######## design 1 ########
Design 1, placement by cell class:
Drawn at 6 px/um.
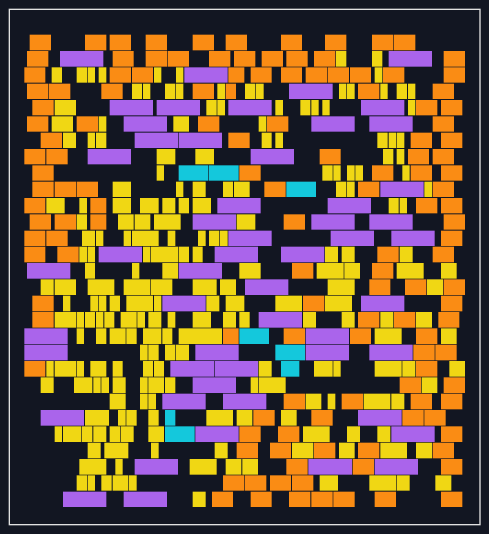

<file path="config.mk">
export PLATFORM = sky130hd
export DESIGN_NAME = mem_access_ctrl
export DESIGN_NICKNAME = d
export VERILOG_FILES = /design/src/rtl/mem_access_ctrl_pkg.sv /design/src/rtl/mem_access_ctrl_addr_decode.sv /design/src/rtl/mem_access_ctrl.sv
export SDC_FILE = /design/constraint.sdc
export NUM_CORES = 1
export LEC_CHECK = 0
export CORE_ASPECT_RATIO = 1.1
export CORE_MARGIN = 2
export CORE_UTILIZATION = 44
export DETAILED_ROUTE_END_ITERATION = 10
export PLACE_DENSITY_LB_ADDON = 0.08
export SLEW_MARGIN = 10
export SYNTH_ARGS = -nofsm -noshare
export SYNTH_HDL_FRONTEND = slang
export SYNTH_SLANG_ARGS = --single-unit
export TNS_END_PERCENT = 5
</file>
<file path="constraint.sdc">
create_clock -name clk -period 7.6 [get_ports clk]
set_input_delay 1.52 -clock clk [delete_from_list [all_inputs] [get_ports clk]]
set_output_delay 1.52 -clock clk [all_outputs]
set_load 0.03 [all_outputs]
</file>
<file path="src/rtl/mem_access_ctrl_pkg.sv">
// Shared definitions for the memory-stage access controller: default address map,
// region codes and FSM state encoding.
package mem_access_ctrl_pkg;

    localparam int unsigned DefDataW    = 16;
    localparam int unsigned DefAddrW    = 16;
    localparam logic [15:0] DefRam2Top  = 16'h7FFF;
    localparam logic [15:0] DefUartData = 16'hBF00;
    localparam logic [15:0] DefUartStat = 16'hBF01;

    typedef enum logic [1:0] {
        RegRam2,
        RegRam1,
        RegUdata,
        RegUstat
    } region_e;

    typedef enum logic [2:0] {
        StIdle,
        StRamAcc,
        StUartAcc,
        StUartRec,
        StDone
    } state_e;

endpackage

</file>
<file path="src/rtl/mem_access_ctrl_addr_decode.sv">
// Combinational region decode of a memory-stage address.
// The UART registers sit inside the RAM1 window and take priority over it.
module mem_access_ctrl_addr_decode
    import mem_access_ctrl_pkg::*;
#(
    parameter int unsigned        ADDR_W    = DefAddrW,
    parameter logic [ADDR_W-1:0]  RAM2_TOP  = DefRam2Top,
    parameter logic [ADDR_W-1:0]  UART_DATA = DefUartData,
    parameter logic [ADDR_W-1:0]  UART_STAT = DefUartStat
) (
    input  logic [ADDR_W-1:0] addr_i,
    output region_e           region_o
);

    // Priority decode: RAM2 window first, then the two UART registers, RAM1 otherwise.
    always_comb begin
        region_o = RegRam1;
        if (addr_i <= RAM2_TOP) begin
            region_o = RegRam2;
        end else if (addr_i == UART_STAT) begin
            region_o = RegUstat;
        end else if (addr_i == UART_DATA) begin
            region_o = RegUdata;
        end
    end

endmodule

</file>
<file path="src/rtl/mem_access_ctrl.sv">
// Memory-stage access controller: accepts a load/store in IDLE, runs the SRAM or UART
// bus cycle with registered active-low strobes, and stalls the pipeline until done.
module mem_access_ctrl
    import mem_access_ctrl_pkg::*;
#(
    parameter int unsigned       DATA_W     = DefDataW,
    parameter int unsigned       ADDR_W     = DefAddrW,
    parameter logic [ADDR_W-1:0] RAM2_TOP   = DefRam2Top,
    parameter logic [ADDR_W-1:0] UART_DATA  = DefUartData,
    parameter logic [ADDR_W-1:0] UART_STAT  = DefUartStat,
    parameter int unsigned       RAM_WAIT   = 1,
    parameter int unsigned       UART_PULSE = 2
) (
    input  logic              clk,
    input  logic              rst,
    input  logic              memread_i,
    input  logic              memwrite_i,
    input  logic [ADDR_W-1:0] addr_i,
    input  logic [DATA_W-1:0] wdata_i,
    output logic              stall_o,
    output logic [DATA_W-1:0] rdata_o,
    output logic              rdata_valid_o,
    output logic              ram1_en_n_o,
    output logic              ram1_oe_n_o,
    output logic              ram1_we_n_o,
    input  logic [DATA_W-1:0] ram1_d_i,
    output logic [DATA_W-1:0] ram1_d_o,
    output logic              ram1_d_oe_o,
    output logic              ram2_en_n_o,
    output logic              ram2_oe_n_o,
    output logic              ram2_we_n_o,
    input  logic [DATA_W-1:0] ram2_d_i,
    output logic [DATA_W-1:0] ram2_d_o,
    output logic              ram2_d_oe_o,
    output logic              uart_rdn_o,
    output logic              uart_wrn_o,
    input  logic              uart_data_ready_i,
    input  logic              uart_tbre_i,
    input  logic              uart_tsre_i
);

    state_e            state_q;
    region_e           region_q;
    region_e           region;
    logic [3:0]        cnt_q;
    logic              is_wr_q;
    logic [DATA_W-1:0] wdata_q;
    logic [DATA_W-1:0] status_word;

    mem_access_ctrl_addr_decode #(
        .ADDR_W    (ADDR_W),
        .RAM2_TOP  (RAM2_TOP),
        .UART_DATA (UART_DATA),
        .UART_STAT (UART_STAT)
    ) u_addr_decode (
        .addr_i   (addr_i),
        .region_o (region)
    );

    // Status register image: bit 1 receive data ready, bit 0 transmitter fully empty.
    assign status_word = {{(DATA_W-2){1'b0}}, uart_data_ready_i, uart_tbre_i & uart_tsre_i};

    // Write data is only meaningful while the matching d_oe is asserted.
    assign ram1_d_o = wdata_q;
    assign ram2_d_o = wdata_q;

    // Pipeline hold: a fresh request in IDLE, or any access still in flight.
    assign stall_o = ((state_q == StIdle) && (memread_i || memwrite_i)) ||
                     ((state_q != StIdle) && (state_q != StDone));

    // Access FSM with wait counter and registered strobes/result.
    always_ff @(posedge clk) begin
        if (rst) begin
            state_q       <= StIdle;
            region_q      <= RegRam1;
            cnt_q         <= 4'd0;
            is_wr_q       <= 1'b0;
            wdata_q       <= '0;
            rdata_o       <= '0;
            rdata_valid_o <= 1'b0;
            ram1_en_n_o   <= 1'b1;
            ram1_oe_n_o   <= 1'b1;
            ram1_we_n_o   <= 1'b1;
            ram1_d_oe_o   <= 1'b0;
            ram2_en_n_o   <= 1'b1;
            ram2_oe_n_o   <= 1'b1;
            ram2_we_n_o   <= 1'b1;
            ram2_d_oe_o   <= 1'b0;
            uart_rdn_o    <= 1'b1;
            uart_wrn_o    <= 1'b1;
        end else begin
            rdata_valid_o <= 1'b0;
            unique case (state_q)
                StIdle: begin
                    if (memread_i || memwrite_i) begin
                        region_q <= region;
                        is_wr_q  <= memwrite_i;
                        wdata_q  <= wdata_i;
                        unique case (region)
                            RegRam2: begin
                                state_q     <= StRamAcc;
                                cnt_q       <= 4'(RAM_WAIT);
                                ram2_en_n_o <= 1'b0;
                                ram2_oe_n_o <= memwrite_i;
                                ram2_we_n_o <= ~memwrite_i;
                                ram2_d_oe_o <= memwrite_i;
                            end
                            RegRam1: begin
                                state_q     <= StRamAcc;
                                cnt_q       <= 4'(RAM_WAIT);
                                ram1_en_n_o <= 1'b0;
                                ram1_oe_n_o <= memwrite_i;
                                ram1_we_n_o <= ~memwrite_i;
                                ram1_d_oe_o <= memwrite_i;
                            end
                            RegUdata: begin
                                // RAM1 stays deselected; the UART drives the shared bus.
                                state_q     <= StUartAcc;
                                cnt_q       <= 4'(UART_PULSE - 1);
                                uart_rdn_o  <= memwrite_i;
                                uart_wrn_o  <= ~memwrite_i;
                                ram1_d_oe_o <= memwrite_i;
                            end
                            RegUstat: begin
                                // No bus cycle; stores to the status register are dropped.
                                state_q <= StDone;
                                cnt_q   <= 4'd0;
                                if (!memwrite_i) begin
                                    rdata_o       <= status_word;
                                    rdata_valid_o <= 1'b1;
                                end
                            end
                        endcase
                    end
                end
                StRamAcc: begin
                    if (cnt_q == 4'd0) begin
                        state_q     <= StDone;
                        ram1_en_n_o <= 1'b1;
                        ram1_oe_n_o <= 1'b1;
                        ram1_we_n_o <= 1'b1;
                        ram1_d_oe_o <= 1'b0;
                        ram2_en_n_o <= 1'b1;
                        ram2_oe_n_o <= 1'b1;
                        ram2_we_n_o <= 1'b1;
                        ram2_d_oe_o <= 1'b0;
                        if (!is_wr_q) begin
                            rdata_o       <= (region_q == RegRam2) ? ram2_d_i : ram1_d_i;
                            rdata_valid_o <= 1'b1;
                        end
                    end else begin
                        cnt_q <= cnt_q - 4'd1;
                    end
                end
                StUartAcc: begin
                    if (cnt_q == 4'd0) begin
                        state_q     <= StUartRec;
                        uart_rdn_o  <= 1'b1;
                        uart_wrn_o  <= 1'b1;
                        ram1_d_oe_o <= 1'b0;
                        if (!is_wr_q) begin
                            rdata_o <= ram1_d_i;
                        end
                    end else begin
                        cnt_q <= cnt_q - 4'd1;
                    end
                end
                StUartRec: begin
                    state_q       <= StDone;
                    cnt_q         <= 4'd0;
                    rdata_valid_o <= ~is_wr_q;
                end
                StDone: begin
                    state_q <= StIdle;
                    cnt_q   <= 4'd0;
                end
                default: begin
                    state_q <= StIdle;
                    cnt_q   <= 4'd0;
                end
            endcase
        end
    end

endmodule
</file>
######## design 2 ########
<file path="src/rtl/matrix_mac_sequencer.sv">
// Control sequencer for one 4x4 matrix multiply-accumulate job: clears the MAC,
// streams K tile-pair reads, waits for the MAC pipeline to drain, then hands off the result.
module matrix_mac_sequencer #(
  parameter int unsigned DATA_WIDTH  = 8,
  parameter int unsigned ADDR_WIDTH  = 10,
  parameter int unsigned K_WIDTH     = 8,
  parameter int unsigned MAC_LATENCY = 1
) (
  input  logic                  clock,
  input  logic                  reset,
  input  logic                  cmd_valid_i,
  output logic                  cmd_ready_o,
  input  logic [ADDR_WIDTH-1:0] cmd_a_base_i,
  input  logic [ADDR_WIDTH-1:0] cmd_b_base_i,
  input  logic [K_WIDTH-1:0]    cmd_k_tiles_i,
  output logic                  rd_req_valid_o,
  input  logic                  rd_req_ready_i,
  output logic [ADDR_WIDTH-1:0] rd_addr_a_o,
  output logic [ADDR_WIDTH-1:0] rd_addr_b_o,
  input  logic                  rd_data_valid_i,
  output logic                  mac_clear_o,
  output logic                  mac_enable_o,
  output logic                  res_valid_o,
  input  logic                  res_ready_i,
  output logic                  busy_o,
  output logic                  proto_err_o
);

  localparam int unsigned LAT_W    = (MAC_LATENCY > 1) ? $clog2(MAC_LATENCY) : 1;
  localparam int unsigned LAT_LAST = (MAC_LATENCY > 0) ? MAC_LATENCY - 1 : 0;

  if (DATA_WIDTH == 0 || ADDR_WIDTH == 0 || K_WIDTH == 0) begin : g_param_check
    $error("matrix_mac_sequencer: widths must be non-zero");
  end

  typedef enum logic [2:0] {
    S_IDLE,
    S_CLEAR,
    S_ISSUE,
    S_DRAIN,
    S_OUTPUT
  } state_e;

  state_e                state_q, state_d;
  logic [K_WIDTH-1:0]    k_q, k_d;
  logic [K_WIDTH-1:0]    issue_cnt_q, issue_cnt_d;
  logic [K_WIDTH-1:0]    ret_cnt_q, ret_cnt_d;
  logic [LAT_W-1:0]      lat_cnt_q, lat_cnt_d;
  logic [ADDR_WIDTH-1:0] addr_a_q, addr_a_d;
  logic [ADDR_WIDTH-1:0] addr_b_q, addr_b_d;
  logic                  proto_err_q, proto_err_d;
  logic                  drop_q, drop_d;
  logic                  rd_req_valid_q, mac_clear_q, res_valid_q, busy_q, cmd_ready_q;
  logic                  mac_en_c;

  // A return is only legal while the MAC is listening and a request is outstanding.
  assign mac_en_c = rd_data_valid_i
                    && (state_q == S_ISSUE || state_q == S_DRAIN)
                    && (ret_cnt_q != issue_cnt_q);

  always_comb begin
    state_d     = state_q;
    k_d         = k_q;
    issue_cnt_d = issue_cnt_q;
    ret_cnt_d   = ret_cnt_q;
    lat_cnt_d   = lat_cnt_q;
    addr_a_d    = addr_a_q;
    addr_b_d    = addr_b_q;
    proto_err_d = proto_err_q;
    drop_d      = drop_q;

    unique case (state_q)
      S_IDLE: begin
        if (cmd_valid_i && cmd_ready_q) begin
          k_d         = cmd_k_tiles_i;
          addr_a_d    = cmd_a_base_i;
          addr_b_d    = cmd_b_base_i;
          issue_cnt_d = '0;
          ret_cnt_d   = '0;
          lat_cnt_d   = '0;
          drop_d      = 1'b0;
          state_d     = S_CLEAR;
        end
      end
      S_CLEAR: begin
        state_d = (k_q != '0) ? S_ISSUE : S_DRAIN;
      end
      S_ISSUE: begin
        if (rd_req_ready_i) begin
          issue_cnt_d = issue_cnt_q + K_WIDTH'(1);
          addr_a_d    = addr_a_q + ADDR_WIDTH'(1);
          addr_b_d    = addr_b_q + ADDR_WIDTH'(1);
          if (issue_cnt_d == k_q) begin
            state_d = S_DRAIN;
          end
        end
      end
      S_DRAIN: begin
        if (ret_cnt_q == k_q) begin
          if (lat_cnt_q == LAT_W'(LAT_LAST)) begin
            state_d = S_OUTPUT;
          end else begin
            lat_cnt_d = lat_cnt_q + LAT_W'(1);
          end
        end
      end
      S_OUTPUT: begin
        if (res_ready_i) begin
          state_d = S_IDLE;
        end
      end
      default: state_d = S_IDLE;
    endcase

    if (mac_en_c) begin
      ret_cnt_d = ret_cnt_q + K_WIDTH'(1);
    end
    // Returns still in flight from an abandoned job are dropped silently.
    if (rd_data_valid_i && !mac_en_c && !drop_q) begin
      proto_err_d = 1'b1;
    end
  end

  always_ff @(posedge clock) begin
    if (!reset) begin
      state_q        <= S_IDLE;
      k_q            <= '0;
      issue_cnt_q    <= '0;
      ret_cnt_q      <= '0;
      lat_cnt_q      <= '0;
      addr_a_q       <= '0;
      addr_b_q       <= '0;
      proto_err_q    <= 1'b0;
      drop_q         <= 1'b1;
      rd_req_valid_q <= 1'b0;
      mac_clear_q    <= 1'b0;
      res_valid_q    <= 1'b0;
      busy_q         <= 1'b0;
      cmd_ready_q    <= 1'b1;
    end else begin
      state_q        <= state_d;
      k_q            <= k_d;
      issue_cnt_q    <= issue_cnt_d;
      ret_cnt_q      <= ret_cnt_d;
      lat_cnt_q      <= lat_cnt_d;
      addr_a_q       <= addr_a_d;
      addr_b_q       <= addr_b_d;
      proto_err_q    <= proto_err_d;
      drop_q         <= drop_d;
      rd_req_valid_q <= (state_d == S_ISSUE);
      mac_clear_q    <= (state_d == S_CLEAR);
      res_valid_q    <= (state_d == S_OUTPUT);
      busy_q         <= (state_d != S_IDLE);
      cmd_ready_q    <= (state_d == S_IDLE);
    end
  end

  assign cmd_ready_o    = cmd_ready_q;
  assign rd_req_valid_o = rd_req_valid_q;
  assign rd_addr_a_o    = addr_a_q;
  assign rd_addr_b_o    = addr_b_q;
  assign mac_clear_o    = mac_clear_q;
  assign mac_enable_o   = mac_en_c;
  assign res_valid_o    = res_valid_q;
  assign busy_o         = busy_q;
  assign proto_err_o    = proto_err_q;

endmodule

</file>
<file path="config.mk">
export PLATFORM = sky130hd
export DESIGN_NAME = matrix_mac_sequencer
export DESIGN_NICKNAME = d
export VERILOG_FILES = /design/src/rtl/matrix_mac_sequencer.sv
export SDC_FILE = /design/constraint.sdc
export NUM_CORES = 1
export LEC_CHECK = 0
export ABC_AREA = 1
export CORE_ASPECT_RATIO = 1.2
export CORE_MARGIN = 2
export CORE_UTILIZATION = 50
export DETAILED_ROUTE_END_ITERATION = 16
export HOLD_SLACK_MARGIN = 0.08
export PLACE_DENSITY = 0.89
export SLEW_MARGIN = 25
export SYNTH_ARGS = -nofsm -noshare
export SYNTH_HDL_FRONTEND = slang
export SYNTH_SLANG_ARGS = --single-unit
</file>
<file path="constraint.sdc">
create_clock -name clock -period 2.7 [get_ports clock]
set_input_delay 0.81 -clock clock [delete_from_list [all_inputs] [get_ports clock]]
set_output_delay 0.81 -clock clock [all_outputs]
set_load 0.005 [all_outputs]
</file>
Design 1, sequential cells coloured by netlist name:
Drawn at 4 px/um. Other sequential cells in the stronger grey, the rest of the logic in the fainter grey.
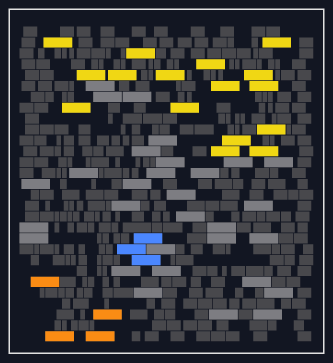
[orange] cnt_q | placed flops: 4 | where: lower left
[yellow] ram1_d_o | placed flops: 16
[blue] state_q | placed flops: 3
not coloured: 30

Design 1, the metal 3 layer:
Drawn at 3 px/um. Cells faint in the background.
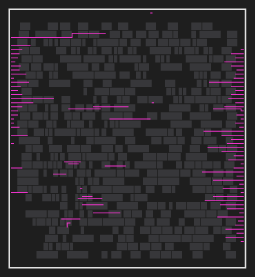
longest straight run: 20.2 um
nets with wire on the layer: 85

## Picture notes: 'placement by cell class' of design 1
[orange] other buffers and delay cells | cells: 134
[yellow] all other logic | cells: 217
[purple] flip-flops | cells: 53
[cyan] clock drivers and dummy loads | cells: 8

==> impl_metrics.csv, design 1 <==
group,metric,value,unit
status,status,"completed",
timing,finalHoldViolations,0,
floorplan,die_area,6700,um^2
job,warning_count,31,
final_layout,area_growth,48.9,%
drt,num_vias,2539,
timing,finalSetupTns,0,ns
floorplan,fp.coreArea,5810,um^2
synth,ys_types,43,
worst_setup_path,cp_data_arrival_time,3.38,ns
synth,top_area_cell,"dfxtp_1",
clocking,cts_root_buf,"clkbuf_8",
worst_setup_path,crit_top_cell,"clkdlybuf4s50_1",
pwr,comb_power,0.377,mW
synth,syn_inst,306,
drt,drc_errors,0,
min_path,hold_class,"flip-flop to flip-flop",
worst_setup_path,r2r_slack,5.01,ns
floorplan,fp.dieH,85.6,um
global_route,grt.busiest_layer,"met2",
global_route,met1_usage,25.6,%
worst_setup_path,crit_fanout,21,
global_route,gr-total-overflow,0,
[design 1: kinds of logic after synthesis]
group	share of synthesized area [%]
buf+inv	9.57
flops	39.8
xor+xnor	0.329
simple gates	20.0
fa+ha+maj	3.28
compound gates	25.9
mux	1.13
[design 1: cell type report]
cell class	count	area share (%)
clock buffers	6	2.08
clock inverters	2	0.347
inverters	10	0.945
multi-input cells	207	34.1
flip-flops and latches	53	26.7
well taps	77	2.43
repair buffers	134	33.4
[design 1: cells in the mapped netlist, drive strengths merged]
cell	n
dfxtp	53
nand2	43
nand4b	1
a211o	4
a311oi	2
a21oi	23
or4bb	1
o22a	2
a21o	4
ha	7
a211oi	18
o21bai	2
nand2b	5
o21ai	14
a222oi	1
and4b	2
clkbuf	14
nor3	7
nand3b	1
mux2i	3
nor4b	1
buf	22
or2	1
inv	10
a32oi	2
or3b	2
o32a	1
nor2	31
nor4	2
nand4	2
nor2b	4
o211ai	1
xnor2	1
a22oi	17
or3	1
nand3	1
[design 1: worst reg2reg max path, cell delays in order (launching register included)]
cell	delay (ns)
dfxtp_1	0.62
or3b_2	0.55
nor3_2	0.77
a222oi_1	0.32
a211oi_2	0.25
Design 2, cells by drive strength:
Drawn at 4 px/um.
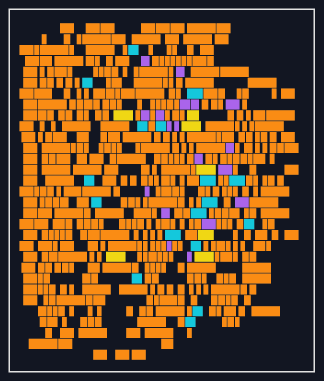
[orange] drive 1 or less | cells: 476 | share: 92% | most used: nand2_1
[purple] drive 2 | cells: 18 | share: 3.5%
[cyan] drive 3 to 4 | cells: 17 | share: 3.3% | most used: buf_4
[yellow] drive 6 and up | cells: 7 | share: 1.4% | most used: clkbuf_8

==> impl_metrics.csv, design 2 <==
group,metric,value,unit
final_layout,ff_count,54,
worst_setup_path,path_delay_family,"buffers and inverters",
drt,top_layer,"met4",
timing,finalSetupTns,0,ns
drt,dr.first_iter.drc_count,192,
pwr,seqPwrFrac,40.6,%
final_layout,clock_cell_area_share,2.49,%
clocking,numCtsBuffers,5,
floorplan,die_area,6850,um^2
global_route,grt_pass1_wl,13400,um
global_route,grt.busiest_layer,"met2",
worst_setup_path,worst-path-buf-inv,3,
clocking,htree_levels,2,
floorplan,row_count,31,
place,place.gp.congestion,0.918,
timing,fin_skew,0.00835,ns
worst_setup_path,start_kind,"primary input",
worst_setup_path,r2r_start,"issue_cnt_q[0]$_SDFFE_PN0P_",
status,status,"completed",
drt,wl_met2,4090,um
drt,drc_errors,0,
final_layout,seq_share,28.0,%
final_layout,instances_no_fill,600,
timing,drv_slew,0,
final_layout,logic_area,1710,um^2
## design 2: cells by family after synthesis
family	count (synthesis)	share of synthesized area, %
AND/OR/NAND/NOR	213	31.7
adder cells (fa/ha/maj)	4	1.61
XOR/XNOR	15	4.24
buffers and inverters	72	10.1
flip-flops	54	34.9
AND-OR/OR-AND	101	17.5
## design 2: cell usage in the layout (no fill, tap or decap), types with 3 or more instances in the layout
cell               n
a21oi_1           45
a31oi_1            5
buf_4             10
clkbuf_8           5
clkdlybuf4s50_1   59
dfxtp_1           54
ha_1               4
inv_1             48
inv_2              5
nand2_1          107
nand2_2            5
nand3_1           51
nand3_2            4
nand4_1            8
nor2_1            20
nor2_2             3
nor2_4             3
nor3_1             6
o21ai_0           40
o21bai_1           3
xnor2_1            5
xor2_1            10
## design 2: flip-flops by register name, summed over array words and instances, names as in the netlist
| register | count |
|---|---|
| rd_addr_a_o | 10 |
| rd_addr_b_o | 10 |
| issue_cnt_q | 8 |
| k_q | 8 |
| ret_cnt_q | 8 |
| state_q | 3 |
| busy_o | 1 |
| cmd_ready_o | 1 |
| drop_q | 1 |
| mac_clear_o | 1 |
| proto_err_o | 1 |
| rd_req_valid_o | 1 |
| res_valid_o | 1 |

==> gallery <==
Cell outlines without signal wires.
shot_01.png
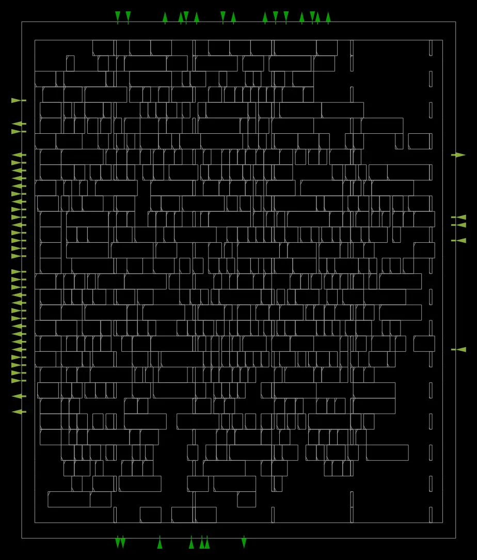
shot_02.png
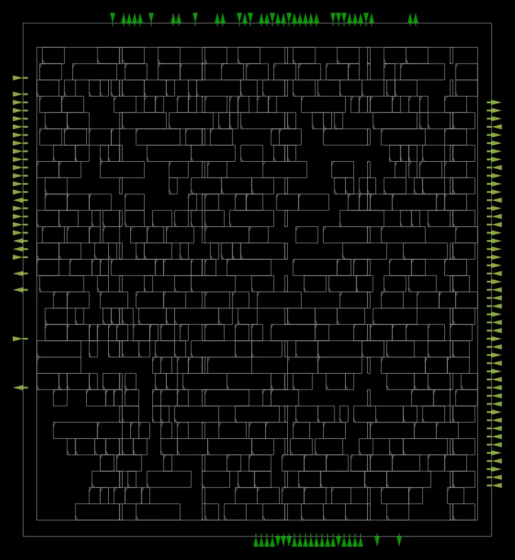
shot_01.png -> design 2
shot_02.png -> design 1
The one with the most cells is shot_01.png.


######## design 3 ########
Design 3, cell outlines without signal wires:
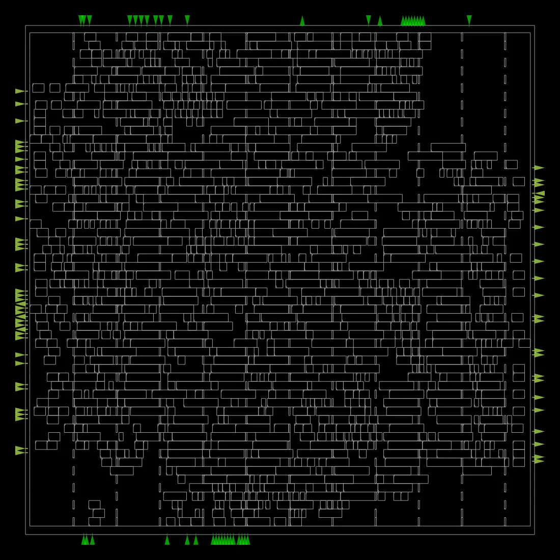

**src/rtl/rca_pipe_addsub.sv**
```systemverilog
// Pipelined ripple-carry adder/subtractor: one STAGE_WIDTH chunk per stage,
// valid/ready handshakes, and a global stall driven by result backpressure.
module rca_pipe_addsub #(
  parameter int DATA_SIZE   = 32,
  parameter int STAGE_WIDTH = 8
) (
  input  logic                 clk,
  input  logic                 rst,
  input  logic [DATA_SIZE-1:0] add_1,
  input  logic [DATA_SIZE-1:0] add_2,
  input  logic                 c_in,
  input  logic                 sub,
  input  logic                 a_valid_f_data,
  output logic                 a_ready_f_data,
  output logic [DATA_SIZE-1:0] s,
  output logic                 c_out,
  output logic                 ovf,
  output logic                 a_valid_f_res,
  input  logic                 a_ready_f_res
);

  localparam int NUM_STAGES = DATA_SIZE / STAGE_WIDTH;
  localparam int MSB        = DATA_SIZE - 1;

  logic                 en;
  logic [DATA_SIZE-1:0] a_in_r;
  logic [DATA_SIZE-1:0] b_in_r;
  logic                 c_in_r;
  logic                 v_in_r;

  // x_r: finished sum chunks below the stage boundary, untouched A chunks above.
  logic [DATA_SIZE-1:0] x_r  [NUM_STAGES];
  logic [DATA_SIZE-1:0] y_r  [NUM_STAGES];
  logic                 c_r  [NUM_STAGES];
  logic                 v_r  [NUM_STAGES];
  logic                 am_r [NUM_STAGES];

  logic [DATA_SIZE-1:0] s_r;
  logic                 c_out_r;
  logic                 ovf_r;
  logic                 vld_r;

  assign en             = !vld_r || a_ready_f_res;
  assign a_ready_f_data = en;

  // Operand register: subtract is folded into B' and cin' here.
  always_ff @(posedge clk) begin
    if (rst) begin
      a_in_r <= '0;
      b_in_r <= '0;
      c_in_r <= 1'b0;
      v_in_r <= 1'b0;
    end else if (en) begin
      a_in_r <= add_1;
      b_in_r <= sub ? ~add_2 : add_2;
      c_in_r <= sub ? ~c_in : c_in;
      v_in_r <= a_valid_f_data;
    end
  end

  for (genvar k = 0; k < NUM_STAGES; k++) begin : g_stage
    localparam int LO = k * STAGE_WIDTH;

    logic [DATA_SIZE-1:0] x_in;
    logic [DATA_SIZE-1:0] y_in;
    logic [DATA_SIZE-1:0] x_nxt;
    logic                 c_prev;
    logic                 v_prev;
    logic [STAGE_WIDTH:0] chunk;

    if (k == 0) begin : g_head
      assign x_in   = a_in_r;
      assign y_in   = b_in_r;
      assign c_prev = c_in_r;
      assign v_prev = v_in_r;
    end else begin : g_tail
      assign x_in   = x_r[k-1];
      assign y_in   = y_r[k-1];
      assign c_prev = c_r[k-1];
      assign v_prev = v_r[k-1];
    end

    assign chunk = {1'b0, x_in[LO +: STAGE_WIDTH]} + {1'b0, y_in[LO +: STAGE_WIDTH]}
                 + {{STAGE_WIDTH{1'b0}}, c_prev};

    // Splice this stage's sum chunk into the travelling word.
    always_comb begin
      x_nxt = x_in;
      x_nxt[LO +: STAGE_WIDTH] = chunk[STAGE_WIDTH-1:0];
    end

    // Stage register; A's MSB is kept aside because the last stage overwrites it.
    always_ff @(posedge clk) begin
      if (rst) begin
        x_r[k]  <= '0;
        y_r[k]  <= '0;
        c_r[k]  <= 1'b0;
        v_r[k]  <= 1'b0;
        am_r[k] <= 1'b0;
      end else if (en) begin
        x_r[k]  <= x_nxt;
        y_r[k]  <= y_in;
        c_r[k]  <= chunk[STAGE_WIDTH];
        v_r[k]  <= v_prev;
        am_r[k] <= x_in[MSB];
      end
    end
  end

  // Result register: holds stable while the consumer stalls.
  always_ff @(posedge clk) begin
    if (rst) begin
      s_r     <= '0;
      c_out_r <= 1'b0;
      ovf_r   <= 1'b0;
      vld_r   <= 1'b0;
    end else if (en) begin
      s_r     <= x_r[NUM_STAGES-1];
      c_out_r <= c_r[NUM_STAGES-1];
      ovf_r   <= (am_r[NUM_STAGES-1] == y_r[NUM_STAGES-1][MSB]) &&
                 (x_r[NUM_STAGES-1][MSB] != am_r[NUM_STAGES-1]);
      vld_r   <= v_r[NUM_STAGES-1];
    end
  end

  assign s             = s_r;
  assign c_out         = c_out_r;
  assign ovf           = ovf_r;
  assign a_valid_f_res = vld_r;

endmodule

```
**config.mk**
```make
export PLATFORM = sky130hd
export DESIGN_NAME = rca_pipe_addsub
export DESIGN_NICKNAME = d
export VERILOG_FILES = /design/src/rtl/rca_pipe_addsub.sv
export SDC_FILE = /design/constraint.sdc
export NUM_CORES = 1
export LEC_CHECK = 0
export ABC_AREA = 0
export CORE_UTILIZATION = 46
export CTS_CLUSTER_SIZE = 30
export DETAILED_ROUTE_END_ITERATION = 8
export PLACE_DENSITY = 0.67
export RECOVER_POWER = 50
export SLEW_MARGIN = 40
export SYNTH_ARGS = -nofsm -noshare
export SYNTH_HDL_FRONTEND = slang
export SYNTH_SLANG_ARGS = --single-unit
```
**constraint.sdc**
```tcl
create_clock -name clk -period 9.4 [get_ports clk]
set_input_delay 2.82 -clock clk [delete_from_list [all_inputs] [get_ports clk]]
set_output_delay 2.82 -clock clk [all_outputs]
set_load 0.02 [all_outputs]
```
######## design 4 ########
===== src/rtl/pc_sequencer.sv =====
`default_nettype none
// ============================================================================
// Module      : pc_sequencer
// Description : Next-PC generator for the Forth core. Decodes the
//               control-flow op of the current instruction and produces nPC,
//               which the PC register loads every cycle. Owns the hardware
//               return stack used by CALL/RET. A stack overflow or underflow
//               moves the block into a sticky FAULT state that only reset
//               clears.
// Ports       : clk_i          rising-edge clock
//               rst_ni         asynchronous active-low reset
//               pc_i           current PC (PC register output)
//               op_i           0 NEXT, 1 JMP, 2 BRZ, 3 CALL, 4 RET, 5 HALT,
//                              6/7 behave as NEXT
//               target_i       jump/branch/call destination
//               cond_i         1 = data-stack TOS is zero (BRZ taken)
//               stall_i        1 = hold PC, op ignored
//               npc_o          next PC (combinational)
//               rs_top_o       return-stack top entry, 0 when empty
//               rs_depth_o     number of valid return-stack entries
//               fault_o        1 while in FAULT
//               fault_cause_o  0 = overflow, 1 = underflow (valid with fault)
// Revision    : 1.0 - initial release
// ============================================================================
module pc_sequencer #(
    parameter int               WIDTH     = 16,
    parameter int               DEPTH     = 16,
    parameter logic [WIDTH-1:0] FAULT_VEC = WIDTH'(2)
) (
    input  logic                       clk_i,
    input  logic                       rst_ni,
    input  logic [WIDTH-1:0]           pc_i,
    input  logic [2:0]                 op_i,
    input  logic [WIDTH-1:0]           target_i,
    input  logic                       cond_i,
    input  logic                       stall_i,
    output logic [WIDTH-1:0]           npc_o,
    output logic [WIDTH-1:0]           rs_top_o,
    output logic [$clog2(DEPTH+1)-1:0] rs_depth_o,
    output logic                       fault_o,
    output logic                       fault_cause_o
);

    localparam int DW = $clog2(DEPTH + 1);
    localparam int AW = (DEPTH > 1) ? $clog2(DEPTH) : 1;

    localparam logic [2:0] OP_JMP  = 3'd1;
    localparam logic [2:0] OP_BRZ  = 3'd2;
    localparam logic [2:0] OP_CALL = 3'd3;
    localparam logic [2:0] OP_RET  = 3'd4;
    localparam logic [2:0] OP_HALT = 3'd5;

    typedef enum logic [0:0] {
        S_RUN   = 1'b0,
        S_FAULT = 1'b1
    } state_t;

    state_t           state_q;
    logic [DW-1:0]    depth_q;
    logic             cause_q;
    logic [WIDTH-1:0] stack_q [DEPTH];

    logic [WIDTH-1:0] w_inc;
    logic [WIDTH-1:0] w_npc;
    logic [WIDTH-1:0] w_top;
    logic [AW-1:0]    w_top_idx;
    logic [AW-1:0]    w_push_idx;
    logic             w_push;
    logic             w_pop;
    logic             w_ovf;
    logic             w_unf;
    logic             w_full;
    logic             w_empty;

    assign w_inc      = pc_i + WIDTH'(1);
    assign w_full     = (depth_q == DW'(DEPTH));
    assign w_empty    = (depth_q == '0);
    // The top entry lives at depth-1; the next free slot is at depth.
    assign w_top_idx  = AW'(depth_q - DW'(1));
    assign w_push_idx = AW'(depth_q);
    assign w_top      = w_empty ? '0 : stack_q[w_top_idx];

    // Op decode. Outside RUN, or while stalled, the PC simply holds.
    always_comb begin
        w_npc  = pc_i;
        w_push = 1'b0;
        w_pop  = 1'b0;
        w_ovf  = 1'b0;
        w_unf  = 1'b0;
        if ((state_q == S_RUN) && !stall_i) begin
            case (op_i)
                OP_JMP:  w_npc = target_i;
                OP_BRZ:  w_npc = cond_i ? target_i : w_inc;
                OP_CALL: begin
                    if (w_full) begin
                        w_ovf = 1'b1;
                        w_npc = FAULT_VEC;
                    end else begin
                        w_push = 1'b1;
                        w_npc  = target_i;
                    end
                end
                OP_RET: begin
                    if (w_empty) begin
                        w_unf = 1'b1;
                        w_npc = FAULT_VEC;
                    end else begin
                        w_pop = 1'b1;
                        w_npc = w_top;
                    end
                end
                OP_HALT: w_npc = pc_i;
                default: w_npc = w_inc;
            endcase
        end
    end

    // State, stack and fault cause. The stack is frozen once FAULT is entered.
    always_ff @(posedge clk_i or negedge rst_ni) begin
        if (!rst_ni) begin
            state_q <= S_RUN;
            depth_q <= '0;
            cause_q <= 1'b0;
            for (int i = 0; i < DEPTH; i++) begin
                stack_q[i] <= '0;
            end
        end else begin
            case (state_q)
                S_RUN: begin
                    if (w_push) begin
                        stack_q[w_push_idx] <= w_inc;
                        depth_q             <= depth_q + DW'(1);
                    end else if (w_pop) begin
                        depth_q <= depth_q - DW'(1);
                    end
                    if (w_ovf || w_unf) begin
                        state_q <= S_FAULT;
                        cause_q <= w_unf;
                    end
                end
                default: state_q <= S_FAULT;
            endcase
        end
    end

    assign npc_o         = w_npc;
    assign rs_top_o      = w_top;
    assign rs_depth_o    = depth_q;
    assign fault_o       = (state_q == S_FAULT);
    assign fault_cause_o = cause_q;

endmodule
`default_nettype wire

===== config.mk =====
export PLATFORM = sky130hd
export DESIGN_NAME = pc_sequencer
export DESIGN_NICKNAME = d
export VERILOG_FILES = /design/src/rtl/pc_sequencer.sv
export SDC_FILE = /design/constraint.sdc
export NUM_CORES = 1
export LEC_CHECK = 0
export CORE_MARGIN = 4
export CORE_UTILIZATION = 60
export CTS_CLUSTER_SIZE = 14
export DETAILED_ROUTE_END_ITERATION = 7
export GPL_ROUTABILITY_DRIVEN = 0
export GPL_TIMING_DRIVEN = 0
export PLACE_DENSITY_LB_ADDON = 0.2
export SLEW_MARGIN = 5
export SYNTH_ARGS = -nofsm -noshare
export SYNTH_HDL_FRONTEND = slang
export SYNTH_SLANG_ARGS = --single-unit

===== constraint.sdc =====
create_clock -name clk_i -period 4 [get_ports clk_i]
set_input_delay 0.4 -clock clk_i [delete_from_list [all_inputs] [get_ports clk_i]]
set_output_delay 0.4 -clock clk_i [all_outputs]
set_load 0.005 [all_outputs]

######## design 5 ########
## config.mk

```make
export PLATFORM = sky130hd
export DESIGN_NAME = cpu_bus_responder
export DESIGN_NICKNAME = d
export VERILOG_FILES = /design/src/rtl/cpu_bus_responder.sv
export SDC_FILE = /design/constraint.sdc
export NUM_CORES = 1
export LEC_CHECK = 0
export ABC_CLOCK_PERIOD_IN_PS = 2300
export CAP_MARGIN = 25
export CORE_ASPECT_RATIO = 0.9
export CORE_MARGIN = 3
export CORE_UTILIZATION = 49
export DETAILED_ROUTE_END_ITERATION = 16
export HOLD_SLACK_MARGIN = 0.02
export PLACE_DENSITY = 0.79
export SLEW_MARGIN = 20
export SYNTH_ARGS = -nofsm -noshare
export SYNTH_HDL_FRONTEND = slang
export SYNTH_SLANG_ARGS = --single-unit
```

## constraint.sdc

```tcl
create_clock -name CLK -period 2.3 [get_ports CLK]
set_input_delay 0.69 -clock CLK [delete_from_list [all_inputs] [get_ports CLK]]
set_output_delay 0.69 -clock CLK [all_outputs]
set_load 0.01 [all_outputs]
```

## src/rtl/cpu_bus_responder.sv

```systemverilog
// CPU external-bus target: control registers, table write/read pulses, tri-state read data.
// Latency: write visible 2 CLK after WE_N rise, read OE after TBL_LAT+3 CLK; no backpressure, CPU holds strobes.
module cpu_bus_responder #(
    parameter int          WIDTH            = 13,
    parameter int          TRANS_NUM        = 249,
    parameter int          TBL_LAT          = 2,
    parameter logic [15:0] VERSION          = 16'h0001,
    parameter int          STEP_RST         = 100,
    parameter int          UPDATE_CYCLE_RST = 1250
) (
    input  logic             CLK,
    input  logic             RESET_N,
    input  logic [15:0]      CPU_ADDR,
    input  logic [15:0]      CPU_DATA_IN,
    output logic [15:0]      CPU_DATA_OUT,
    output logic             CPU_DATA_OE,
    input  logic             CPU_CS1_N,
    input  logic             CPU_WE0_N,
    input  logic             CPU_RD_N,
    output logic             TBL_WE,
    output logic             TBL_RE,
    output logic [1:0]       TBL_SEL,
    output logic [7:0]       TBL_ADDR,
    output logic [15:0]      TBL_WDATA,
    input  logic [15:0]      TBL_RDATA,
    output logic [WIDTH-1:0] STEP,
    output logic [WIDTH-1:0] UPDATE_CYCLE,
    output logic             FORCE_FAN,
    output logic [3:0]       GPIO_OUT
);

    localparam logic [8:0] TN = 9'(TRANS_NUM);
    localparam int         CW = (TBL_LAT > 1) ? $clog2(TBL_LAT) : 1;
    localparam logic [CW-1:0] CNT_LAST = CW'(TBL_LAT - 1);

    typedef enum logic [1:0] {IDLE, ISSUE, WAIT, DRIVE} state_t;

    state_t         state;
    logic [CW-1:0]  cnt;

    // stage S: registered pins; stage P: the previous S sample
    logic           s_cs_n, s_we_n, s_rd_n;
    logic [1:0]     s_bank;
    logic [7:0]     s_idx;
    logic [15:0]    s_data;
    logic           p_cs_n, p_we_n;
    logic [1:0]     p_bank;
    logic [7:0]     p_idx;
    logic [15:0]    p_data;
    logic [1:0]     r_bank;
    logic [7:0]     r_idx;

    logic           unused_addr;
    logic           commit, rd_hold, rd_start;
    logic [15:0]    ctl_rdata;

    assign unused_addr = ^CPU_ADDR[13:8];

    function automatic logic in_range(input logic [7:0] idx);
        return {1'b0, idx} < TN;
    endfunction

    assign commit   = s_we_n & ~p_we_n & ~p_cs_n;
    assign rd_hold  = ~s_rd_n & ~s_cs_n;
    assign rd_start = rd_hold & s_we_n;

    always_comb begin
        ctl_rdata = 16'h0000;
        case (r_idx[1:0])
            2'd0:    ctl_rdata = {8'b0, GPIO_OUT, 3'b0, FORCE_FAN};
            2'd1:    ctl_rdata = 16'(STEP);
            2'd2:    ctl_rdata = 16'(UPDATE_CYCLE);
            default: ctl_rdata = VERSION;
        endcase
    end

    always_ff @(posedge CLK or negedge RESET_N) begin
        if (!RESET_N) begin
            s_cs_n       <= 1'b1;
            s_we_n       <= 1'b1;
            s_rd_n       <= 1'b1;
            s_bank       <= '0;
            s_idx        <= '0;
            s_data       <= '0;
            p_cs_n       <= 1'b1;
            p_we_n       <= 1'b1;
            p_bank       <= '0;
            p_idx        <= '0;
            p_data       <= '0;
            r_bank       <= '0;
            r_idx        <= '0;
            state        <= IDLE;
            cnt          <= '0;
            CPU_DATA_OUT <= '0;
            CPU_DATA_OE  <= 1'b0;
            TBL_WE       <= 1'b0;
            TBL_RE       <= 1'b0;
            TBL_SEL      <= '0;
            TBL_ADDR     <= '0;
            TBL_WDATA    <= '0;
            STEP         <= WIDTH'(STEP_RST);
            UPDATE_CYCLE <= WIDTH'(UPDATE_CYCLE_RST);
            FORCE_FAN    <= 1'b0;
            GPIO_OUT     <= '0;
        end else begin
            s_cs_n <= CPU_CS1_N;
            s_we_n <= CPU_WE0_N;
            s_rd_n <= CPU_RD_N;
            s_bank <= CPU_ADDR[15:14];
            s_idx  <= CPU_ADDR[7:0];
            s_data <= CPU_DATA_IN;
            p_cs_n <= s_cs_n;
            p_we_n <= s_we_n;
            p_bank <= s_bank;
            p_idx  <= s_idx;
            p_data <= s_data;
            TBL_WE <= 1'b0;
            TBL_RE <= 1'b0;

            // address/data of a commit come from the last WE_N-low sample (P)
            if (commit && p_bank != 2'd0 && in_range(p_idx)) begin
                TBL_WE    <= 1'b1;
                TBL_SEL   <= p_bank;
                TBL_ADDR  <= p_idx;
                TBL_WDATA <= p_data;
            end
            if (commit && p_bank == 2'd0) begin
                case (p_idx[1:0])
                    2'd0: begin
                        FORCE_FAN <= p_data[0];
                        GPIO_OUT  <= p_data[7:4];
                    end
                    2'd1:    STEP         <= p_data[WIDTH-1:0];
                    2'd2:    UPDATE_CYCLE <= p_data[WIDTH-1:0];
                    default: ;
                endcase
            end

            case (state)
                IDLE: begin
                    if (rd_start) begin
                        state  <= ISSUE;
                        r_bank <= s_bank;
                        r_idx  <= s_idx;
                        if (s_bank != 2'd0 && in_range(s_idx)) begin
                            TBL_RE   <= 1'b1;
                            TBL_SEL  <= s_bank;
                            TBL_ADDR <= s_idx;
                        end
                    end
                end
                ISSUE: begin
                    cnt   <= '0;
                    state <= rd_hold ? WAIT : IDLE;
                end
                WAIT: begin
                    if (!rd_hold) begin
                        state <= IDLE;
                    end else if (cnt == CNT_LAST) begin
                        state       <= DRIVE;
                        CPU_DATA_OE <= 1'b1;
                        if (r_bank == 2'd0)
                            CPU_DATA_OUT <= ctl_rdata;
                        else
                            CPU_DATA_OUT <= in_range(r_idx) ? TBL_RDATA : 16'h0000;
                    end else begin
                        cnt <= cnt + 1'b1;
                    end
                end
                default: begin
                    if (!rd_hold) begin
                        state       <= IDLE;
                        CPU_DATA_OE <= 1'b0;
                    end
                end
            endcase
        end
    end

endmodule

```

######## design 6 ########
--- config.mk ---
export PLATFORM = sky130hd
export DESIGN_NAME = mp3_stream_ctrl
export DESIGN_NICKNAME = d
export VERILOG_FILES = /design/src/rtl/mp3_stream_ctrl.sv
export SDC_FILE = /design/constraint.sdc
export NUM_CORES = 1
export LEC_CHECK = 0
export ABC_AREA = 1
export CORE_ASPECT_RATIO = 1.5
export CORE_UTILIZATION = 25
export CTS_BUF_LIST = sky130_fd_sc_hd__clkbuf_4
export CTS_CLUSTER_DIAMETER = 80
export DETAILED_ROUTE_END_ITERATION = 10
export GPL_ROUTABILITY_DRIVEN = 0
export MAX_ROUTING_LAYER = met4
export PLACE_DENSITY = 0.41
export SYNTH_ARGS = -nofsm -noshare
export SYNTH_HDL_FRONTEND = slang
export SYNTH_SLANG_ARGS = --single-unit
--- constraint.sdc ---
create_clock -name mp3_clk -period 3 [get_ports mp3_clk]
set_input_delay 0.45 -clock mp3_clk [delete_from_list [all_inputs] [get_ports mp3_clk]]
set_output_delay 0.45 -clock mp3_clk [all_outputs]
set_load 0.05 [all_outputs]
--- src/rtl/mp3_stream_ctrl.sv ---
// MP3 decoder stream controller: holds XRST, sends the SCI init commands, then streams song words over SDI.
// Optional volume SCI writes are enabled by defining MP3_VOL_CTRL_EN.
module mp3_stream_ctrl #(
  parameter int                    CMD_NUM    = 2,
  parameter logic [CMD_NUM*32-1:0] CMD_ROM    = {32'h02000804, 32'h020B0000},
  parameter int                    DATA_W     = 16,
  parameter int                    NUM_SONGS  = 4,
  parameter int                    SONG_LEN   = 16384,
  parameter int                    ADDR_W     = 16,
  parameter int                    DELAY_TIME = 500000,
  localparam int                   SEL_W      = (NUM_SONGS > 1) ? $clog2(NUM_SONGS) : 1
) (
  input  logic              mp3_clk,
  input  logic              rst_n,
  input  logic              i_DREQ,
  input  logic [SEL_W-1:0]  song_sel,
  input  logic [7:0]        vol,
  input  logic              vol_wr,
  output logic [ADDR_W-1:0] mem_addr,
  input  logic [DATA_W-1:0] mem_data,
  output logic              o_XRST,
  output logic              o_XCS,
  output logic              o_XDCS,
  output logic              o_SI,
  output logic              o_SCK,
  output logic              o_busy,
  output logic              o_song_done
);

  localparam int DLY_W = (DELAY_TIME > 1) ? $clog2(DELAY_TIME + 1) : 1;

  typedef enum logic [2:0] {
    HOLD, CMD_PRE, CMD_SHIFT, DATA_PRE, DATA_FETCH, DATA_SHIFT
`ifdef MP3_VOL_CTRL_EN
    , VOL_SHIFT
`endif
  } state_t;

  state_t             r_state, w_next;
  logic [DLY_W-1:0]   r_dly;
  logic [2:0]         r_cmd_idx;
  logic [ADDR_W-1:0]  r_off;
  logic [SEL_W-1:0]   r_cur_sel;
  logic [31:0]        r_sr;
  logic [4:0]         r_bit, r_len;
  logic               r_phase;
  logic               r_xrst, r_xcs, r_xdcs, r_si, r_sck, r_done;

  logic [31:0]        w_cmd_word, w_data_word, w_load_word;
  logic [4:0]         w_load_len;
  logic               w_load, w_last, w_shifting, w_sel_chg, w_dly_done;

`ifdef MP3_VOL_CTRL_EN
  logic [7:0]         r_vol;
  logic               r_vol_pend;
`else
  logic               w_unused_vol;
  assign w_unused_vol = ^{vol, vol_wr};
`endif

  always_comb begin
    w_cmd_word = 32'h0;
    for (int i = 0; i < CMD_NUM; i++)
      if (r_cmd_idx == 3'(i)) w_cmd_word = CMD_ROM[(CMD_NUM-1-i)*32 +: 32];
  end

  // Data words are left-aligned so every frame shifts out of bit 31.
  assign w_data_word = 32'(mem_data) << (32 - DATA_W);
  assign w_last      = r_phase && (r_bit == r_len);
  assign w_sel_chg   = (song_sel != r_cur_sel);
  assign w_dly_done  = (r_dly == DLY_W'(DELAY_TIME - 1));
  assign w_shifting  = (r_state == CMD_SHIFT) || (r_state == DATA_SHIFT)
`ifdef MP3_VOL_CTRL_EN
                    || (r_state == VOL_SHIFT)
`endif
                     ;

  always_comb begin
    w_next = r_state;
    case (r_state)
      HOLD:       if (w_dly_done) w_next = CMD_PRE;
      CMD_PRE:    if (r_cmd_idx == 3'(CMD_NUM)) w_next = DATA_PRE;
                  else if (i_DREQ)               w_next = CMD_SHIFT;
      CMD_SHIFT:  if (w_last) w_next = CMD_PRE;
      // A song switch spends one cycle here so mem_addr settles before the fetch.
      DATA_PRE:   if (!w_sel_chg) begin
`ifdef MP3_VOL_CTRL_EN
                    if (r_vol_pend && i_DREQ) w_next = VOL_SHIFT; else
`endif
                    if (i_DREQ) w_next = DATA_FETCH;
                  end
      DATA_FETCH: w_next = DATA_SHIFT;
      DATA_SHIFT: if (w_last) w_next = DATA_PRE;
`ifdef MP3_VOL_CTRL_EN
      VOL_SHIFT:  if (w_last) w_next = DATA_PRE;
`endif
      default:    w_next = HOLD;
    endcase
  end

  always_comb begin
    w_load      = 1'b0;
    w_load_word = w_cmd_word;
    w_load_len  = 5'd31;
    if (r_state == CMD_PRE && w_next == CMD_SHIFT) w_load = 1'b1;
    if (r_state == DATA_FETCH) begin
      w_load      = 1'b1;
      w_load_word = w_data_word;
      w_load_len  = 5'(DATA_W - 1);
    end
`ifdef MP3_VOL_CTRL_EN
    if (r_state == DATA_PRE && w_next == VOL_SHIFT) begin
      w_load      = 1'b1;
      w_load_word = {16'h020B, r_vol, r_vol};
    end
`endif
  end

  always_ff @(posedge mp3_clk) begin
    if (!rst_n) begin
      r_state   <= HOLD;
      r_dly     <= '0;
      r_cmd_idx <= '0;
      r_off     <= '0;
      r_cur_sel <= '0;
      r_sr      <= '0;
      r_bit     <= '0;
      r_len     <= '0;
      r_phase   <= 1'b0;
      r_xrst    <= 1'b0;
      r_xcs     <= 1'b1;
      r_xdcs    <= 1'b1;
      r_si      <= 1'b0;
      r_sck     <= 1'b0;
      r_done    <= 1'b0;
    end else begin
      r_state <= w_next;
      r_done  <= 1'b0;

      if (r_state == HOLD) begin
        if (w_dly_done) r_xrst <= 1'b1;
        else            r_dly  <= r_dly + DLY_W'(1);
      end

      if (r_state == DATA_PRE && w_sel_chg) begin
        r_cur_sel <= song_sel;
        r_off     <= '0;
      end

      // SI changes with the SCK fall; SCK is high for the second cycle of each bit.
      if (w_shifting) begin
        if (!r_phase) begin
          r_sck   <= 1'b1;
          r_phase <= 1'b1;
        end else begin
          r_sck   <= 1'b0;
          r_phase <= 1'b0;
          if (!w_last) begin
            r_si  <= r_sr[31];
            r_sr  <= r_sr << 1;
            r_bit <= r_bit + 5'd1;
          end
        end
      end

      if (w_last && r_state == CMD_SHIFT) begin
        r_xcs     <= 1'b1;
        r_cmd_idx <= r_cmd_idx + 3'd1;
      end
`ifdef MP3_VOL_CTRL_EN
      if (w_last && r_state == VOL_SHIFT) r_xcs <= 1'b1;
`endif
      if (w_last && r_state == DATA_SHIFT) begin
        r_xdcs <= 1'b1;
        if (r_off == ADDR_W'(SONG_LEN - 1)) begin
          r_off  <= '0;
          r_done <= 1'b1;
        end else begin
          r_off  <= r_off + ADDR_W'(1);
        end
      end

      if (w_load) begin
        r_sr    <= w_load_word << 1;
        r_si    <= w_load_word[31];
        r_bit   <= '0;
        r_len   <= w_load_len;
        r_phase <= 1'b0;
        r_sck   <= 1'b0;
        if (r_state == DATA_FETCH) r_xdcs <= 1'b0;
        else                       r_xcs  <= 1'b0;
      end
    end
  end

`ifdef MP3_VOL_CTRL_EN
  // A new vol_wr wins over the clear at the end of an in-flight volume write.
  always_ff @(posedge mp3_clk) begin
    if (!rst_n) begin
      r_vol      <= '0;
      r_vol_pend <= 1'b0;
    end else if (vol_wr) begin
      r_vol      <= vol;
      r_vol_pend <= 1'b1;
    end else if (r_state == VOL_SHIFT && w_last) begin
      r_vol_pend <= 1'b0;
    end
  end
`endif

  assign mem_addr    = ADDR_W'(r_cur_sel) * ADDR_W'(SONG_LEN) + r_off;
  assign o_XRST      = r_xrst;
  assign o_XCS       = r_xcs;
  assign o_XDCS      = r_xdcs;
  assign o_SI        = r_si;
  assign o_SCK       = r_sck;
  assign o_song_done = r_done;
  assign o_busy      = (r_state == DATA_PRE) || (r_state == DATA_FETCH) || (r_state == DATA_SHIFT)
`ifdef MP3_VOL_CTRL_EN
                    || (r_state == VOL_SHIFT)
`endif
                     ;

endmodule

Design 3, cells by drive strength:
Drawn at 2 px/um.
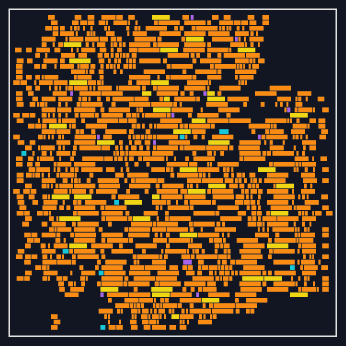
[yellow] drive 6 and up | cells: 42 | share: 3.7% | most used: clkbuf_16
[purple] drive 2 | cells: 12 | share: 1.1% | most used: clkinv_2
[orange] drive 1 or less | cells: 1064 | share: 94% | most used: edfxtp_1
[cyan] drive 3 to 4 | cells: 8 | share: 0.71% | most used: buf_4

Design 3, placement by cell class:
Drawn at 3 px/um.
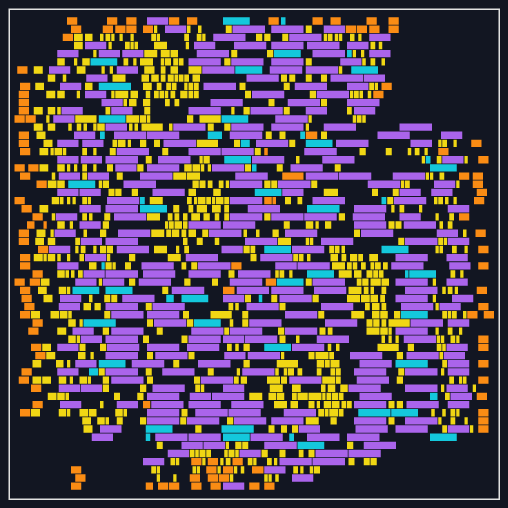
[yellow] all other logic | cells: 671
[cyan] clock drivers and dummy loads | cells: 54
[purple] flip-flops | cells: 287
[orange] other buffers and delay cells | cells: 114

About 'cell outlines without signal wires' of design 3:
post-layout util: 56.2%
placement row count: 58
fraction of area in registers: 53.6%
Tap Cells: 330
seq_cells: 287

==> impl_metrics.csv, design 3 <==
group,metric,value,unit
pwr,vdd_drop_max,0.131,mV
drt,postRouteAntennaNets,0,
status,status,"finished, violations left",
final_layout,stdcell_area,14200,um^2
timing,rsz0062_at_grt,"false",
job,maxCapViolCount,2,
synth,area_leaders,"edfxtp_1 (47%), dfxtp_1 (17%), and2_1 (8.1%)",
status,violations,"max-capacitance violations, max-slew violations",
clocking,cts_resized,0,
synth,yosys-top-cells-count,"edfxtp_1 (186), and2_1 (154), nand2_1 (137)",
synth,ys_sh_xor,2.43,%
min_path,hold_class,"flip-flop to flip-flop",
timing,finalHoldViolations,0,
synth,synth.cellmix.simpleShare,17.5,%
worst_setup_path,cp_slowest_cell,"clkdlybuf4s50_1",
floorplan,io_pins,106,
worst_setup_path,crit_fanout,4,
synth,synth-adder-area-share,4.29,%
worst_setup_path,crit_type,"primary input to primary output",
job,warning_count,28,
timing,drv_slew,158,
==> design 3: area by class of cell <==
cell class | instances | area [um^2]
clock buffers | 34 | 777
clock inverters | 20 | 262
repair buffers | 114 | 1130
multi-input cells | 654 | 3950
inverters | 17 | 65.1
fillers | 2169 | 11100
well taps | 330 | 413
flip-flops and latches | 287 | 7610
==> design 3: worst min-delay path: stages (launching register included) <==
cell and delay [ns]:
dfxtp_1 0.30, nand2_1 0.05, a21oi_1 0.05
==> design 3: per-layer routing <==
metal / share of wire, % / global-route usage (%) / wire [um] / vias up
li1: - / - / - / 3712
met1: 49 / 22.8 / 9820 / 3181
met2: 44 / 24.4 / 8790 / 160
met3: 5.0 / 2.62 / 997 / 28
met4: 1.6 / 3.95 / 315 / 0
met5: 0 / 0 / 0 / -
==> design 3: where the power goes <==
group	switching, mW	internal, mW
Clock	0.468	0.757
Sequential	0.0206	1.40
Combinational	0.0775	0.0799
==> design 3: through the flow <==
stage | hold WS (ns) | power (mW)
after floorplan | 0.427 | 1.54
after global placement | 0.436 | 1.60
after detailed placement | 0.441 | 1.61
after CTS | 0.448 | 2.83
after global routing | 0.462 | 2.91
final | 0.444 | 2.80
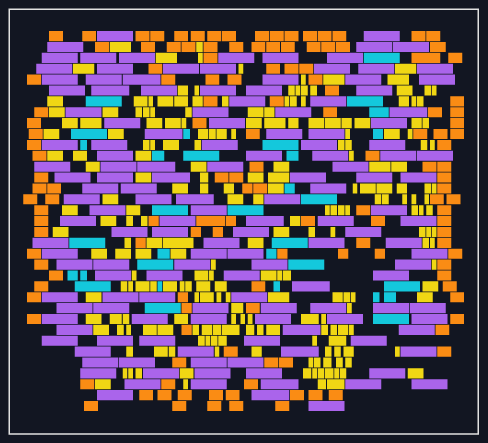
Design 5: placement by cell class
Drawn at 4 px/um.
[purple] flip-flops | cells: 146
[yellow] all other logic | cells: 222
[orange] other buffers and delay cells | cells: 136
[cyan] clock drivers and dummy loads | cells: 32

Design 5, cell outlines without signal wires:
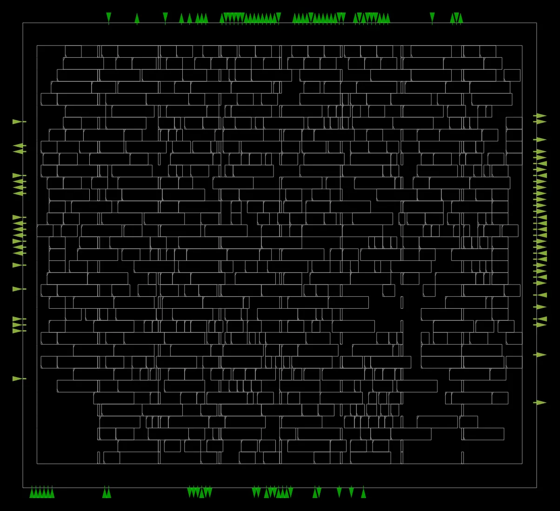
post-layout util: 70.0%
FILL cells: 747
core area: 10500 um^2

==> impl_metrics.csv, design 5 <==
group,metric,value,unit
pwr,vdd_drop_max,0.589,mV
job,warning_count,33,
timing,hold_ws,0.208,ns
floorplan,tap_cells,129,
final_layout,clock_cell_area_share,7.24,%
final_layout,n_antenna_cell,0,
final_layout,clockBufferCount,19,
synth,synth_area,5420,um^2
clocking,htree_levels,4,
timing,fin_skew,0.0104,ns
global_route,met2_usage,32.9,%
status,status,"completed",
synth,yosys_most_used_dff,"dfrtp_1",
synth,yosys_warnings,0,
synth,yosys_area,5420,um^2
global_route,gr-total-overflow,0,
place,placed_area,6830,um^2
final_layout,comb_area_share,22.2,%
pwr,clockPowerShare,37.0,%
worst_setup_path,crit_type,"flip-flop to primary output",
worst_setup_path,r2r-end,"TBL_WDATA[7]$_DFFE_PN0P_",
clocking,tritoncts,"done",
worst_setup_path,cp_cell_sequence,"clkdlybuf4s50_1",
worst_setup_path,crit_path_end,"UPDATE_CYCLE[1]",
final_layout,logic_gates,219,
==> design 5: metal layers <==
| layer | share of wire (%) | vias to the layer above | routed length (um) |
|---|---|---|---|
| met5 | 0 | - | 0 |
| met4 | 0.76 | 0 | 90 |
| met3 | 3.7 | 8 | 438 |
| met2 | 51 | 102 | 6070 |
| met1 | 44 | 1777 | 5210 |
| li1 | - | 1636 | - |
==> design 5: cells by family after synthesis <==
group / after synthesis / share of synthesized area (%)
AND/OR/NAND/NOR: 78 / 6.87
multiplexers: 70 / 15.0
buffers and inverters: 20 / 2.21
flip-flops: 146 / 67.7
adder cells (fa/ha/maj): 2 / 0.461
AND-OR/OR-AND: 69 / 7.75
==> design 5: layout by cell type, fill, tap and decap left out, drive strengths merged, types with 10 or more instances in the layout <==
| cell type | netlist | layout |
|---|---|---|
| clkdlybuf4s50 | 0 | 121 |
| nor2 | 18 | 18 |
| clkbuf | 4 | 19 |
| a22oi | 13 | 13 |
| o21ai | 35 | 35 |
| a21oi | 10 | 10 |
| mux2 | 59 | 59 |
| dfrtp | 133 | 133 |
| buf | 13 | 15 |
| dfstp | 13 | 13 |
| nand2 | 37 | 37 |
| mux2i | 11 | 11 |
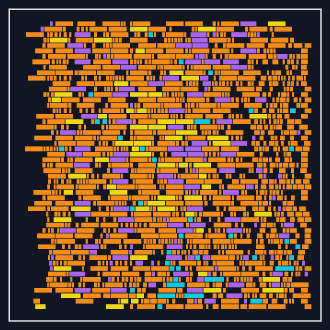
Design 4: cells by drive strength
Drawn at 2 px/um.
[cyan] drive 3 to 4 | cells: 37 | share: 2.6% | most used: buf_4
[purple] drive 2 | cells: 128 | share: 8.9% | most used: mux4_2
[orange] drive 1 or less | cells: 1210 | share: 84% | most used: nand2_1
[yellow] drive 6 and up | cells: 62 | share: 4.3% | most used: clkbuf_16

==> impl_metrics.csv, design 4 <==
group,metric,value,unit
job,warning_count,36,
final_layout,logic_gates,900,
clocking,tritoncts,"done",
status,status,"completed",
synth,yosys_area,13000,um^2
floorplan,initial_core_util,61.4,%
global_route,antenna_found_initial,0,
global_route,gr-total-overflow,0,
timing,final.min_clock_period,3.93,ns
worst_setup_path,crit_type,"flip-flop to primary output",
job,maxCapViolCount,0,
pwr,power_density,740,nW/um^2
worst_setup_path,ff2ff_path_depth,12,
timing,slew_headroom,42.3,%
final_layout,fill_cells,1407,
floorplan,row_count,53,
clocking,numCtsBuffers,28,
floorplan,fp.coreArea,21200,um^2
worst_setup_path,cp_cell_sequence,"buf_6, buf_12, clkinvlp_4, ha_4, buf_6, clkbuf_16, mux4_2, mux4_2, and2_4, clkdlybuf4s50_1",
clocking,clkSinkCount,263,
pwr,power.internal,7.44,mW
pwr,powerSeq,3.66,mW
clocking,hold_buffers,1,
pwr,power_leader,"combinational cells",
[design 4: synthesized netlist by cell type, drive strengths merged, types with 3 or more instances]
library cell  instances
nor3                  8
a22oi                 4
mux4                 72
a211o                 3
a311oi                3
clkbuf               73
o2111ai               3
o22ai                 3
xor2                 14
a21o                  4
a21oi                84
nand4                13
nand3                18
nor2                 80
mux2i                 6
inv                  10
xnor2                 7
a221oi                9
a31oi                 4
mux2                  5
o311ai                4
buf                  42
o21ai               217
a211oi                5
nand2               269
o211ai                3
and2                 15
and4                  6
nor2b                 4
ha                    7
and3                  8
dfrtp               263
[design 4: worst register-to-register path, stage by stage (launching register included)]
cell	delay [ns]
dfrtp_1	0.37
buf_6	0.13
buf_12	0.12
clkinvlp_4	0.15
ha_4	0.23
and4bb_4	0.24
nor3_1	0.35
buf_2	0.30
buf_6	0.18
nand3_1	0.25
clkbuf_1	0.34
nand2_1	0.14
o21ai_0	0.11
[design 4: routing by layer]
metal / up-vias / global-route usage (%) / part of all wire (%)
li1: 4812 / - / -
met1: 5398 / 44.8 / 37
met2: 710 / 57.4 / 48
met3: 164 / 7.09 / 9.9
met4: 0 / 14.9 / 4.9
met5: - / 0 / 0
Design 6, placement by cell class:
Drawn at 3 px/um.
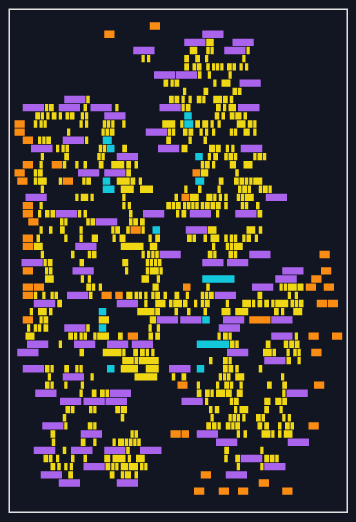
[orange] other buffers and delay cells | cells: 49
[cyan] clock drivers and dummy loads | cells: 16
[yellow] all other logic | cells: 542
[purple] flip-flops | cells: 85

==> impl_metrics.csv, design 6 <==
group,metric,value,unit
worst_setup_path,cp-end-kind,"primary output",
pwr,vdd_drop_max,0.151,mV
synth,synth_flop_count,85,
final_layout,seq_area,1700,um^2
status,violations,"design-rule violations",
final_layout,final_cell_mix,"nand2_1 (167), dfxtp_1 (85), nor2_1 (81), inv_1 (69), a21oi_1 (50)",
drt,drc_errors,4,
drt,postRouteAntennaNets,0,
min_path,hold_end,"r_sr[11]$_SDFFE_PN0P_",
final_layout,area_growth,15.9,%
worst_setup_path,cp_data_arrival_time,2.36,ns
synth,synth-adder-area-share,2.20,%
final_layout,lay_top_count,"nand2_1",
floorplan,fp.coreArea,17900,um^2
floorplan,row_count,60,
pwr,report.power.total,2.02,mW
worst_setup_path,crit_type,"flip-flop to primary output",
clocking,clkTransAtPathRegs,0.16,ns
clocking,cts_buffer_depth,2,
global_route,grt_max_degree,28,
timing,max_freq,356,MHz
status,status,"finished, violations left",
drt,num_vias,4130,
timing,worst_slack,0.192,ns
pwr,power_leakage,2.05,nW
[design 6: cell families (layout without fill, tap and decap cells)]
group	after synthesis	count (layout)
XOR/XNOR	24	24
AND/OR/NAND/NOR	330	330
flip-flops	85	85
buffers and inverters	111	143
adder cells (fa/ha/maj)	8	8
AND-OR/OR-AND	102	102
other	0	1
[design 6: area by class of cell]
class | instances | share of cell area [%]
clock buffer | 9 | 1.28
timing repair buffer | 49 | 9.25
multi-input combinational | 464 | 44.4
antenna | 1 | 0.0475
clock inverter | 7 | 1.99
tap | 217 | 5.15
inverter | 78 | 5.55
sequential | 85 | 32.3
[design 6: registers in the layout, indices dropped and copies added (netlist names), 2 cells and up]
register,flops
r_state,3
r_dly,19
r_len,2
r_off,16
r_cur_sel,2
r_bit,5
r_cmd_idx,3
r_sr,29
[design 6: where the power goes]
| part | leakage [nW] | internal, mW | switching (mW) | total [mW] |
|---|---|---|---|---|
| Combinational | 1.28 | 0.0342 | 0.0337 | 0.0679 |
| Clock | 0.0891 | 0.351 | 0.467 | 0.818 |
| Sequential | 0.685 | 1.13 | 0.00351 | 1.14 |
| Total | 2.05 | 1.52 | 0.504 | 2.02 |

## Gallery

The metal 3 layer.
image #1
Drawn at 1.5 px/um. Cells faint in the background.
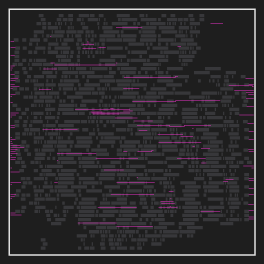
image #2
Drawn at 1.5 px/um. Cells faint in the background.
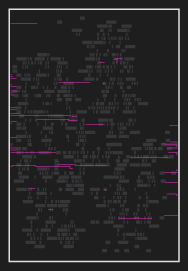
image #3
Drawn at 2 px/um. Cells faint in the background.
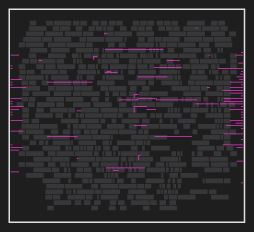
image #4
Drawn at 2 px/um. Cells faint in the background.
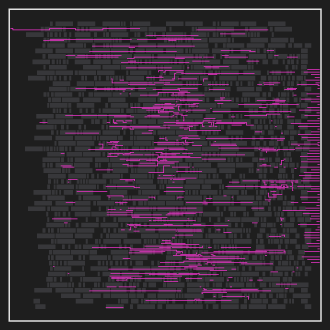
Image #3 comes from design 5.
Image #4 comes from design 4.
Image #1 comes from design 3.
Image #2 comes from design 6.


######## design 7 ########
File: config.mk
export PLATFORM = sky130hd
export DESIGN_NAME = alu_op_encoder
export DESIGN_NICKNAME = d
export VERILOG_FILES = /design/src/rtl/alu_op_pkg.sv /design/src/rtl/alu_op_lut.sv /design/src/rtl/alu_op_encoder.sv
export SDC_FILE = /design/constraint.sdc
export NUM_CORES = 1
export LEC_CHECK = 0
export ABC_AREA = 1
export ABC_CLOCK_PERIOD_IN_PS = 2800
export CAP_MARGIN = 15
export CORE_MARGIN = 2
export CORE_UTILIZATION = 51
export DETAILED_ROUTE_END_ITERATION = 7
export HOLD_SLACK_MARGIN = 0.03
export MAX_ROUTING_LAYER = met4
export PLACE_DENSITY = 0.82
export SYNTH_ARGS = -nofsm -noshare
export SYNTH_HDL_FRONTEND = slang
export SYNTH_SLANG_ARGS = --single-unit
File: constraint.sdc
create_clock -name clk -period 2.8 [get_ports clk]
set_clock_uncertainty 0.15 [all_clocks]
set_input_delay 0.56 -clock clk [delete_from_list [all_inputs] [get_ports clk]]
set_output_delay 0.56 -clock clk [all_outputs]
set_load 0.01 [all_outputs]
File: src/rtl/alu_op_pkg.sv
// Shared definitions for the ALUop encoder: byte field positions, operation and
// opcode/funct codes, FSM state type and a helper that packs the ALUop byte.
package alu_op_pkg;

   localparam int unsigned OPC_W_DEF = 6;
   localparam int unsigned FN_W_DEF  = 5;

   localparam int unsigned BIT_ARITH = 7;
   localparam int unsigned BIT_TWOC  = 6;
   localparam int unsigned BIT_LR    = 5;
   localparam int unsigned OPER_HI   = 4;
   localparam int unsigned OPER_LO   = 3;
   localparam int unsigned FLAG_HI   = 2;
   localparam int unsigned FLAG_LO   = 0;

   localparam logic [2:0] FLAG_ALL_DEF = 3'b111;
   localparam logic [2:0] FLAG_LOG_DEF = 3'b110;

   typedef enum logic [1:0] {
      OP_ADD   = 2'b00,
      OP_AND   = 2'b01,
      OP_XOR   = 2'b10,
      OP_SHIFT = 2'b11
   } alu_oper_e;

   localparam logic [5:0] OPC_RTYPE = 6'd0;
   localparam logic [5:0] OPC_ADDI  = 6'd1;
   localparam logic [5:0] OPC_COMPI = 6'd2;

   localparam logic [4:0] FN_ADD  = 5'd0;
   localparam logic [4:0] FN_COMP = 5'd1;
   localparam logic [4:0] FN_AND  = 5'd2;
   localparam logic [4:0] FN_XOR  = 5'd3;
   localparam logic [4:0] FN_SHLL = 5'd4;
   localparam logic [4:0] FN_SHRL = 5'd5;
   localparam logic [4:0] FN_SHRA = 5'd6;

   typedef enum logic [1:0] {
      IDLE   = 2'd0,
      DECODE = 2'd1,
      ISSUE  = 2'd2
   } enc_state_e;

   function automatic logic [7:0] pack_alu_op(input logic       is_arith,
                                              input logic       is_twoc,
                                              input logic       left,
                                              input alu_oper_e  oper,
                                              input logic [2:0] flag);
      logic [7:0] b;
      b                   = 8'h00;
      b[BIT_ARITH]        = is_arith;
      b[BIT_TWOC]         = is_twoc;
      b[BIT_LR]           = left;
      b[OPER_HI:OPER_LO]  = oper;
      b[FLAG_HI:FLAG_LO]  = flag;
      return b;
   endfunction

endpackage

File: src/rtl/alu_op_lut.sv
// Combinational opcode/funct to ALUop byte lookup with a legality flag.
module alu_op_lut
   import alu_op_pkg::*;
#(
   parameter int unsigned OPC_W    = OPC_W_DEF,
   parameter int unsigned FN_W     = FN_W_DEF,
   parameter logic [2:0]  FLAG_ALL = FLAG_ALL_DEF,
   parameter logic [2:0]  FLAG_LOG = FLAG_LOG_DEF
) (
   input  logic [OPC_W-1:0] opcode_i,
   input  logic [FN_W-1:0]  funct_i,
   output logic [7:0]       alu_op_o,
   output logic             legal_o
);

   // Decode table; anything not listed is illegal and yields a zero byte.
   always_comb begin
      alu_op_o = 8'h00;
      legal_o  = 1'b0;
      if (opcode_i == OPC_W'(OPC_RTYPE)) begin
         case (funct_i)
            FN_W'(FN_ADD):  begin alu_op_o = pack_alu_op(1'b0, 1'b0, 1'b0, OP_ADD,   FLAG_ALL); legal_o = 1'b1; end
            FN_W'(FN_COMP): begin alu_op_o = pack_alu_op(1'b0, 1'b1, 1'b0, OP_ADD,   FLAG_ALL); legal_o = 1'b1; end
            FN_W'(FN_AND):  begin alu_op_o = pack_alu_op(1'b0, 1'b0, 1'b0, OP_AND,   FLAG_LOG); legal_o = 1'b1; end
            FN_W'(FN_XOR):  begin alu_op_o = pack_alu_op(1'b0, 1'b0, 1'b0, OP_XOR,   FLAG_LOG); legal_o = 1'b1; end
            FN_W'(FN_SHLL): begin alu_op_o = pack_alu_op(1'b0, 1'b0, 1'b1, OP_SHIFT, FLAG_LOG); legal_o = 1'b1; end
            FN_W'(FN_SHRL): begin alu_op_o = pack_alu_op(1'b0, 1'b0, 1'b0, OP_SHIFT, FLAG_LOG); legal_o = 1'b1; end
            FN_W'(FN_SHRA): begin alu_op_o = pack_alu_op(1'b1, 1'b0, 1'b0, OP_SHIFT, FLAG_LOG); legal_o = 1'b1; end
            default:        begin alu_op_o = 8'h00; legal_o = 1'b0; end
         endcase
      end else if (opcode_i == OPC_W'(OPC_ADDI)) begin
         alu_op_o = pack_alu_op(1'b0, 1'b0, 1'b0, OP_ADD, FLAG_ALL);
         legal_o  = 1'b1;
      end else if (opcode_i == OPC_W'(OPC_COMPI)) begin
         alu_op_o = pack_alu_op(1'b0, 1'b1, 1'b0, OP_ADD, FLAG_ALL);
         legal_o  = 1'b1;
      end else begin
         alu_op_o = 8'h00;
         legal_o  = 1'b0;
      end
   end

endmodule

File: src/rtl/alu_op_encoder.sv
// IDLE/DECODE/ISSUE sequencer producing the registered ALUop byte with valid/ready
// handshakes. Optional saturating illegal counter under macro ALUOP_ILLEGAL_CNT_EN.
module alu_op_encoder
   import alu_op_pkg::*;
#(
   parameter int unsigned OPC_W    = OPC_W_DEF,
   parameter int unsigned FN_W     = FN_W_DEF,
   parameter logic [2:0]  FLAG_ALL = FLAG_ALL_DEF,
   parameter logic [2:0]  FLAG_LOG = FLAG_LOG_DEF
) (
   input  logic             clk,
   input  logic             rst_n,
   input  logic             instr_valid,
   output logic             instr_ready,
   input  logic [OPC_W-1:0] opcode,
   input  logic [FN_W-1:0]  funct,
   output logic [7:0]       alu_op,
   output logic             alu_op_valid,
   input  logic             alu_ready,
   output logic             illegal
`ifdef ALUOP_ILLEGAL_CNT_EN
   ,output logic [7:0]      illegal_cnt
`endif
);

   enc_state_e       state_q, state_d;
   logic [OPC_W-1:0] opc_q, opc_d;
   logic [FN_W-1:0]  fn_q, fn_d;
   logic [7:0]       alu_op_q, alu_op_d;
   logic             valid_q, valid_d;
   logic             illegal_q, illegal_d;
   logic             ready_q, ready_d;
   logic [7:0]       lut_byte_s;
   logic             lut_legal_s;

   alu_op_lut #(
      .OPC_W    (OPC_W),
      .FN_W     (FN_W),
      .FLAG_ALL (FLAG_ALL),
      .FLAG_LOG (FLAG_LOG)
   ) u_lut (
      .opcode_i (opc_q),
      .funct_i  (fn_q),
      .alu_op_o (lut_byte_s),
      .legal_o  (lut_legal_s)
   );

   // Next-state and output-register logic for the handshake sequencer.
   always_comb begin
      state_d   = state_q;
      opc_d     = opc_q;
      fn_d      = fn_q;
      alu_op_d  = alu_op_q;
      valid_d   = valid_q;
      illegal_d = 1'b0;
      case (state_q)
         IDLE: begin
            valid_d = 1'b0;
            if (instr_valid) begin
               opc_d   = opcode;
               fn_d    = funct;
               state_d = DECODE;
            end else begin
               state_d = IDLE;
            end
         end
         DECODE: begin
            if (lut_legal_s) begin
               alu_op_d = lut_byte_s;
               valid_d  = 1'b1;
               state_d  = ISSUE;
            end else begin
               alu_op_d  = 8'h00;
               valid_d   = 1'b0;
               illegal_d = 1'b1;
               state_d   = IDLE;
            end
         end
         ISSUE: begin
            // alu_op is left untouched so the last issued byte stays visible.
            if (alu_ready) begin
               valid_d = 1'b0;
               state_d = IDLE;
            end else begin
               valid_d = 1'b1;
               state_d = ISSUE;
            end
         end
         default: begin
            valid_d = 1'b0;
            state_d = IDLE;
         end
      endcase
      ready_d = (state_d == IDLE);
   end

   // State and registered outputs with synchronous active-low reset.
   always_ff @(posedge clk) begin
      if (!rst_n) begin
         state_q   <= IDLE;
         opc_q     <= '0;
         fn_q      <= '0;
         alu_op_q  <= 8'h00;
         valid_q   <= 1'b0;
         illegal_q <= 1'b0;
         ready_q   <= 1'b1;
      end else begin
         state_q   <= state_d;
         opc_q     <= opc_d;
         fn_q      <= fn_d;
         alu_op_q  <= alu_op_d;
         valid_q   <= valid_d;
         illegal_q <= illegal_d;
         ready_q   <= ready_d;
      end
   end

   assign instr_ready  = ready_q;
   assign alu_op       = alu_op_q;
   assign alu_op_valid = valid_q;
   assign illegal      = illegal_q;

`ifdef ALUOP_ILLEGAL_CNT_EN
   logic [7:0] cnt_q, cnt_d;

   // Saturating count, stepped on the same edge that raises the illegal pulse.
   always_comb begin
      if (illegal_d && (cnt_q != 8'hFF)) begin
         cnt_d = cnt_q + 8'd1;
      end else begin
         cnt_d = cnt_q;
      end
   end

   // Illegal counter register.
   always_ff @(posedge clk) begin
      if (!rst_n) begin
         cnt_q <= 8'h00;
      end else begin
         cnt_q <= cnt_d;
      end
   end

   assign illegal_cnt = cnt_q;
`endif

endmodule

######## design 8 ########
$ cat config.mk
export PLATFORM = sky130hd
export DESIGN_NAME = ac_sequencer
export DESIGN_NICKNAME = d
export VERILOG_FILES = /design/src/rtl/ac_pkg.sv /design/src/rtl/ac_sequencer.sv
export SDC_FILE = /design/constraint.sdc
export NUM_CORES = 1
export LEC_CHECK = 0
export CORE_MARGIN = 2
export CORE_UTILIZATION = 40
export CTS_CLUSTER_SIZE = 14
export DETAILED_ROUTE_END_ITERATION = 6
export GPL_ROUTABILITY_DRIVEN = 0
export PLACE_DENSITY = 0.71
export SLEW_MARGIN = 15
export SYNTH_ARGS = -nofsm -noshare
export SYNTH_HDL_FRONTEND = slang
export SYNTH_SLANG_ARGS = --single-unit
$ cat constraint.sdc
create_clock -name clk -period 2.5 [get_ports clk]
set_input_delay 0.5 -clock clk [delete_from_list [all_inputs] [get_ports clk]]
set_output_delay 0.5 -clock clk [all_outputs]
set_load 0.02 [all_outputs]
$ cat src/rtl/ac_pkg.sv
// ---------------------------------------------------------------------------
// ac_pkg
// Shared definitions for the accumulator (AC) and its instruction sequencer:
// the 4-bit opcode encoding, the sequencer state encoding and a helper that
// says whether an opcode is one the AC itself executes.
// ---------------------------------------------------------------------------
package ac_pkg;

    // Opcode encoding, found in instruction word bits [35:32].
    localparam logic [3:0] ADD   = 4'h0;
    localparam logic [3:0] LOAD  = 4'h2;
    localparam logic [3:0] JMP   = 4'h8;
    localparam logic [3:0] HALT  = 4'hE;
    localparam logic [3:0] NO_OP = 4'hF;

    // Sequencer states.
    typedef enum logic [2:0] {
        IDLE,
        FETCH,
        WAIT,
        EXEC,
        HALTED
    } state_e;

    // True for the opcodes forwarded to the AC; everything else is resolved
    // inside the sequencer or executed as a no-op.
    function automatic logic is_ac_op(input logic [3:0] op);
        return (op == ADD) || (op == LOAD);
    endfunction

endpackage

$ cat src/rtl/ac_sequencer.sv
// ---------------------------------------------------------------------------
// ac_sequencer
// Fetches 36-bit instruction words from a synchronous-read instruction memory
// and presents ADD/LOAD to the accumulator for exactly one cycle, one
// instruction every three cycles (FETCH, WAIT, EXEC). JMP and HALT are
// resolved here, so the AC only ever sees ADD, LOAD or NO_OP.
//
// Ports:
//   clk        system clock, rising edge
//   reset      synchronous, active-high reset
//   start      begin execution (honoured only in IDLE or HALTED)
//   stop       abort to IDLE (honoured in every state, beats start)
//   imem_en    instruction memory read enable
//   imem_addr  instruction memory read address
//   imem_data  read data, valid the cycle after imem_en; [35:32] op, [31:0] arg
//   opcode     AC opcode (registered)
//   operand    AC operand (registered)
//   pc         current program counter
//   busy       high in FETCH, WAIT, EXEC
//   halted     high in HALTED
//   retired    instructions retired since the last start, saturating
// ---------------------------------------------------------------------------
module ac_sequencer
    import ac_pkg::*;
#(
    parameter int PC_W       = 8,
    parameter int START_ADDR = 0
) (
    input  logic            clk,
    input  logic            reset,
    input  logic            start,
    input  logic            stop,
    output logic            imem_en,
    output logic [PC_W-1:0] imem_addr,
    input  logic [35:0]     imem_data,
    output logic [3:0]      opcode,
    output logic [31:0]     operand,
    output logic [PC_W-1:0] pc,
    output logic            busy,
    output logic            halted,
    output logic [15:0]     retired
);

    localparam logic [PC_W-1:0] START_PC = PC_W'(START_ADDR);

    state_e          state_q,   state_d;
    logic [PC_W-1:0] pc_q,      pc_d;
    logic [3:0]      opcode_q,  opcode_d;
    logic [31:0]     operand_q, operand_d;
    logic [15:0]     retired_q, retired_d;
    // Instruction latched in WAIT so EXEC can resolve control flow even though
    // the AC-facing registers are parked at NO_OP for JMP/HALT.
    logic [3:0]      ir_op_q,   ir_op_d;
    logic [PC_W-1:0] ir_tgt_q,  ir_tgt_d;

    // Next-state and datapath logic.
    always_comb begin
        // NOTE: every variable gets a hold-value default before the case so no
        // path leaves one unassigned, which would infer a latch.
        state_d   = state_q;
        pc_d      = pc_q;
        opcode_d  = opcode_q;
        operand_d = operand_q;
        retired_d = retired_q;
        ir_op_d   = ir_op_q;
        ir_tgt_d  = ir_tgt_q;

        case (state_q)
            IDLE, HALTED: begin
                opcode_d = NO_OP;
                if (start) begin
                    state_d   = FETCH;
                    pc_d      = START_PC;
                    retired_d = '0;
                end
            end

            FETCH: state_d = WAIT;

            WAIT: begin
                ir_op_d  = imem_data[35:32];
                ir_tgt_d = imem_data[PC_W-1:0];
                if (is_ac_op(imem_data[35:32])) begin
                    opcode_d  = imem_data[35:32];
                    operand_d = imem_data[31:0];
                end else begin
                    opcode_d  = NO_OP;
                end
                state_d = EXEC;
            end

            EXEC: begin
                opcode_d  = NO_OP;
                retired_d = (retired_q == 16'hFFFF) ? retired_q : retired_q + 16'd1;
                case (ir_op_q)
                    JMP: begin
                        pc_d    = ir_tgt_q;
                        state_d = FETCH;
                    end
                    HALT: state_d = HALTED;
                    default: begin
                        pc_d    = pc_q + 1'b1;  // wraps naturally at 2^PC_W
                        state_d = FETCH;
                    end
                endcase
            end

            default: begin
                state_d  = IDLE;
                opcode_d = NO_OP;
            end
        endcase

        // stop wins over everything. An ADD/LOAD in EXEC has already been
        // presented and is consumed this edge, so it still counts as retired,
        // but the PC does not advance.
        if (stop) begin
            state_d   = IDLE;
            opcode_d  = NO_OP;
            operand_d = operand_q;
            pc_d      = pc_q;
            if (state_q != EXEC) begin
                retired_d = retired_q;
            end
        end
    end

    // State registers with synchronous reset.
    always_ff @(posedge clk) begin
        // NOTE: sequential state uses non-blocking assignments so every
        // register samples the pre-edge values regardless of statement order.
        if (reset) begin
            state_q   <= IDLE;
            pc_q      <= '0;
            opcode_q  <= NO_OP;
            operand_q <= '0;
            retired_q <= '0;
            ir_op_q   <= NO_OP;
            ir_tgt_q  <= '0;
        end else begin
            state_q   <= state_d;
            pc_q      <= pc_d;
            opcode_q  <= opcode_d;
            operand_q <= operand_d;
            retired_q <= retired_d;
            ir_op_q   <= ir_op_d;
            ir_tgt_q  <= ir_tgt_d;
        end
    end

    // Memory read is issued straight from the state, no prefetch.
    assign imem_en   = (state_q == FETCH);
    assign imem_addr = imem_en ? pc_q : '0;

    assign opcode  = opcode_q;
    assign operand = operand_q;
    assign pc      = pc_q;
    assign busy    = (state_q == FETCH) || (state_q == WAIT) || (state_q == EXEC);
    assign halted  = (state_q == HALTED);
    assign retired = retired_q;

endmodule
######## design 9 ########
File: src/rtl/mux8_sel_sequencer_if.sv
// Word-in / serial-select-out bundle between the word source, the sequencer and the 8:1 mux.
interface mux8_sel_sequencer_if;
    logic       in_valid;
    logic [7:0] in_data;
    logic       in_ready;
    logic [7:0] mux_in;
    logic [2:0] mux_sel;
    logic       bit_valid;
    logic       bit_first;
    logic       bit_last;
    logic       done;

    modport master (
        output in_valid, in_data,
        input  in_ready, mux_in, mux_sel, bit_valid, bit_first, bit_last, done
    );

    modport slave (
        input  in_valid, in_data,
        output in_ready, mux_in, mux_sel, bit_valid, bit_first, bit_last, done
    );
endinterface

File: src/rtl/mux8_sel_sequencer.sv
// Holds an 8-bit word on the mux inputs and steps the 3-bit select, HOLD_CYCLES clocks per bit.
// Latency: bit_valid one clock after acceptance; backpressure: in_ready only in IDLE or on the done cycle.
// MUX8_SEQ_MSB_FIRST_EN selects a 7->0 select order instead of 0->7.
module mux8_sel_sequencer #(
    parameter int HOLD_CYCLES = 1,
    parameter int CNT_W       = 4
) (
    input  logic                 clk,
    input  logic                 rst,
    mux8_sel_sequencer_if.slave  bus
);
    typedef enum logic {IDLE, SHIFT} state_t;

    localparam logic [CNT_W-1:0] DWELL_LAST = CNT_W'(HOLD_CYCLES - 1);

    state_t           state_q;
    logic [7:0]       mux_in_q;
    logic [2:0]       sel_q;
    logic [2:0]       sel_d;
    logic [CNT_W-1:0] dwell_q;

    logic shifting;
    logic dwell_end;
    logic last_bit;
    logic done_w;
    logic ready_w;
    logic accept;

`ifdef MUX8_SEQ_MSB_FIRST_EN
    localparam logic [2:0] START_IDX = 3'd7;
    localparam logic [2:0] END_IDX   = 3'd0;
    assign sel_d = sel_q - 3'd1;
`else
    localparam logic [2:0] START_IDX = 3'd0;
    localparam logic [2:0] END_IDX   = 3'd7;
    assign sel_d = sel_q + 3'd1;
`endif

    assign shifting  = (state_q == SHIFT);
    assign dwell_end = (dwell_q == DWELL_LAST);
    assign last_bit  = shifting && (sel_q == END_IDX);
    assign done_w    = last_bit && dwell_end;
    assign ready_w   = !shifting || done_w;
    assign accept    = bus.in_valid && ready_w;

    always_ff @(posedge clk) begin
        if (rst) begin
            state_q  <= IDLE;
            mux_in_q <= 8'h00;
            sel_q    <= 3'd0;
            dwell_q  <= '0;
        end else begin
            case (state_q)
                IDLE: begin
                    if (accept) begin
                        mux_in_q <= bus.in_data;
                        sel_q    <= START_IDX;
                        dwell_q  <= '0;
                        state_q  <= SHIFT;
                    end
                end
                SHIFT: begin
                    if (dwell_end) begin
                        dwell_q <= '0;
                        // On the done cycle a waiting word restarts the sweep with no bubble;
                        // otherwise the select wraps back to the start index and we go idle.
                        if (done_w && accept) begin
                            mux_in_q <= bus.in_data;
                            sel_q    <= START_IDX;
                        end else begin
                            sel_q <= sel_d;
                            if (done_w) begin
                                state_q <= IDLE;
                            end
                        end
                    end else begin
                        dwell_q <= dwell_q + CNT_W'(1);
                    end
                end
                default: state_q <= IDLE;
            endcase
        end
    end

    assign bus.in_ready  = ready_w;
    assign bus.mux_in    = mux_in_q;
    assign bus.mux_sel   = sel_q;
    assign bus.bit_valid = shifting;
    assign bus.bit_first = shifting && (sel_q == START_IDX);
    assign bus.bit_last  = last_bit;
    assign bus.done      = done_w;
endmodule

File: src/flat_wrapper.sv
// flat-port wrapper written by rule: the top's interface ports become plain ports
module mux8_sel_sequencer_flat 
#(
    parameter int HOLD_CYCLES = 1,
    parameter int CNT_W       = 4
)
  (clk, rst, bus_in_valid, bus_in_data, bus_in_ready, bus_mux_in, bus_mux_sel, bus_bit_valid, bus_bit_first, bus_bit_last, bus_done);
  mux8_sel_sequencer_if bus_i ();
  input  logic clk;
  input  logic rst;
  input wire logic [$bits(bus_i.in_valid)-1:0] bus_in_valid;
  input wire logic [$bits(bus_i.in_data)-1:0] bus_in_data;
  output wire logic [$bits(bus_i.in_ready)-1:0] bus_in_ready;
  output wire logic [$bits(bus_i.mux_in)-1:0] bus_mux_in;
  output wire logic [$bits(bus_i.mux_sel)-1:0] bus_mux_sel;
  output wire logic [$bits(bus_i.bit_valid)-1:0] bus_bit_valid;
  output wire logic [$bits(bus_i.bit_first)-1:0] bus_bit_first;
  output wire logic [$bits(bus_i.bit_last)-1:0] bus_bit_last;
  output wire logic [$bits(bus_i.done)-1:0] bus_done;
  assign bus_i.in_valid = bus_in_valid;
  assign bus_i.in_data = bus_in_data;
  assign bus_in_ready = bus_i.in_ready;
  assign bus_mux_in = bus_i.mux_in;
  assign bus_mux_sel = bus_i.mux_sel;
  assign bus_bit_valid = bus_i.bit_valid;
  assign bus_bit_first = bus_i.bit_first;
  assign bus_bit_last = bus_i.bit_last;
  assign bus_done = bus_i.done;
  mux8_sel_sequencer #(.HOLD_CYCLES(HOLD_CYCLES), .CNT_W(CNT_W)) u_core (.clk(clk), .rst(rst), .bus(bus_i));
endmodule
File: config.mk
export PLATFORM = sky130hd
export DESIGN_NAME = mux8_sel_sequencer_flat
export DESIGN_NICKNAME = d
export VERILOG_FILES = /design/src/rtl/mux8_sel_sequencer_if.sv /design/src/rtl/mux8_sel_sequencer.sv /design/src/flat_wrapper.sv
export SDC_FILE = /design/constraint.sdc
export NUM_CORES = 1
export LEC_CHECK = 0
export CAP_MARGIN = 20
export CORE_ASPECT_RATIO = 1.75
export CORE_MARGIN = 4
export CORE_UTILIZATION = 25
export CTS_BUF_LIST = sky130_fd_sc_hd__clkbuf_2
export DETAILED_ROUTE_END_ITERATION = 16
export GPL_TIMING_DRIVEN = 0
export HOLD_SLACK_MARGIN = 0.06
export PLACE_DENSITY = 0.58
export REMOVE_ABC_BUFFERS = 1
export SLEW_MARGIN = 15
export SYNTH_ARGS = -nofsm -noshare
export SYNTH_HDL_FRONTEND = slang
export SYNTH_SLANG_ARGS = --single-unit
File: constraint.sdc
create_clock -name clk -period 1.7 [get_ports clk]
set_clock_uncertainty 0.1 [all_clocks]
set_input_delay 0.34 -clock clk [delete_from_list [all_inputs] [get_ports clk]]
set_output_delay 0.34 -clock clk [all_outputs]
set_load 0.05 [all_outputs]
######## design 10 ########
## src/rtl/fs_accel_pkg.sv

```systemverilog
// Shared types and constants for the accelerator filter-path weight loader.
// FSM state encoding plus kernel and byte-buffer geometry.
package fs_accel_pkg;

    typedef enum logic [1:0] {
        ST_IDLE  = 2'd0,
        ST_LOAD  = 2'd1,
        ST_FLUSH = 2'd2,
        ST_DONE  = 2'd3
    } wl_state_e;

    localparam int K_ROWS         = 3;
    localparam int K_COLS         = 3;
    localparam int BYTES_PER_WORD = 4;
    localparam int WBUF_DEPTH     = 6;

endpackage

```

## src/rtl/fs_accel_wload_if.sv

```systemverilog
// Word-stream handshake between the weight source and the weight loader.
// The source is the master; the loader is the slave.
interface fs_accel_wload_if;

    logic [31:0] wload_wdata;
    logic        wload_wvalid;
    logic        wload_wready;

    modport master (
        output wload_wdata,
        output wload_wvalid,
        input  wload_wready
    );

    modport slave (
        input  wload_wdata,
        input  wload_wvalid,
        output wload_wready
    );

endinterface

```

## src/rtl/fs_accel_wload_bytebuf.sv

```systemverilog
// Six-byte oldest-first buffer: append four bytes at the tail, drop three
// from the head, both on the same edge if needed.
module fs_accel_wload_bytebuf
    import fs_accel_pkg::*;
(
    input  logic        clk,
    input  logic        rst_n,
    input  logic        clear,
    input  logic        push,
    input  logic        pop,
    input  logic [31:0] push_data,
    output logic [2:0]  cnt,
    output logic [23:0] head
);

    logic [7:0] byte_q [WBUF_DEPTH];
    logic [7:0] byte_d [WBUF_DEPTH];
    logic [2:0] cnt_q;
    logic [2:0] cnt_d;
    logic [2:0] base;

    always_comb begin
        base = pop ? (cnt_q - 3'd3) : cnt_q;
        for (int i = 0; i < WBUF_DEPTH; i++) begin
            byte_d[i] = byte_q[i];
        end
        if (pop) begin
            byte_d[0] = byte_q[3];
            byte_d[1] = byte_q[4];
            byte_d[2] = byte_q[5];
            byte_d[3] = '0;
            byte_d[4] = '0;
            byte_d[5] = '0;
        end
        // Tail position is measured after the pop has shifted the head out.
        if (push) begin
            for (int i = 0; i < WBUF_DEPTH; i++) begin
                for (int j = 0; j < BYTES_PER_WORD; j++) begin
                    if (i == int'(base) + j) begin
                        byte_d[i] = push_data[8*j +: 8];
                    end
                end
            end
        end
        cnt_d = base + (push ? 3'd4 : 3'd0);
        if (clear) begin
            for (int i = 0; i < WBUF_DEPTH; i++) begin
                byte_d[i] = '0;
            end
            cnt_d = '0;
        end
    end

    always_ff @(posedge clk or negedge rst_n) begin
        if (!rst_n) begin
            for (int i = 0; i < WBUF_DEPTH; i++) begin
                byte_q[i] <= '0;
            end
            cnt_q <= '0;
        end else begin
            for (int i = 0; i < WBUF_DEPTH; i++) begin
                byte_q[i] <= byte_d[i];
            end
            cnt_q <= cnt_d;
        end
    end

    assign cnt  = cnt_q;
    assign head = {byte_q[2], byte_q[1], byte_q[0]};

endmodule

```

## src/rtl/fs_accel_wload.sv

```systemverilog
// Weight-load sequencer: unpacks 32-bit words into 3-byte kernel rows.
// Define FS_ACCEL_WLOAD_STAT_EN to add the wload_stall_cnt output.
module fs_accel_wload
    import fs_accel_pkg::*;
#(
    parameter int KCNT_W = 8,
    parameter int WCNT_W = 11
) (
    input  logic              clk,
    input  logic              rst_n,
    input  logic              wload_start,
    input  logic [KCNT_W-1:0] wload_num_k,
    fs_accel_wload_if.slave   wif,
    output logic [7:0]        wload_do_0,
    output logic [7:0]        wload_do_1,
    output logic [7:0]        wload_do_2,
    output logic [1:0]        wload_sel,
    output logic              wload_row_we,
    output logic              wload_kdone,
    output logic              wload_busy,
    output logic              wload_done
`ifdef FS_ACCEL_WLOAD_STAT_EN
   ,output logic [15:0]       wload_stall_cnt
`endif
);

    localparam int PW = WCNT_W + 2;

    wl_state_e         state_q, state_d;
    logic [KCNT_W-1:0] num_k_q, num_k_d;
    logic [KCNT_W-1:0] kcnt_q, kcnt_d;
    logic [WCNT_W-1:0] wtot_q, wtot_d;
    logic [WCNT_W-1:0] wacc_q, wacc_d;
    logic [1:0]        row_q, row_d;
    logic [7:0]        do0_q, do0_d;
    logic [7:0]        do1_q, do1_d;
    logic [7:0]        do2_q, do2_d;
    logic [1:0]        sel_q, sel_d;
    logic              row_we_q, row_we_d;
    logic              kdone_q, kdone_d;
    logic              busy_q, busy_d;
    logic              done_q, done_d;

    logic [2:0]        buf_cnt;
    logic [23:0]       buf_head;
    logic              wready;
    logic              accept;
    logic              emit;
    logic              last_row;
    logic              buf_clear;
    logic              start_ok;
    logic [PW-1:0]     prod;

    assign start_ok = (state_q == ST_IDLE) && wload_start;
    assign wready   = (state_q == ST_LOAD) && (buf_cnt <= 3'd2)
                      && (wacc_q < wtot_q);
    assign accept   = wready && wif.wload_wvalid;
    assign emit     = ((state_q == ST_LOAD) || (state_q == ST_FLUSH))
                      && (buf_cnt >= 3'd3);
    // The final row can leave while still in LOAD, right after the last word.
    assign last_row = emit && (row_q == 2'(K_ROWS - 1))
                      && (({1'b0, kcnt_q} + (KCNT_W+1)'(1))
                          == {1'b0, num_k_q});
    assign buf_clear = (state_q == ST_DONE) || start_ok;
    assign prod      = PW'(wload_num_k) * PW'(9) + PW'(3);

    fs_accel_wload_bytebuf u_bytebuf (
        .clk       (clk),
        .rst_n     (rst_n),
        .clear     (buf_clear),
        .push      (accept),
        .pop       (emit),
        .push_data (wif.wload_wdata),
        .cnt       (buf_cnt),
        .head      (buf_head)
    );

    always_comb begin
        state_d  = state_q;
        num_k_d  = num_k_q;
        kcnt_d   = kcnt_q;
        wtot_d   = wtot_q;
        wacc_d   = wacc_q;
        row_d    = row_q;
        do0_d    = do0_q;
        do1_d    = do1_q;
        do2_d    = do2_q;
        sel_d    = sel_q;
        row_we_d = 1'b0;
        kdone_d  = 1'b0;
        unique case (state_q)
            ST_IDLE: begin
                if (wload_start) begin
                    if (wload_num_k != '0) begin
                        num_k_d = wload_num_k;
                        wtot_d  = WCNT_W'(prod >> 2);
                        wacc_d  = '0;
                        kcnt_d  = '0;
                        row_d   = '0;
                        state_d = ST_LOAD;
                    end else begin
                        state_d = ST_DONE;
                    end
                end
            end
            ST_LOAD, ST_FLUSH: begin
                if (accept) begin
                    wacc_d = wacc_q + WCNT_W'(1);
                end
                if (emit) begin
                    do0_d    = buf_head[7:0];
                    do1_d    = buf_head[15:8];
                    do2_d    = buf_head[23:16];
                    sel_d    = row_q;
                    row_we_d = 1'b1;
                    if (row_q == 2'(K_ROWS - 1)) begin
                        row_d   = '0;
                        kdone_d = 1'b1;
                        kcnt_d  = kcnt_q + KCNT_W'(1);
                    end else begin
                        row_d = row_q + 2'd1;
                    end
                end
                if (last_row) begin
                    state_d = ST_DONE;
                end else if ((state_q == ST_LOAD)
                             && (wacc_q == wtot_q)) begin
                    state_d = ST_FLUSH;
                end
            end
            ST_DONE: begin
                state_d = ST_IDLE;
            end
            default: begin
                state_d = ST_IDLE;
            end
        endcase
        busy_d = (state_d == ST_LOAD) || (state_d == ST_FLUSH);
        done_d = (state_d == ST_DONE);
    end

    always_ff @(posedge clk or negedge rst_n) begin
        if (!rst_n) begin
            state_q  <= ST_IDLE;
            num_k_q  <= '0;
            kcnt_q   <= '0;
            wtot_q   <= '0;
            wacc_q   <= '0;
            row_q    <= '0;
            do0_q    <= '0;
            do1_q    <= '0;
            do2_q    <= '0;
            sel_q    <= '0;
            row_we_q <= 1'b0;
            kdone_q  <= 1'b0;
            busy_q   <= 1'b0;
            done_q   <= 1'b0;
        end else begin
            state_q  <= state_d;
            num_k_q  <= num_k_d;
            kcnt_q   <= kcnt_d;
            wtot_q   <= wtot_d;
            wacc_q   <= wacc_d;
            row_q    <= row_d;
            do0_q    <= do0_d;
            do1_q    <= do1_d;
            do2_q    <= do2_d;
            sel_q    <= sel_d;
            row_we_q <= row_we_d;
            kdone_q  <= kdone_d;
            busy_q   <= busy_d;
            done_q   <= done_d;
        end
    end

`ifdef FS_ACCEL_WLOAD_STAT_EN
    logic [15:0] stall_q, stall_d;

    always_comb begin
        stall_d = stall_q;
        if (start_ok) begin
            stall_d = '0;
        end else if (wready && !wif.wload_wvalid
                     && (stall_q != 16'hFFFF)) begin
            stall_d = stall_q + 16'd1;
        end
    end

    always_ff @(posedge clk or negedge rst_n) begin
        if (!rst_n) begin
            stall_q <= '0;
        end else begin
            stall_q <= stall_d;
        end
    end

    assign wload_stall_cnt = stall_q;
`endif

    assign wif.wload_wready = wready;
    assign wload_do_0       = do0_q;
    assign wload_do_1       = do1_q;
    assign wload_do_2       = do2_q;
    assign wload_sel        = sel_q;
    assign wload_row_we     = row_we_q;
    assign wload_kdone      = kdone_q;
    assign wload_busy       = busy_q;
    assign wload_done       = done_q;

endmodule

```

## src/flat_wrapper.sv

```systemverilog
// flat-port wrapper written by rule: the top's interface ports become plain ports
module fs_accel_wload_flat import fs_accel_pkg::*;
#(
    parameter int KCNT_W = 8,
    parameter int WCNT_W = 11
)
  (clk, rst_n, wload_start, wload_num_k, wload_do_0, wload_do_1, wload_do_2, wload_sel, wload_row_we, wload_kdone, wload_busy, wload_done, wif_wload_wdata, wif_wload_wvalid, wif_wload_wready);
  fs_accel_wload_if wif_i ();
  input  logic clk;
  input  logic rst_n;
  input  logic wload_start;
  input  logic [KCNT_W-1:0] wload_num_k;
  output logic [7:0] wload_do_0;
  output logic [7:0] wload_do_1;
  output logic [7:0] wload_do_2;
  output logic [1:0] wload_sel;
  output logic wload_row_we;
  output logic wload_kdone;
  output logic wload_busy;
  output logic wload_done;
  input wire logic [$bits(wif_i.wload_wdata)-1:0] wif_wload_wdata;
  input wire logic [$bits(wif_i.wload_wvalid)-1:0] wif_wload_wvalid;
  output wire logic [$bits(wif_i.wload_wready)-1:0] wif_wload_wready;
  assign wif_i.wload_wdata = wif_wload_wdata;
  assign wif_i.wload_wvalid = wif_wload_wvalid;
  assign wif_wload_wready = wif_i.wload_wready;
  fs_accel_wload #(.KCNT_W(KCNT_W), .WCNT_W(WCNT_W)) u_core (.clk(clk), .rst_n(rst_n), .wload_start(wload_start), .wload_num_k(wload_num_k), .wif(wif_i), .wload_do_0(wload_do_0), .wload_do_1(wload_do_1), .wload_do_2(wload_do_2), .wload_sel(wload_sel), .wload_row_we(wload_row_we), .wload_kdone(wload_kdone), .wload_busy(wload_busy), .wload_done(wload_done));
endmodule
```

## config.mk

```make
export PLATFORM = sky130hd
export DESIGN_NAME = fs_accel_wload_flat
export DESIGN_NICKNAME = d
export VERILOG_FILES = /design/src/rtl/fs_accel_pkg.sv /design/src/rtl/fs_accel_wload_if.sv /design/src/rtl/fs_accel_wload_bytebuf.sv /design/src/rtl/fs_accel_wload.sv /design/src/flat_wrapper.sv
export SDC_FILE = /design/constraint.sdc
export NUM_CORES = 1
export LEC_CHECK = 0
export CORE_ASPECT_RATIO = 1.2
export CORE_MARGIN = 10
export CORE_UTILIZATION = 32
export DETAILED_ROUTE_END_ITERATION = 12
export PLACE_DENSITY = 0.52
export SETUP_SLACK_MARGIN = 0.5
export SYNTH_ARGS = -nofsm -noshare
export SYNTH_HDL_FRONTEND = slang
export SYNTH_HIERARCHICAL = 1
export SYNTH_SLANG_ARGS = --single-unit
```

## constraint.sdc

```tcl
create_clock -name clk -period 4.2 [get_ports clk]
set_input_delay 1.05 -clock clk [delete_from_list [all_inputs] [get_ports clk]]
set_output_delay 1.05 -clock clk [all_outputs]
set_load 0.02 [all_outputs]
```


==> layout pictures side by side <==
Cell outlines without signal wires.
panel A
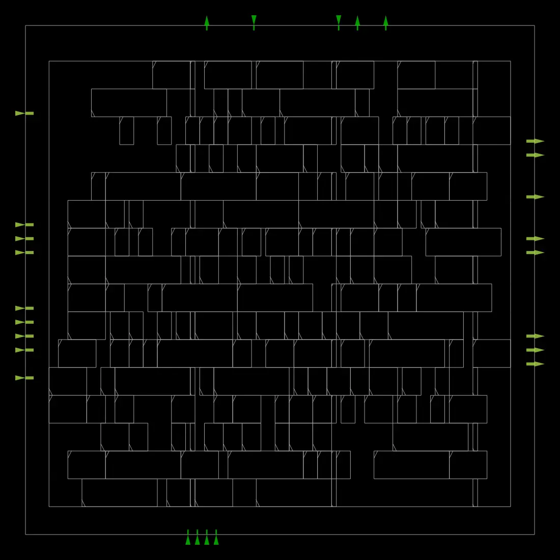
panel B
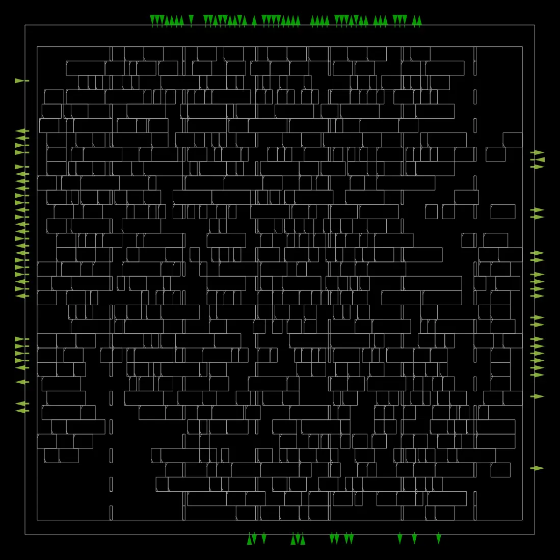
panel C
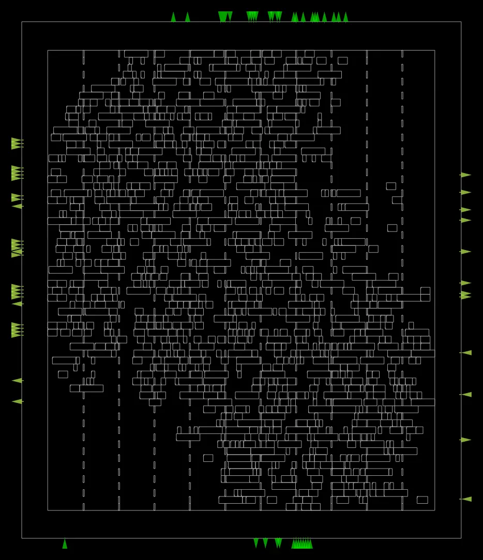
panel D
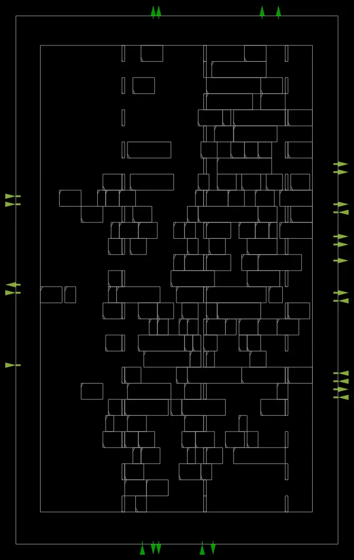
| from | picture |
|---|---|
| design 10 | panel C |
| design 7 | panel A |
| design 9 | panel D |
| design 8 | panel B |

Design 9, the metal 3 layer:
Drawn at 4 px/um. Cells faint in the background.
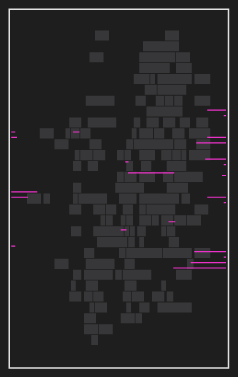
longest straight run: 12.9 um
main direction: horizontal
wire length on this layer: 83.7 um
nets with wire on the layer: 21

==> impl_metrics.csv, design 9 <==
group,metric,value,unit
status,status,"finished, violations left",
worst_setup_path,worst-path-buf-inv,2,
timing,setup_viol,7,
clocking,clkTransAtPathRegs,0.16,ns
worst_setup_path,cp_data_arrival_time,1.54,ns
synth,synth_flop_count,16,
worst_setup_path,r2r_slack,-0.17,ns
worst_setup_path,cp_cell_sequence,"inv_2, ha_4, or3b_4, nor2b_4, buf_8",
pwr,clk-power,0.180,mW
worst_setup_path,ff2ff_path_depth,7,
place,dp_hpwl,1660,um
pwr,power.internal,0.528,mW
status,violations,"negative setup slack",
final_layout,fill_cells,371,
timing,worst_slack,-0.281,ns
pwr,clockPowerShare,21.8,%
synth,aoi_share,22.9,%
timing,finalHoldViolations,0,
synth,syn_inst,108,
worst_setup_path,cp_slowest_cell,"or3b_4",
place,port-buffer-count,26,
final_layout,final_cell_mix,"dfxtp_1 (11), nand2_1 (9), nor3b_1 (9), nand4b_1 (9)",
pwr,power_leader,"sequential cells",
timing,hold_ws,0.456,ns
worst_setup_path,r2r-end,"u_core.bus.mux_sel[0]$_SDFFE_PP0P_",
synth,enable_flop_cells,0,
min_path,hold_end,"u_core.dwell_q[0]$_SDFFE_PP0P_",
synth,yosys_area,945,um^2
[design 9: state kept, by name, indices dropped and copies added (netlist names)]
register	count
u_core.bus.bit_valid	1
u_core.bus.mux_in	8
u_core.bus.mux_sel	3
u_core.dwell_q	4
[design 9: worst min-delay path, cell delays in order, from the launching register on]
cell     delay (ns)
dfxtp_2        0.37
inv_2          0.05
nand3_1        0.06
a21oi_1        0.06
[design 9: final cells by class]
cell class	count	share of cell area [%]
timing repair buffer	34	23.2
tap	46	4.09
inverter	5	1.60
clock buffer	3	1.07
multi-input combinational	77	46.3
sequential	16	23.5
clock inverter	1	0.266
[design 9: repair_timing]
action                     4_1_cts  5_1_grt
pin swaps                        5        5
gates resized                   76       23
setup endpoints to repair       29       15
setup buffers                    7        1
gates cloned                     0        0
[design 9: metal layers]
layer	global-route usage, %	routed length, um
met1	12.3	1110
met2	20.2	1460
met3	1.00	83
met4	5.67	40
met5	0	0
[design 9: per-stage QoR]
| step | total power, mW | area (um^2) |
|---|---|---|
| finish | 0.827 | 1410 |
| CTS | 0.828 | 1370 |
| detailed placement | 0.653 | 1220 |
| global placement | 0.647 | 1220 |
| floorplan | 0.550 | 905 |
| global route | 0.864 | 1410 |
Design 8, the metal 3 layer:
Drawn at 3 px/um. Cells faint in the background.
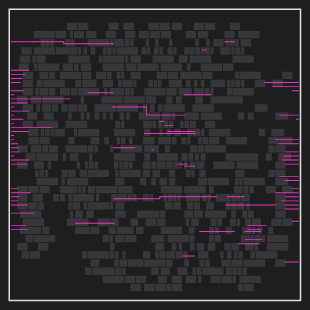
nets with wire on the layer: 70
wire length on this layer: 480 um
share of all routed wire: 5.3%
main direction: horizontal

Design 8, placement by cell class:
Drawn at 4 px/um.
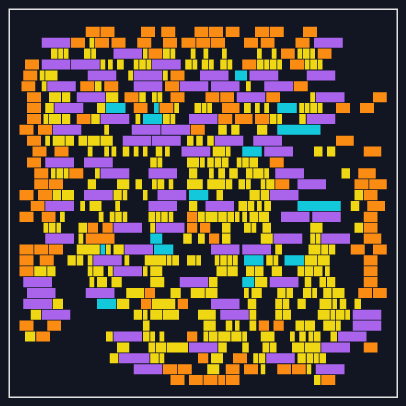
[cyan] clock drivers and dummy loads | cells: 16
[yellow] all other logic | cells: 320
[purple] flip-flops | cells: 75
[orange] other buffers and delay cells | cells: 124

==> impl_metrics.csv, design 8 <==
group,metric,value,unit
synth,synth.most_common_cell,"nand2_1",
worst_setup_path,cp-startpoint,"state_q[2]$_SDFFE_PP0P_",
drt,dr.first_iter.drc_count,155,
floorplan,row_count,33,
drt,num_vias,3421,
final_layout,comb_area_share,36.2,%
global_route,grt_pass1_vias,3078,
drt,first_pass_iters,5,
timing,final.min_clock_period,2.29,ns
final_layout,logic_area,1770,um^2
job,warning_count,26,
final_layout,logic_gates,312,
clocking,cts_buffer_depth,2,
synth,synth.top_cell.area_share,43.8,%
drt,postRouteAntennaNets,0,
pwr,vdd_drop_max,0.308,mV
final_layout,instances_no_fill,640,
status,status,"completed",
final_layout,seq_share,30.8,%
final_layout,drive_above_1_share,11.2,%
worst_setup_path,r2r_start,"retired[0]$_SDFFE_PP0P_",
place,post-place-cells,624,
synth,yosys_warnings,0,
timing,finalSetupTns,0,ns
## design 8: cells by family after synthesis
| kind of cell | after synthesis | share of synthesized area, % |
|---|---|---|
| multiplexers | 2 | 0.657 |
| flip-flops | 75 | 43.8 |
| adder cells (fa/ha/maj) | 2 | 0.730 |
| AND-OR/OR-AND | 104 | 19.4 |
| XOR/XNOR | 1 | 0.255 |
| AND/OR/NAND/NOR | 203 | 29.8 |
| buffers and inverters | 37 | 5.40 |
## design 8: what timing repair did
item	in CTS	in global routing
setup buffers	0	0
gates resized	0	9
hold buffers	0	0
setup endpoints to repair	0	8
## design 8: where the power goes
group	total, mW	switching (mW)	internal (mW)
registers	1.21	0.0101	1.20
clock network	1.03	0.459	0.570
logic	0.172	0.0789	0.0932
## design 8: registers in the layout, summed over array words and instances, names as in the netlist
signal    count
operand      32
state_q       3
retired      16
opcode        4
pc            8
ir_tgt_q      8
ir_op_q       4
## design 8: worst max-delay path, cell delays in order (launching register included)
cell,delay (ns)
dfxtp_1,0.40
nor3b_2,0.20
buf_4,0.23
clkdlybuf4s50_1,0.63
Design 7, the metal 3 layer:
Drawn at 6 px/um. Cells faint in the background.
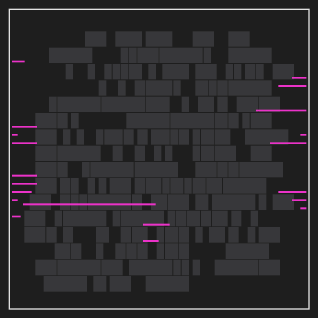
nets with wire on the layer: 19
main direction: horizontal
wire length on this layer: 79.3 um
longest straight run: 21.8 um
share of all routed wire: 3.9%

==> impl_metrics.csv, design 7 <==
group,metric,value,unit
global_route,met1_usage,21.5,%
floorplan,fp.coreArea,1960,um^2
synth,ys_types,25,
global_route,grt_pass1_vias,861,
status,status,"completed",
job,maxCapViolCount,0,
worst_setup_path,crit_fanout,3,
clocking,cts_resized,0,
timing,post-route-period-util,68.9,%
final_layout,final_nets,181,
global_route,grt.busiest_layer,"met2",
drt,wl,2010,um
synth,yosys_area,1070,um^2
timing,drv_slew,0,
synth,yosys-top-cells-count,"dfxtp_1 (23), nand2_1 (16), nor2_1 (16)",
global_route,track_usage,18.9,%
worst_setup_path,slowest_delay,0.54,ns
## design 7: sequential cells by signal, indices dropped and copies added, names as in the netlist
signal	cells
opc_q	6
illegal	1
fn_q	5
alu_op	7
state_q	2
instr_ready	1
alu_op_valid	1
## design 7: final cells by class
class                           instances  area (um^2)  area share (%)
Clock buffer                            3         22.5            1.65
Clock inverter                          1         5.00           0.368
Multi-Input combinational cell         91          518            38.1
Sequential cell                        23          460            33.8
Timing Repair Buffer                   26          258            18.9
Tap cell                               27         33.8            2.48
Inverter                               17         63.8            4.69
## design 7: per-stage QoR
step           cell area (um^2)  instances  hold WS, ns
5_1_grt                    1360        188        0.348
3_3_place_gp               1330        184        0.302
3_5_place_dp               1330        184        0.313
6_report                   1360        188        0.325
4_1_cts                    1360        188        0.332
2_1_floorplan              1070        135        0.306
## design 7: power by group
group / internal, mW / switching, mW / total (mW) / leakage [nW]
Combinational: 0.0657 / 0.0814 / 0.147 / 0.344
Clock: 0.0532 / 0.0997 / 0.153 / 0.0177
Sequential: 0.348 / 0.0151 / 0.363 / 0.189
Design 10, the metal 3 layer:
Drawn at 1.5 px/um. Cells faint in the background.
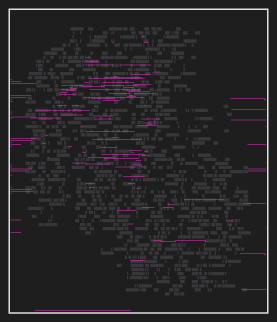
wire length on this layer: 1350 um
share of all routed wire: 4.8%

Design 10, placement by cell class:
Drawn at 2 px/um.
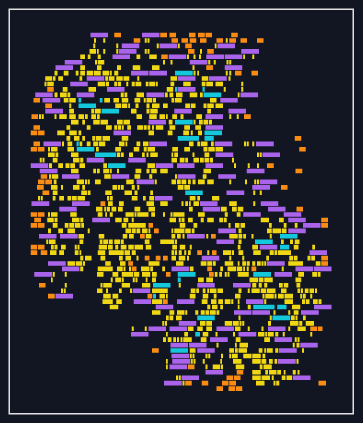
[purple] flip-flops | cells: 122
[cyan] clock drivers and dummy loads | cells: 31
[orange] other buffers and delay cells | cells: 93
[yellow] all other logic | cells: 765

==> impl_metrics.csv, design 10 <==
group,metric,value,unit
pwr,report.power.total,7.87,mW
clocking,cts_setup_buffers,0,
drt,wl_met2,13800,um
worst_setup_path,r2r_start,"u_core/u_bytebuf/cnt[2]$_DFF_PN0_",
synth,yosys_warnings,6,
drt,wl_met3,1350,um
floorplan,io_pins,75,
clocking,cts_buffer_depth,2,
timing,fin_skew,0.00844,ns
clocking,numCtsBuffers,17,
clocking,hold_buffers,0,
pwr,p_switching,3.48,mW
synth,ys_top_logic_family,"AND-OR/OR-AND gates",
final_layout,final_cell_mix,"nand2_1 (132), dfrtp_1 (122), clkdlybuf4s50_1 (73), o21ai_0 (58), a21oi_1 (54)",
final_layout,clock_cell_area_share,5.80,%
drt,viasPerCell,5.61,
status,status,"completed",
worst_setup_path,required,3.15,ns
worst_setup_path,crit_fanout,7,
pwr,vdd_drop_max,0.298,mV
place,post-place-cells,1320,
synth,synthArstFlopShare,100,%
-- design 10: per-layer routing --
| metal | global-route usage [%] | vias up |
|---|---|---|
| li1 | - | 3596 |
| met1 | 20.7 | 3729 |
| met2 | 26.8 | 211 |
| met3 | 3.51 | 41 |
| met4 | 6.25 | 0 |
| met5 | 0 | - |
-- design 10: final timing paths --
path	cells after the start	to
setup / recovery	5	wif_wload_wready
hold / removal	2	u_core/wload_do_1[3]$_DFFE_PN0P_
setup reg to reg	13	u_core/u_bytebuf/head[16]$_DFF_PN0_
hold reg to reg	2	u_core/wload_do_1[3]$_DFFE_PN0P_
max in group asynchronous	2	u_core/wload_do_2[5]$_DFFE_PN0P_
min in group asynchronous	1	u_core/wtot_q[5]$_DFFE_PN0P_
-- design 10: kinds of logic after synthesis --
logic type | Yosys count
compound gates | 282
xor+xnor | 23
fa+ha+maj | 32
buf+inv | 118
flops | 122
mux | 87
simple gates | 300
-- design 10: critical path, stage by stage, from the launching register on --
cell and delay [ns]:
dfrtp_1 0.45, ha_1 0.34, a21oi_1 0.14, a211o_1 0.13, o2111a_2 0.27, clkdlybuf4s50_1 0.64

######## design 11 ########
Design 11, cell outlines without signal wires:
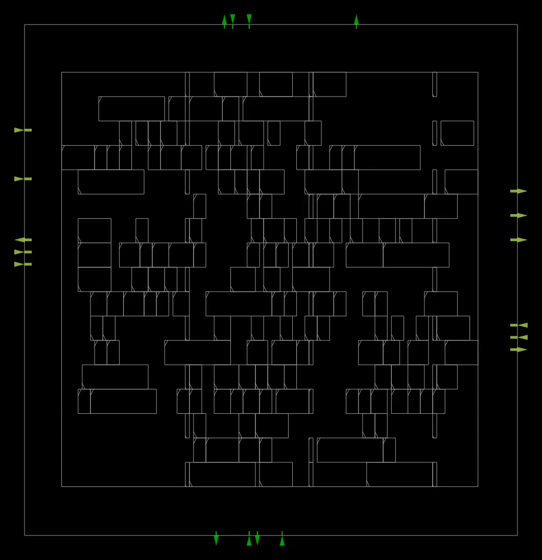
Design 11, cells by drive strength:
Drawn at 6 px/um.
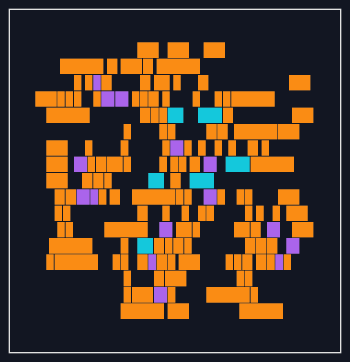
===== src/rtl/arb_client4_pkg.sv =====
// Shared constants and one-hot helpers
// for the four-client arbiter front end.
package arb_client4_pkg;

  localparam int NCLIENT = 4;
  localparam int IDX_W   = 2;

  function automatic logic is_onehot(
    input logic [NCLIENT-1:0] v
  );
    return (v != '0) &&
           ((v & (v - 1'b1)) == '0);
  endfunction

  function automatic logic [IDX_W-1:0] oh2idx(
    input logic [NCLIENT-1:0] v
  );
    logic [IDX_W-1:0] idx;
    idx = '0;
    for (int i = 0; i < NCLIENT; i++) begin
      if (v[i]) idx = idx | IDX_W'(i);
    end
    return idx;
  endfunction

endpackage


===== src/rtl/arb_client4_pend_counter.sv =====
// Saturating pending-request counter
// for one client; inc and dec together cancel.
module pend_counter #(
  parameter int DEPTH = 3
) (
  input  logic                       clk,
  input  logic                       rst,
  input  logic                       inc,
  input  logic                       dec,
  output logic [$clog2(DEPTH+1)-1:0] count,
  output logic                       nonzero,
  output logic                       ovf
);

  localparam int CW = $clog2(DEPTH + 1);
  localparam logic [CW-1:0] MAX = CW'(DEPTH);

  logic [CW-1:0] count_d;
  logic [CW-1:0] count_q;

  always_comb begin
    count_d = count_q;
    ovf     = 1'b0;
    if (inc && !dec) begin
      if (count_q == MAX) ovf = 1'b1;
      else count_d = count_q + CW'(1);
    end else if (dec && !inc) begin
      if (count_q != '0)
        count_d = count_q - CW'(1);
    end
  end

  always_ff @(posedge clk) begin
    if (rst) count_q <= '0;
    else     count_q <= count_d;
  end

  assign count   = count_q;
  assign nonzero = (count_q != '0);

endmodule


===== src/rtl/arb_client4.sv =====
// Request front end for a lowest-set-bit arbiter:
// per-client pending counts, grant check, status flags.
module arb_client4
  import arb_client4_pkg::*;
#(
  parameter int DEPTH = 3
) (
  input  logic               CLK,
  input  logic               RESET,
  input  logic [NCLIENT-1:0] REQ_PULSE,
  input  logic [NCLIENT-1:0] GNT,
  output logic [NCLIENT-1:0] REQ,
  output logic               VALID,
  output logic [IDX_W-1:0]   IDX,
  output logic               OVF,
  output logic               ERR
);

  localparam int CW = $clog2(DEPTH + 1);

  logic [NCLIENT-1:0] nz;
  logic [NCLIENT-1:0] ovf_ev;
  logic [NCLIENT-1:0] dec;
  logic [CW-1:0]      cnt [NCLIENT];

  logic               legal;
  logic               valid_d, valid_q;
  logic [IDX_W-1:0]   idx_d, idx_q;
  logic               ovf_d, ovf_q;
  logic               err_d, err_q;

  for (genvar i = 0; i < NCLIENT; i++) begin : g_pc
    pend_counter #(.DEPTH(DEPTH)) u_pc (
      .clk     (CLK),
      .rst     (RESET),
      .inc     (REQ_PULSE[i]),
      .dec     (dec[i]),
      .count   (cnt[i]),
      .nonzero (nz[i]),
      .ovf     (ovf_ev[i])
    );
  end

  // A grant only counts when it hits a client that is asking
  assign legal = is_onehot(GNT) && ((GNT & nz) != '0);
  assign dec   = legal ? GNT : '0;

  always_comb begin
    valid_d = legal;
    idx_d   = legal ? oh2idx(GNT) : idx_q;
    ovf_d   = ovf_q | (|ovf_ev);
    err_d   = err_q | ((GNT != '0) && !legal);
  end

  always_ff @(posedge CLK) begin
    if (RESET) begin
      valid_q <= 1'b0;
      idx_q   <= '0;
      ovf_q   <= 1'b0;
      err_q   <= 1'b0;
    end else begin
      valid_q <= valid_d;
      idx_q   <= idx_d;
      ovf_q   <= ovf_d;
      err_q   <= err_d;
    end
  end

  assign REQ   = nz;
  assign VALID = valid_q;
  assign IDX   = idx_q;
  assign OVF   = ovf_q;
  assign ERR   = err_q;

endmodule

===== config.mk =====
export PLATFORM = sky130hd
export DESIGN_NAME = arb_client4
export DESIGN_NICKNAME = d
export VERILOG_FILES = /design/src/rtl/arb_client4_pkg.sv /design/src/rtl/arb_client4_pend_counter.sv /design/src/rtl/arb_client4.sv
export SDC_FILE = /design/constraint.sdc
export NUM_CORES = 1
export LEC_CHECK = 0
export ABC_AREA = 1
export CAP_MARGIN = 40
export CORE_AREA = 4 4 51 53
export DETAILED_ROUTE_END_ITERATION = 6
export DIE_AREA = 0 0 55 57
export MAX_ROUTING_LAYER = met4
export SLEW_MARGIN = 20
export SYNTH_ARGS = -nofsm -noshare
export SYNTH_HDL_FRONTEND = slang
export SYNTH_HIERARCHICAL = 1
export SYNTH_SLANG_ARGS = --single-unit

===== constraint.sdc =====
create_clock -name CLK -period 3.1 [get_ports CLK]
set_input_delay 0.62 -clock CLK [delete_from_list [all_inputs] [get_ports CLK]]
set_output_delay 0.62 -clock CLK [all_outputs]
set_load 0.02 [all_outputs]

==> impl_metrics.csv <==
group,metric,value,unit
final_layout,final_nets,165,
clocking,clkSinkCount,13,
timing,fin_skew,0.00307,ns
global_route,met1_usage,14.7,%
timing,finalHoldViolations,0,
clocking,clkTransAtPathRegs,0.08,ns
synth,yosys-top-cells-count,"inv_1 (26), nand2_1 (26), nand3_1 (19)",
worst_setup_path,r2r_slack,1.52,ns
pwr,p_switching,0.155,mW
worst_setup_path,slowest_delay,0.60,ns
pwr,powerSeq,0.195,mW
status,status,"completed",
global_route,grt.busiest_layer,"met2",
pwr,power.internal,0.300,mW
drt,wl_met1,742,um
global_route,gr-total-overflow,0,
final_layout,area_growth,29.8,%
pwr,combPwrFrac,34.0,%
drt,dr.first_iter.drc_count,9,
synth,synth_area,811,um^2
drt,wl_met2,793,um
timing,finalSetupTns,0,ns
final_layout,clock_cell_area_share,2.50,%
floorplan,initial_core_util,37.7,%
About 'cell outlines without signal wires' of design 11:
seq_cells: 13
fraction of area in registers: 24.7%
post-layout util: 49.0%

About 'cells by drive strength' of design 11:
[purple] drive 2 | cells: 15 | share: 9.7% | most used: nand2_2
[cyan] drive 3 to 4 | cells: 6 | share: 3.9% | most used: clkbuf_4
[orange] drive 1 or less | cells: 133 | share: 86%

-- per-stage QoR --
step | cells | util, % | worst slack, ns | power [mW]
after floorplan | 132 | - | 1.47 | 0.296
after global placement | 178 | 47.8 | 0.835 | 0.354
after detailed placement | 178 | 47.8 | 0.788 | 0.355
after CTS | 182 | 49.0 | 1.06 | 0.463
after global routing | 182 | 49.0 | 0.907 | 0.491
final | 182 | 49.0 | 1.07 | 0.455
-- registers in the layout, indices dropped and copies added, names as in the netlist --
signal / cells
ERR: 1
g_pc.u_pc/count: 8
OVF: 1
IDX: 2
VALID: 1
-- worst max path at each step --
stage / from / endpoint / cells past startpoint
finish: g_pc[2].u_pc/count[0]$_SDFFE_PP0P_ / REQ[2] / 3
global route: GNT[2] / g_pc[2].u_pc/count[0]$_SDFFE_PP0P_ / 11
CTS: g_pc[1].u_pc/count[0]$_SDFFE_PP0P_ / REQ[1] / 3
detailed placement: GNT[2] / OVF$_SDFF_PP0_ / 11
global placement: GNT[2] / g_pc[0].u_pc/count[0]$_SDFFE_PP0P_ / 11
floorplan: GNT[2] / g_pc[3].u_pc/count[0]$_SDFFE_PP0P_ / 10


## Gallery

Placement by cell class.
Plate I
Drawn at 4 px/um.
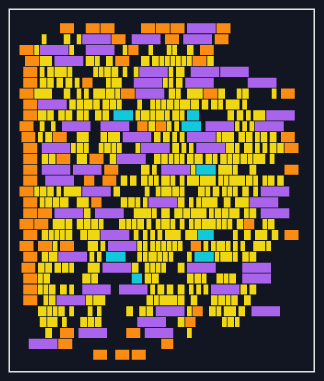
Plate II
Drawn at 10 px/um.
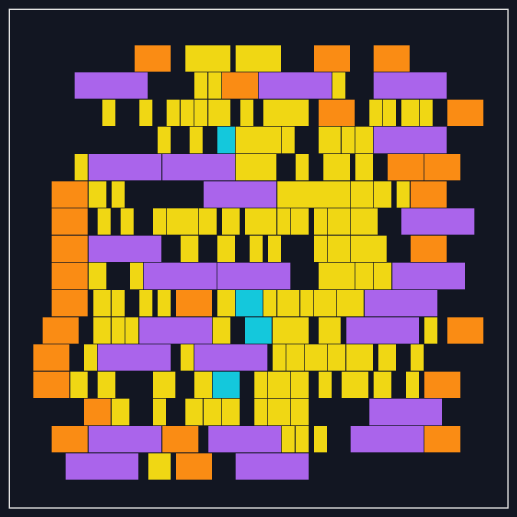
Plate III
Drawn at 8 px/um.
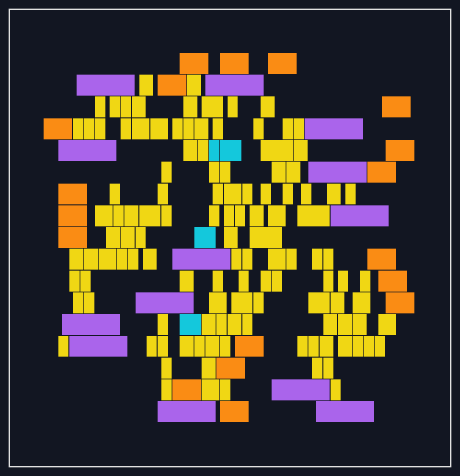
Plate IV
Drawn at 3 px/um.
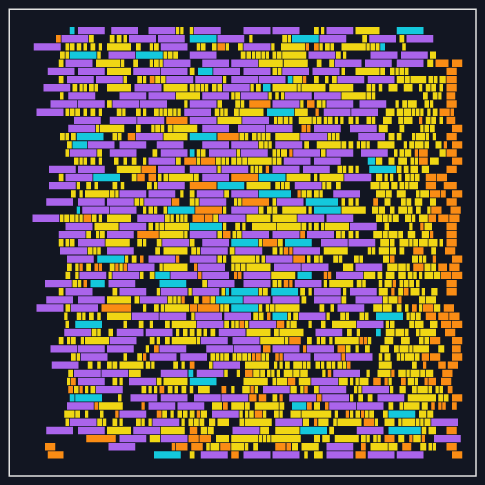
Plate V
Drawn at 6 px/um.
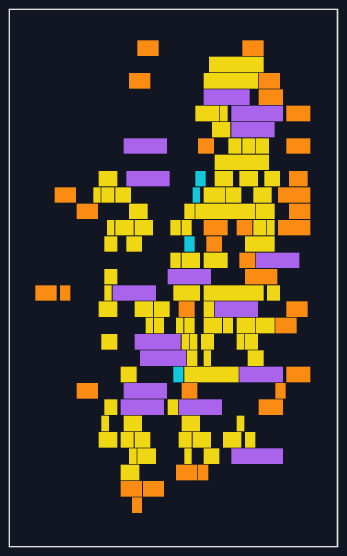
Plate I is design 2.
Plate IV is design 4.
Plate III is design 11.
Plate V is design 9.
Plate II is design 7.


==> layout pictures side by side <==
Sequential cells coloured by netlist name.
picture 1
Drawn at 6 px/um. Other sequential cells in the stronger grey, the rest of the logic in the fainter grey.
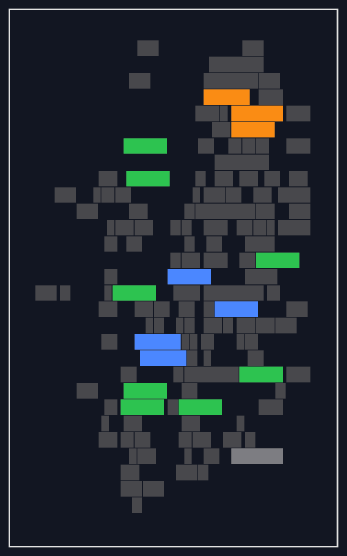
picture 2
Drawn at 3 px/um. Other sequential cells in the stronger grey, the rest of the logic in the fainter grey.
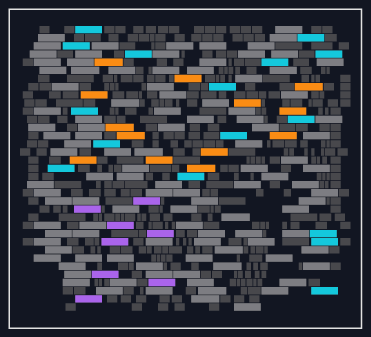
picture 3
Drawn at 2 px/um. Other sequential cells in the stronger grey, the rest of the logic in the fainter grey.
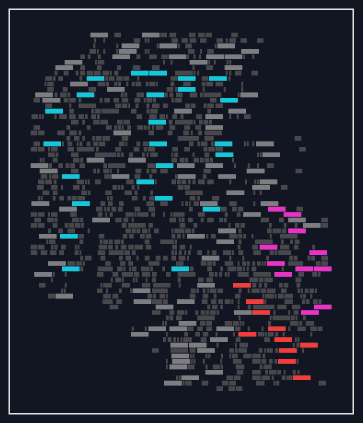
picture 4
Drawn at 4 px/um. Other sequential cells in the stronger grey, the rest of the logic in the fainter grey.
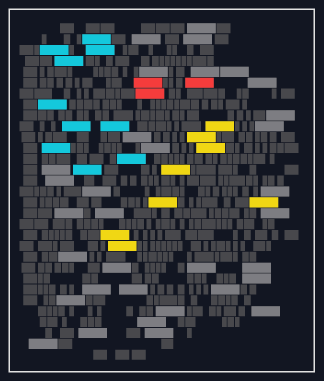
picture 5
Drawn at 2 px/um. Other sequential cells in the stronger grey, the rest of the logic in the fainter grey.
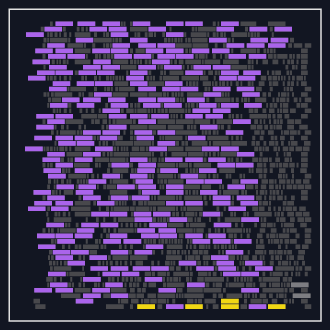
picture 6
Drawn at 2 px/um. Other sequential cells in the stronger grey, the rest of the logic in the fainter grey.
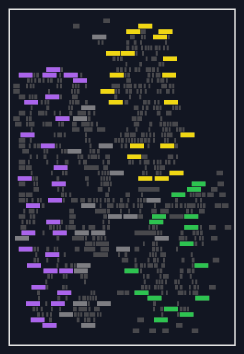
| picture | from |
|---|---|
| picture 3 | design 10 |
| picture 5 | design 4 |
| picture 6 | design 6 |
| picture 4 | design 2 |
| picture 2 | design 5 |
| picture 1 | design 9 |
- largest die: picture 3

Key to picture 6:
[green] r_off | placed flops: 16
[purple] r_sr | placed flops: 29
[yellow] r_dly | placed flops: 19
not coloured: 21

Power and IR drop assume default switching activity.
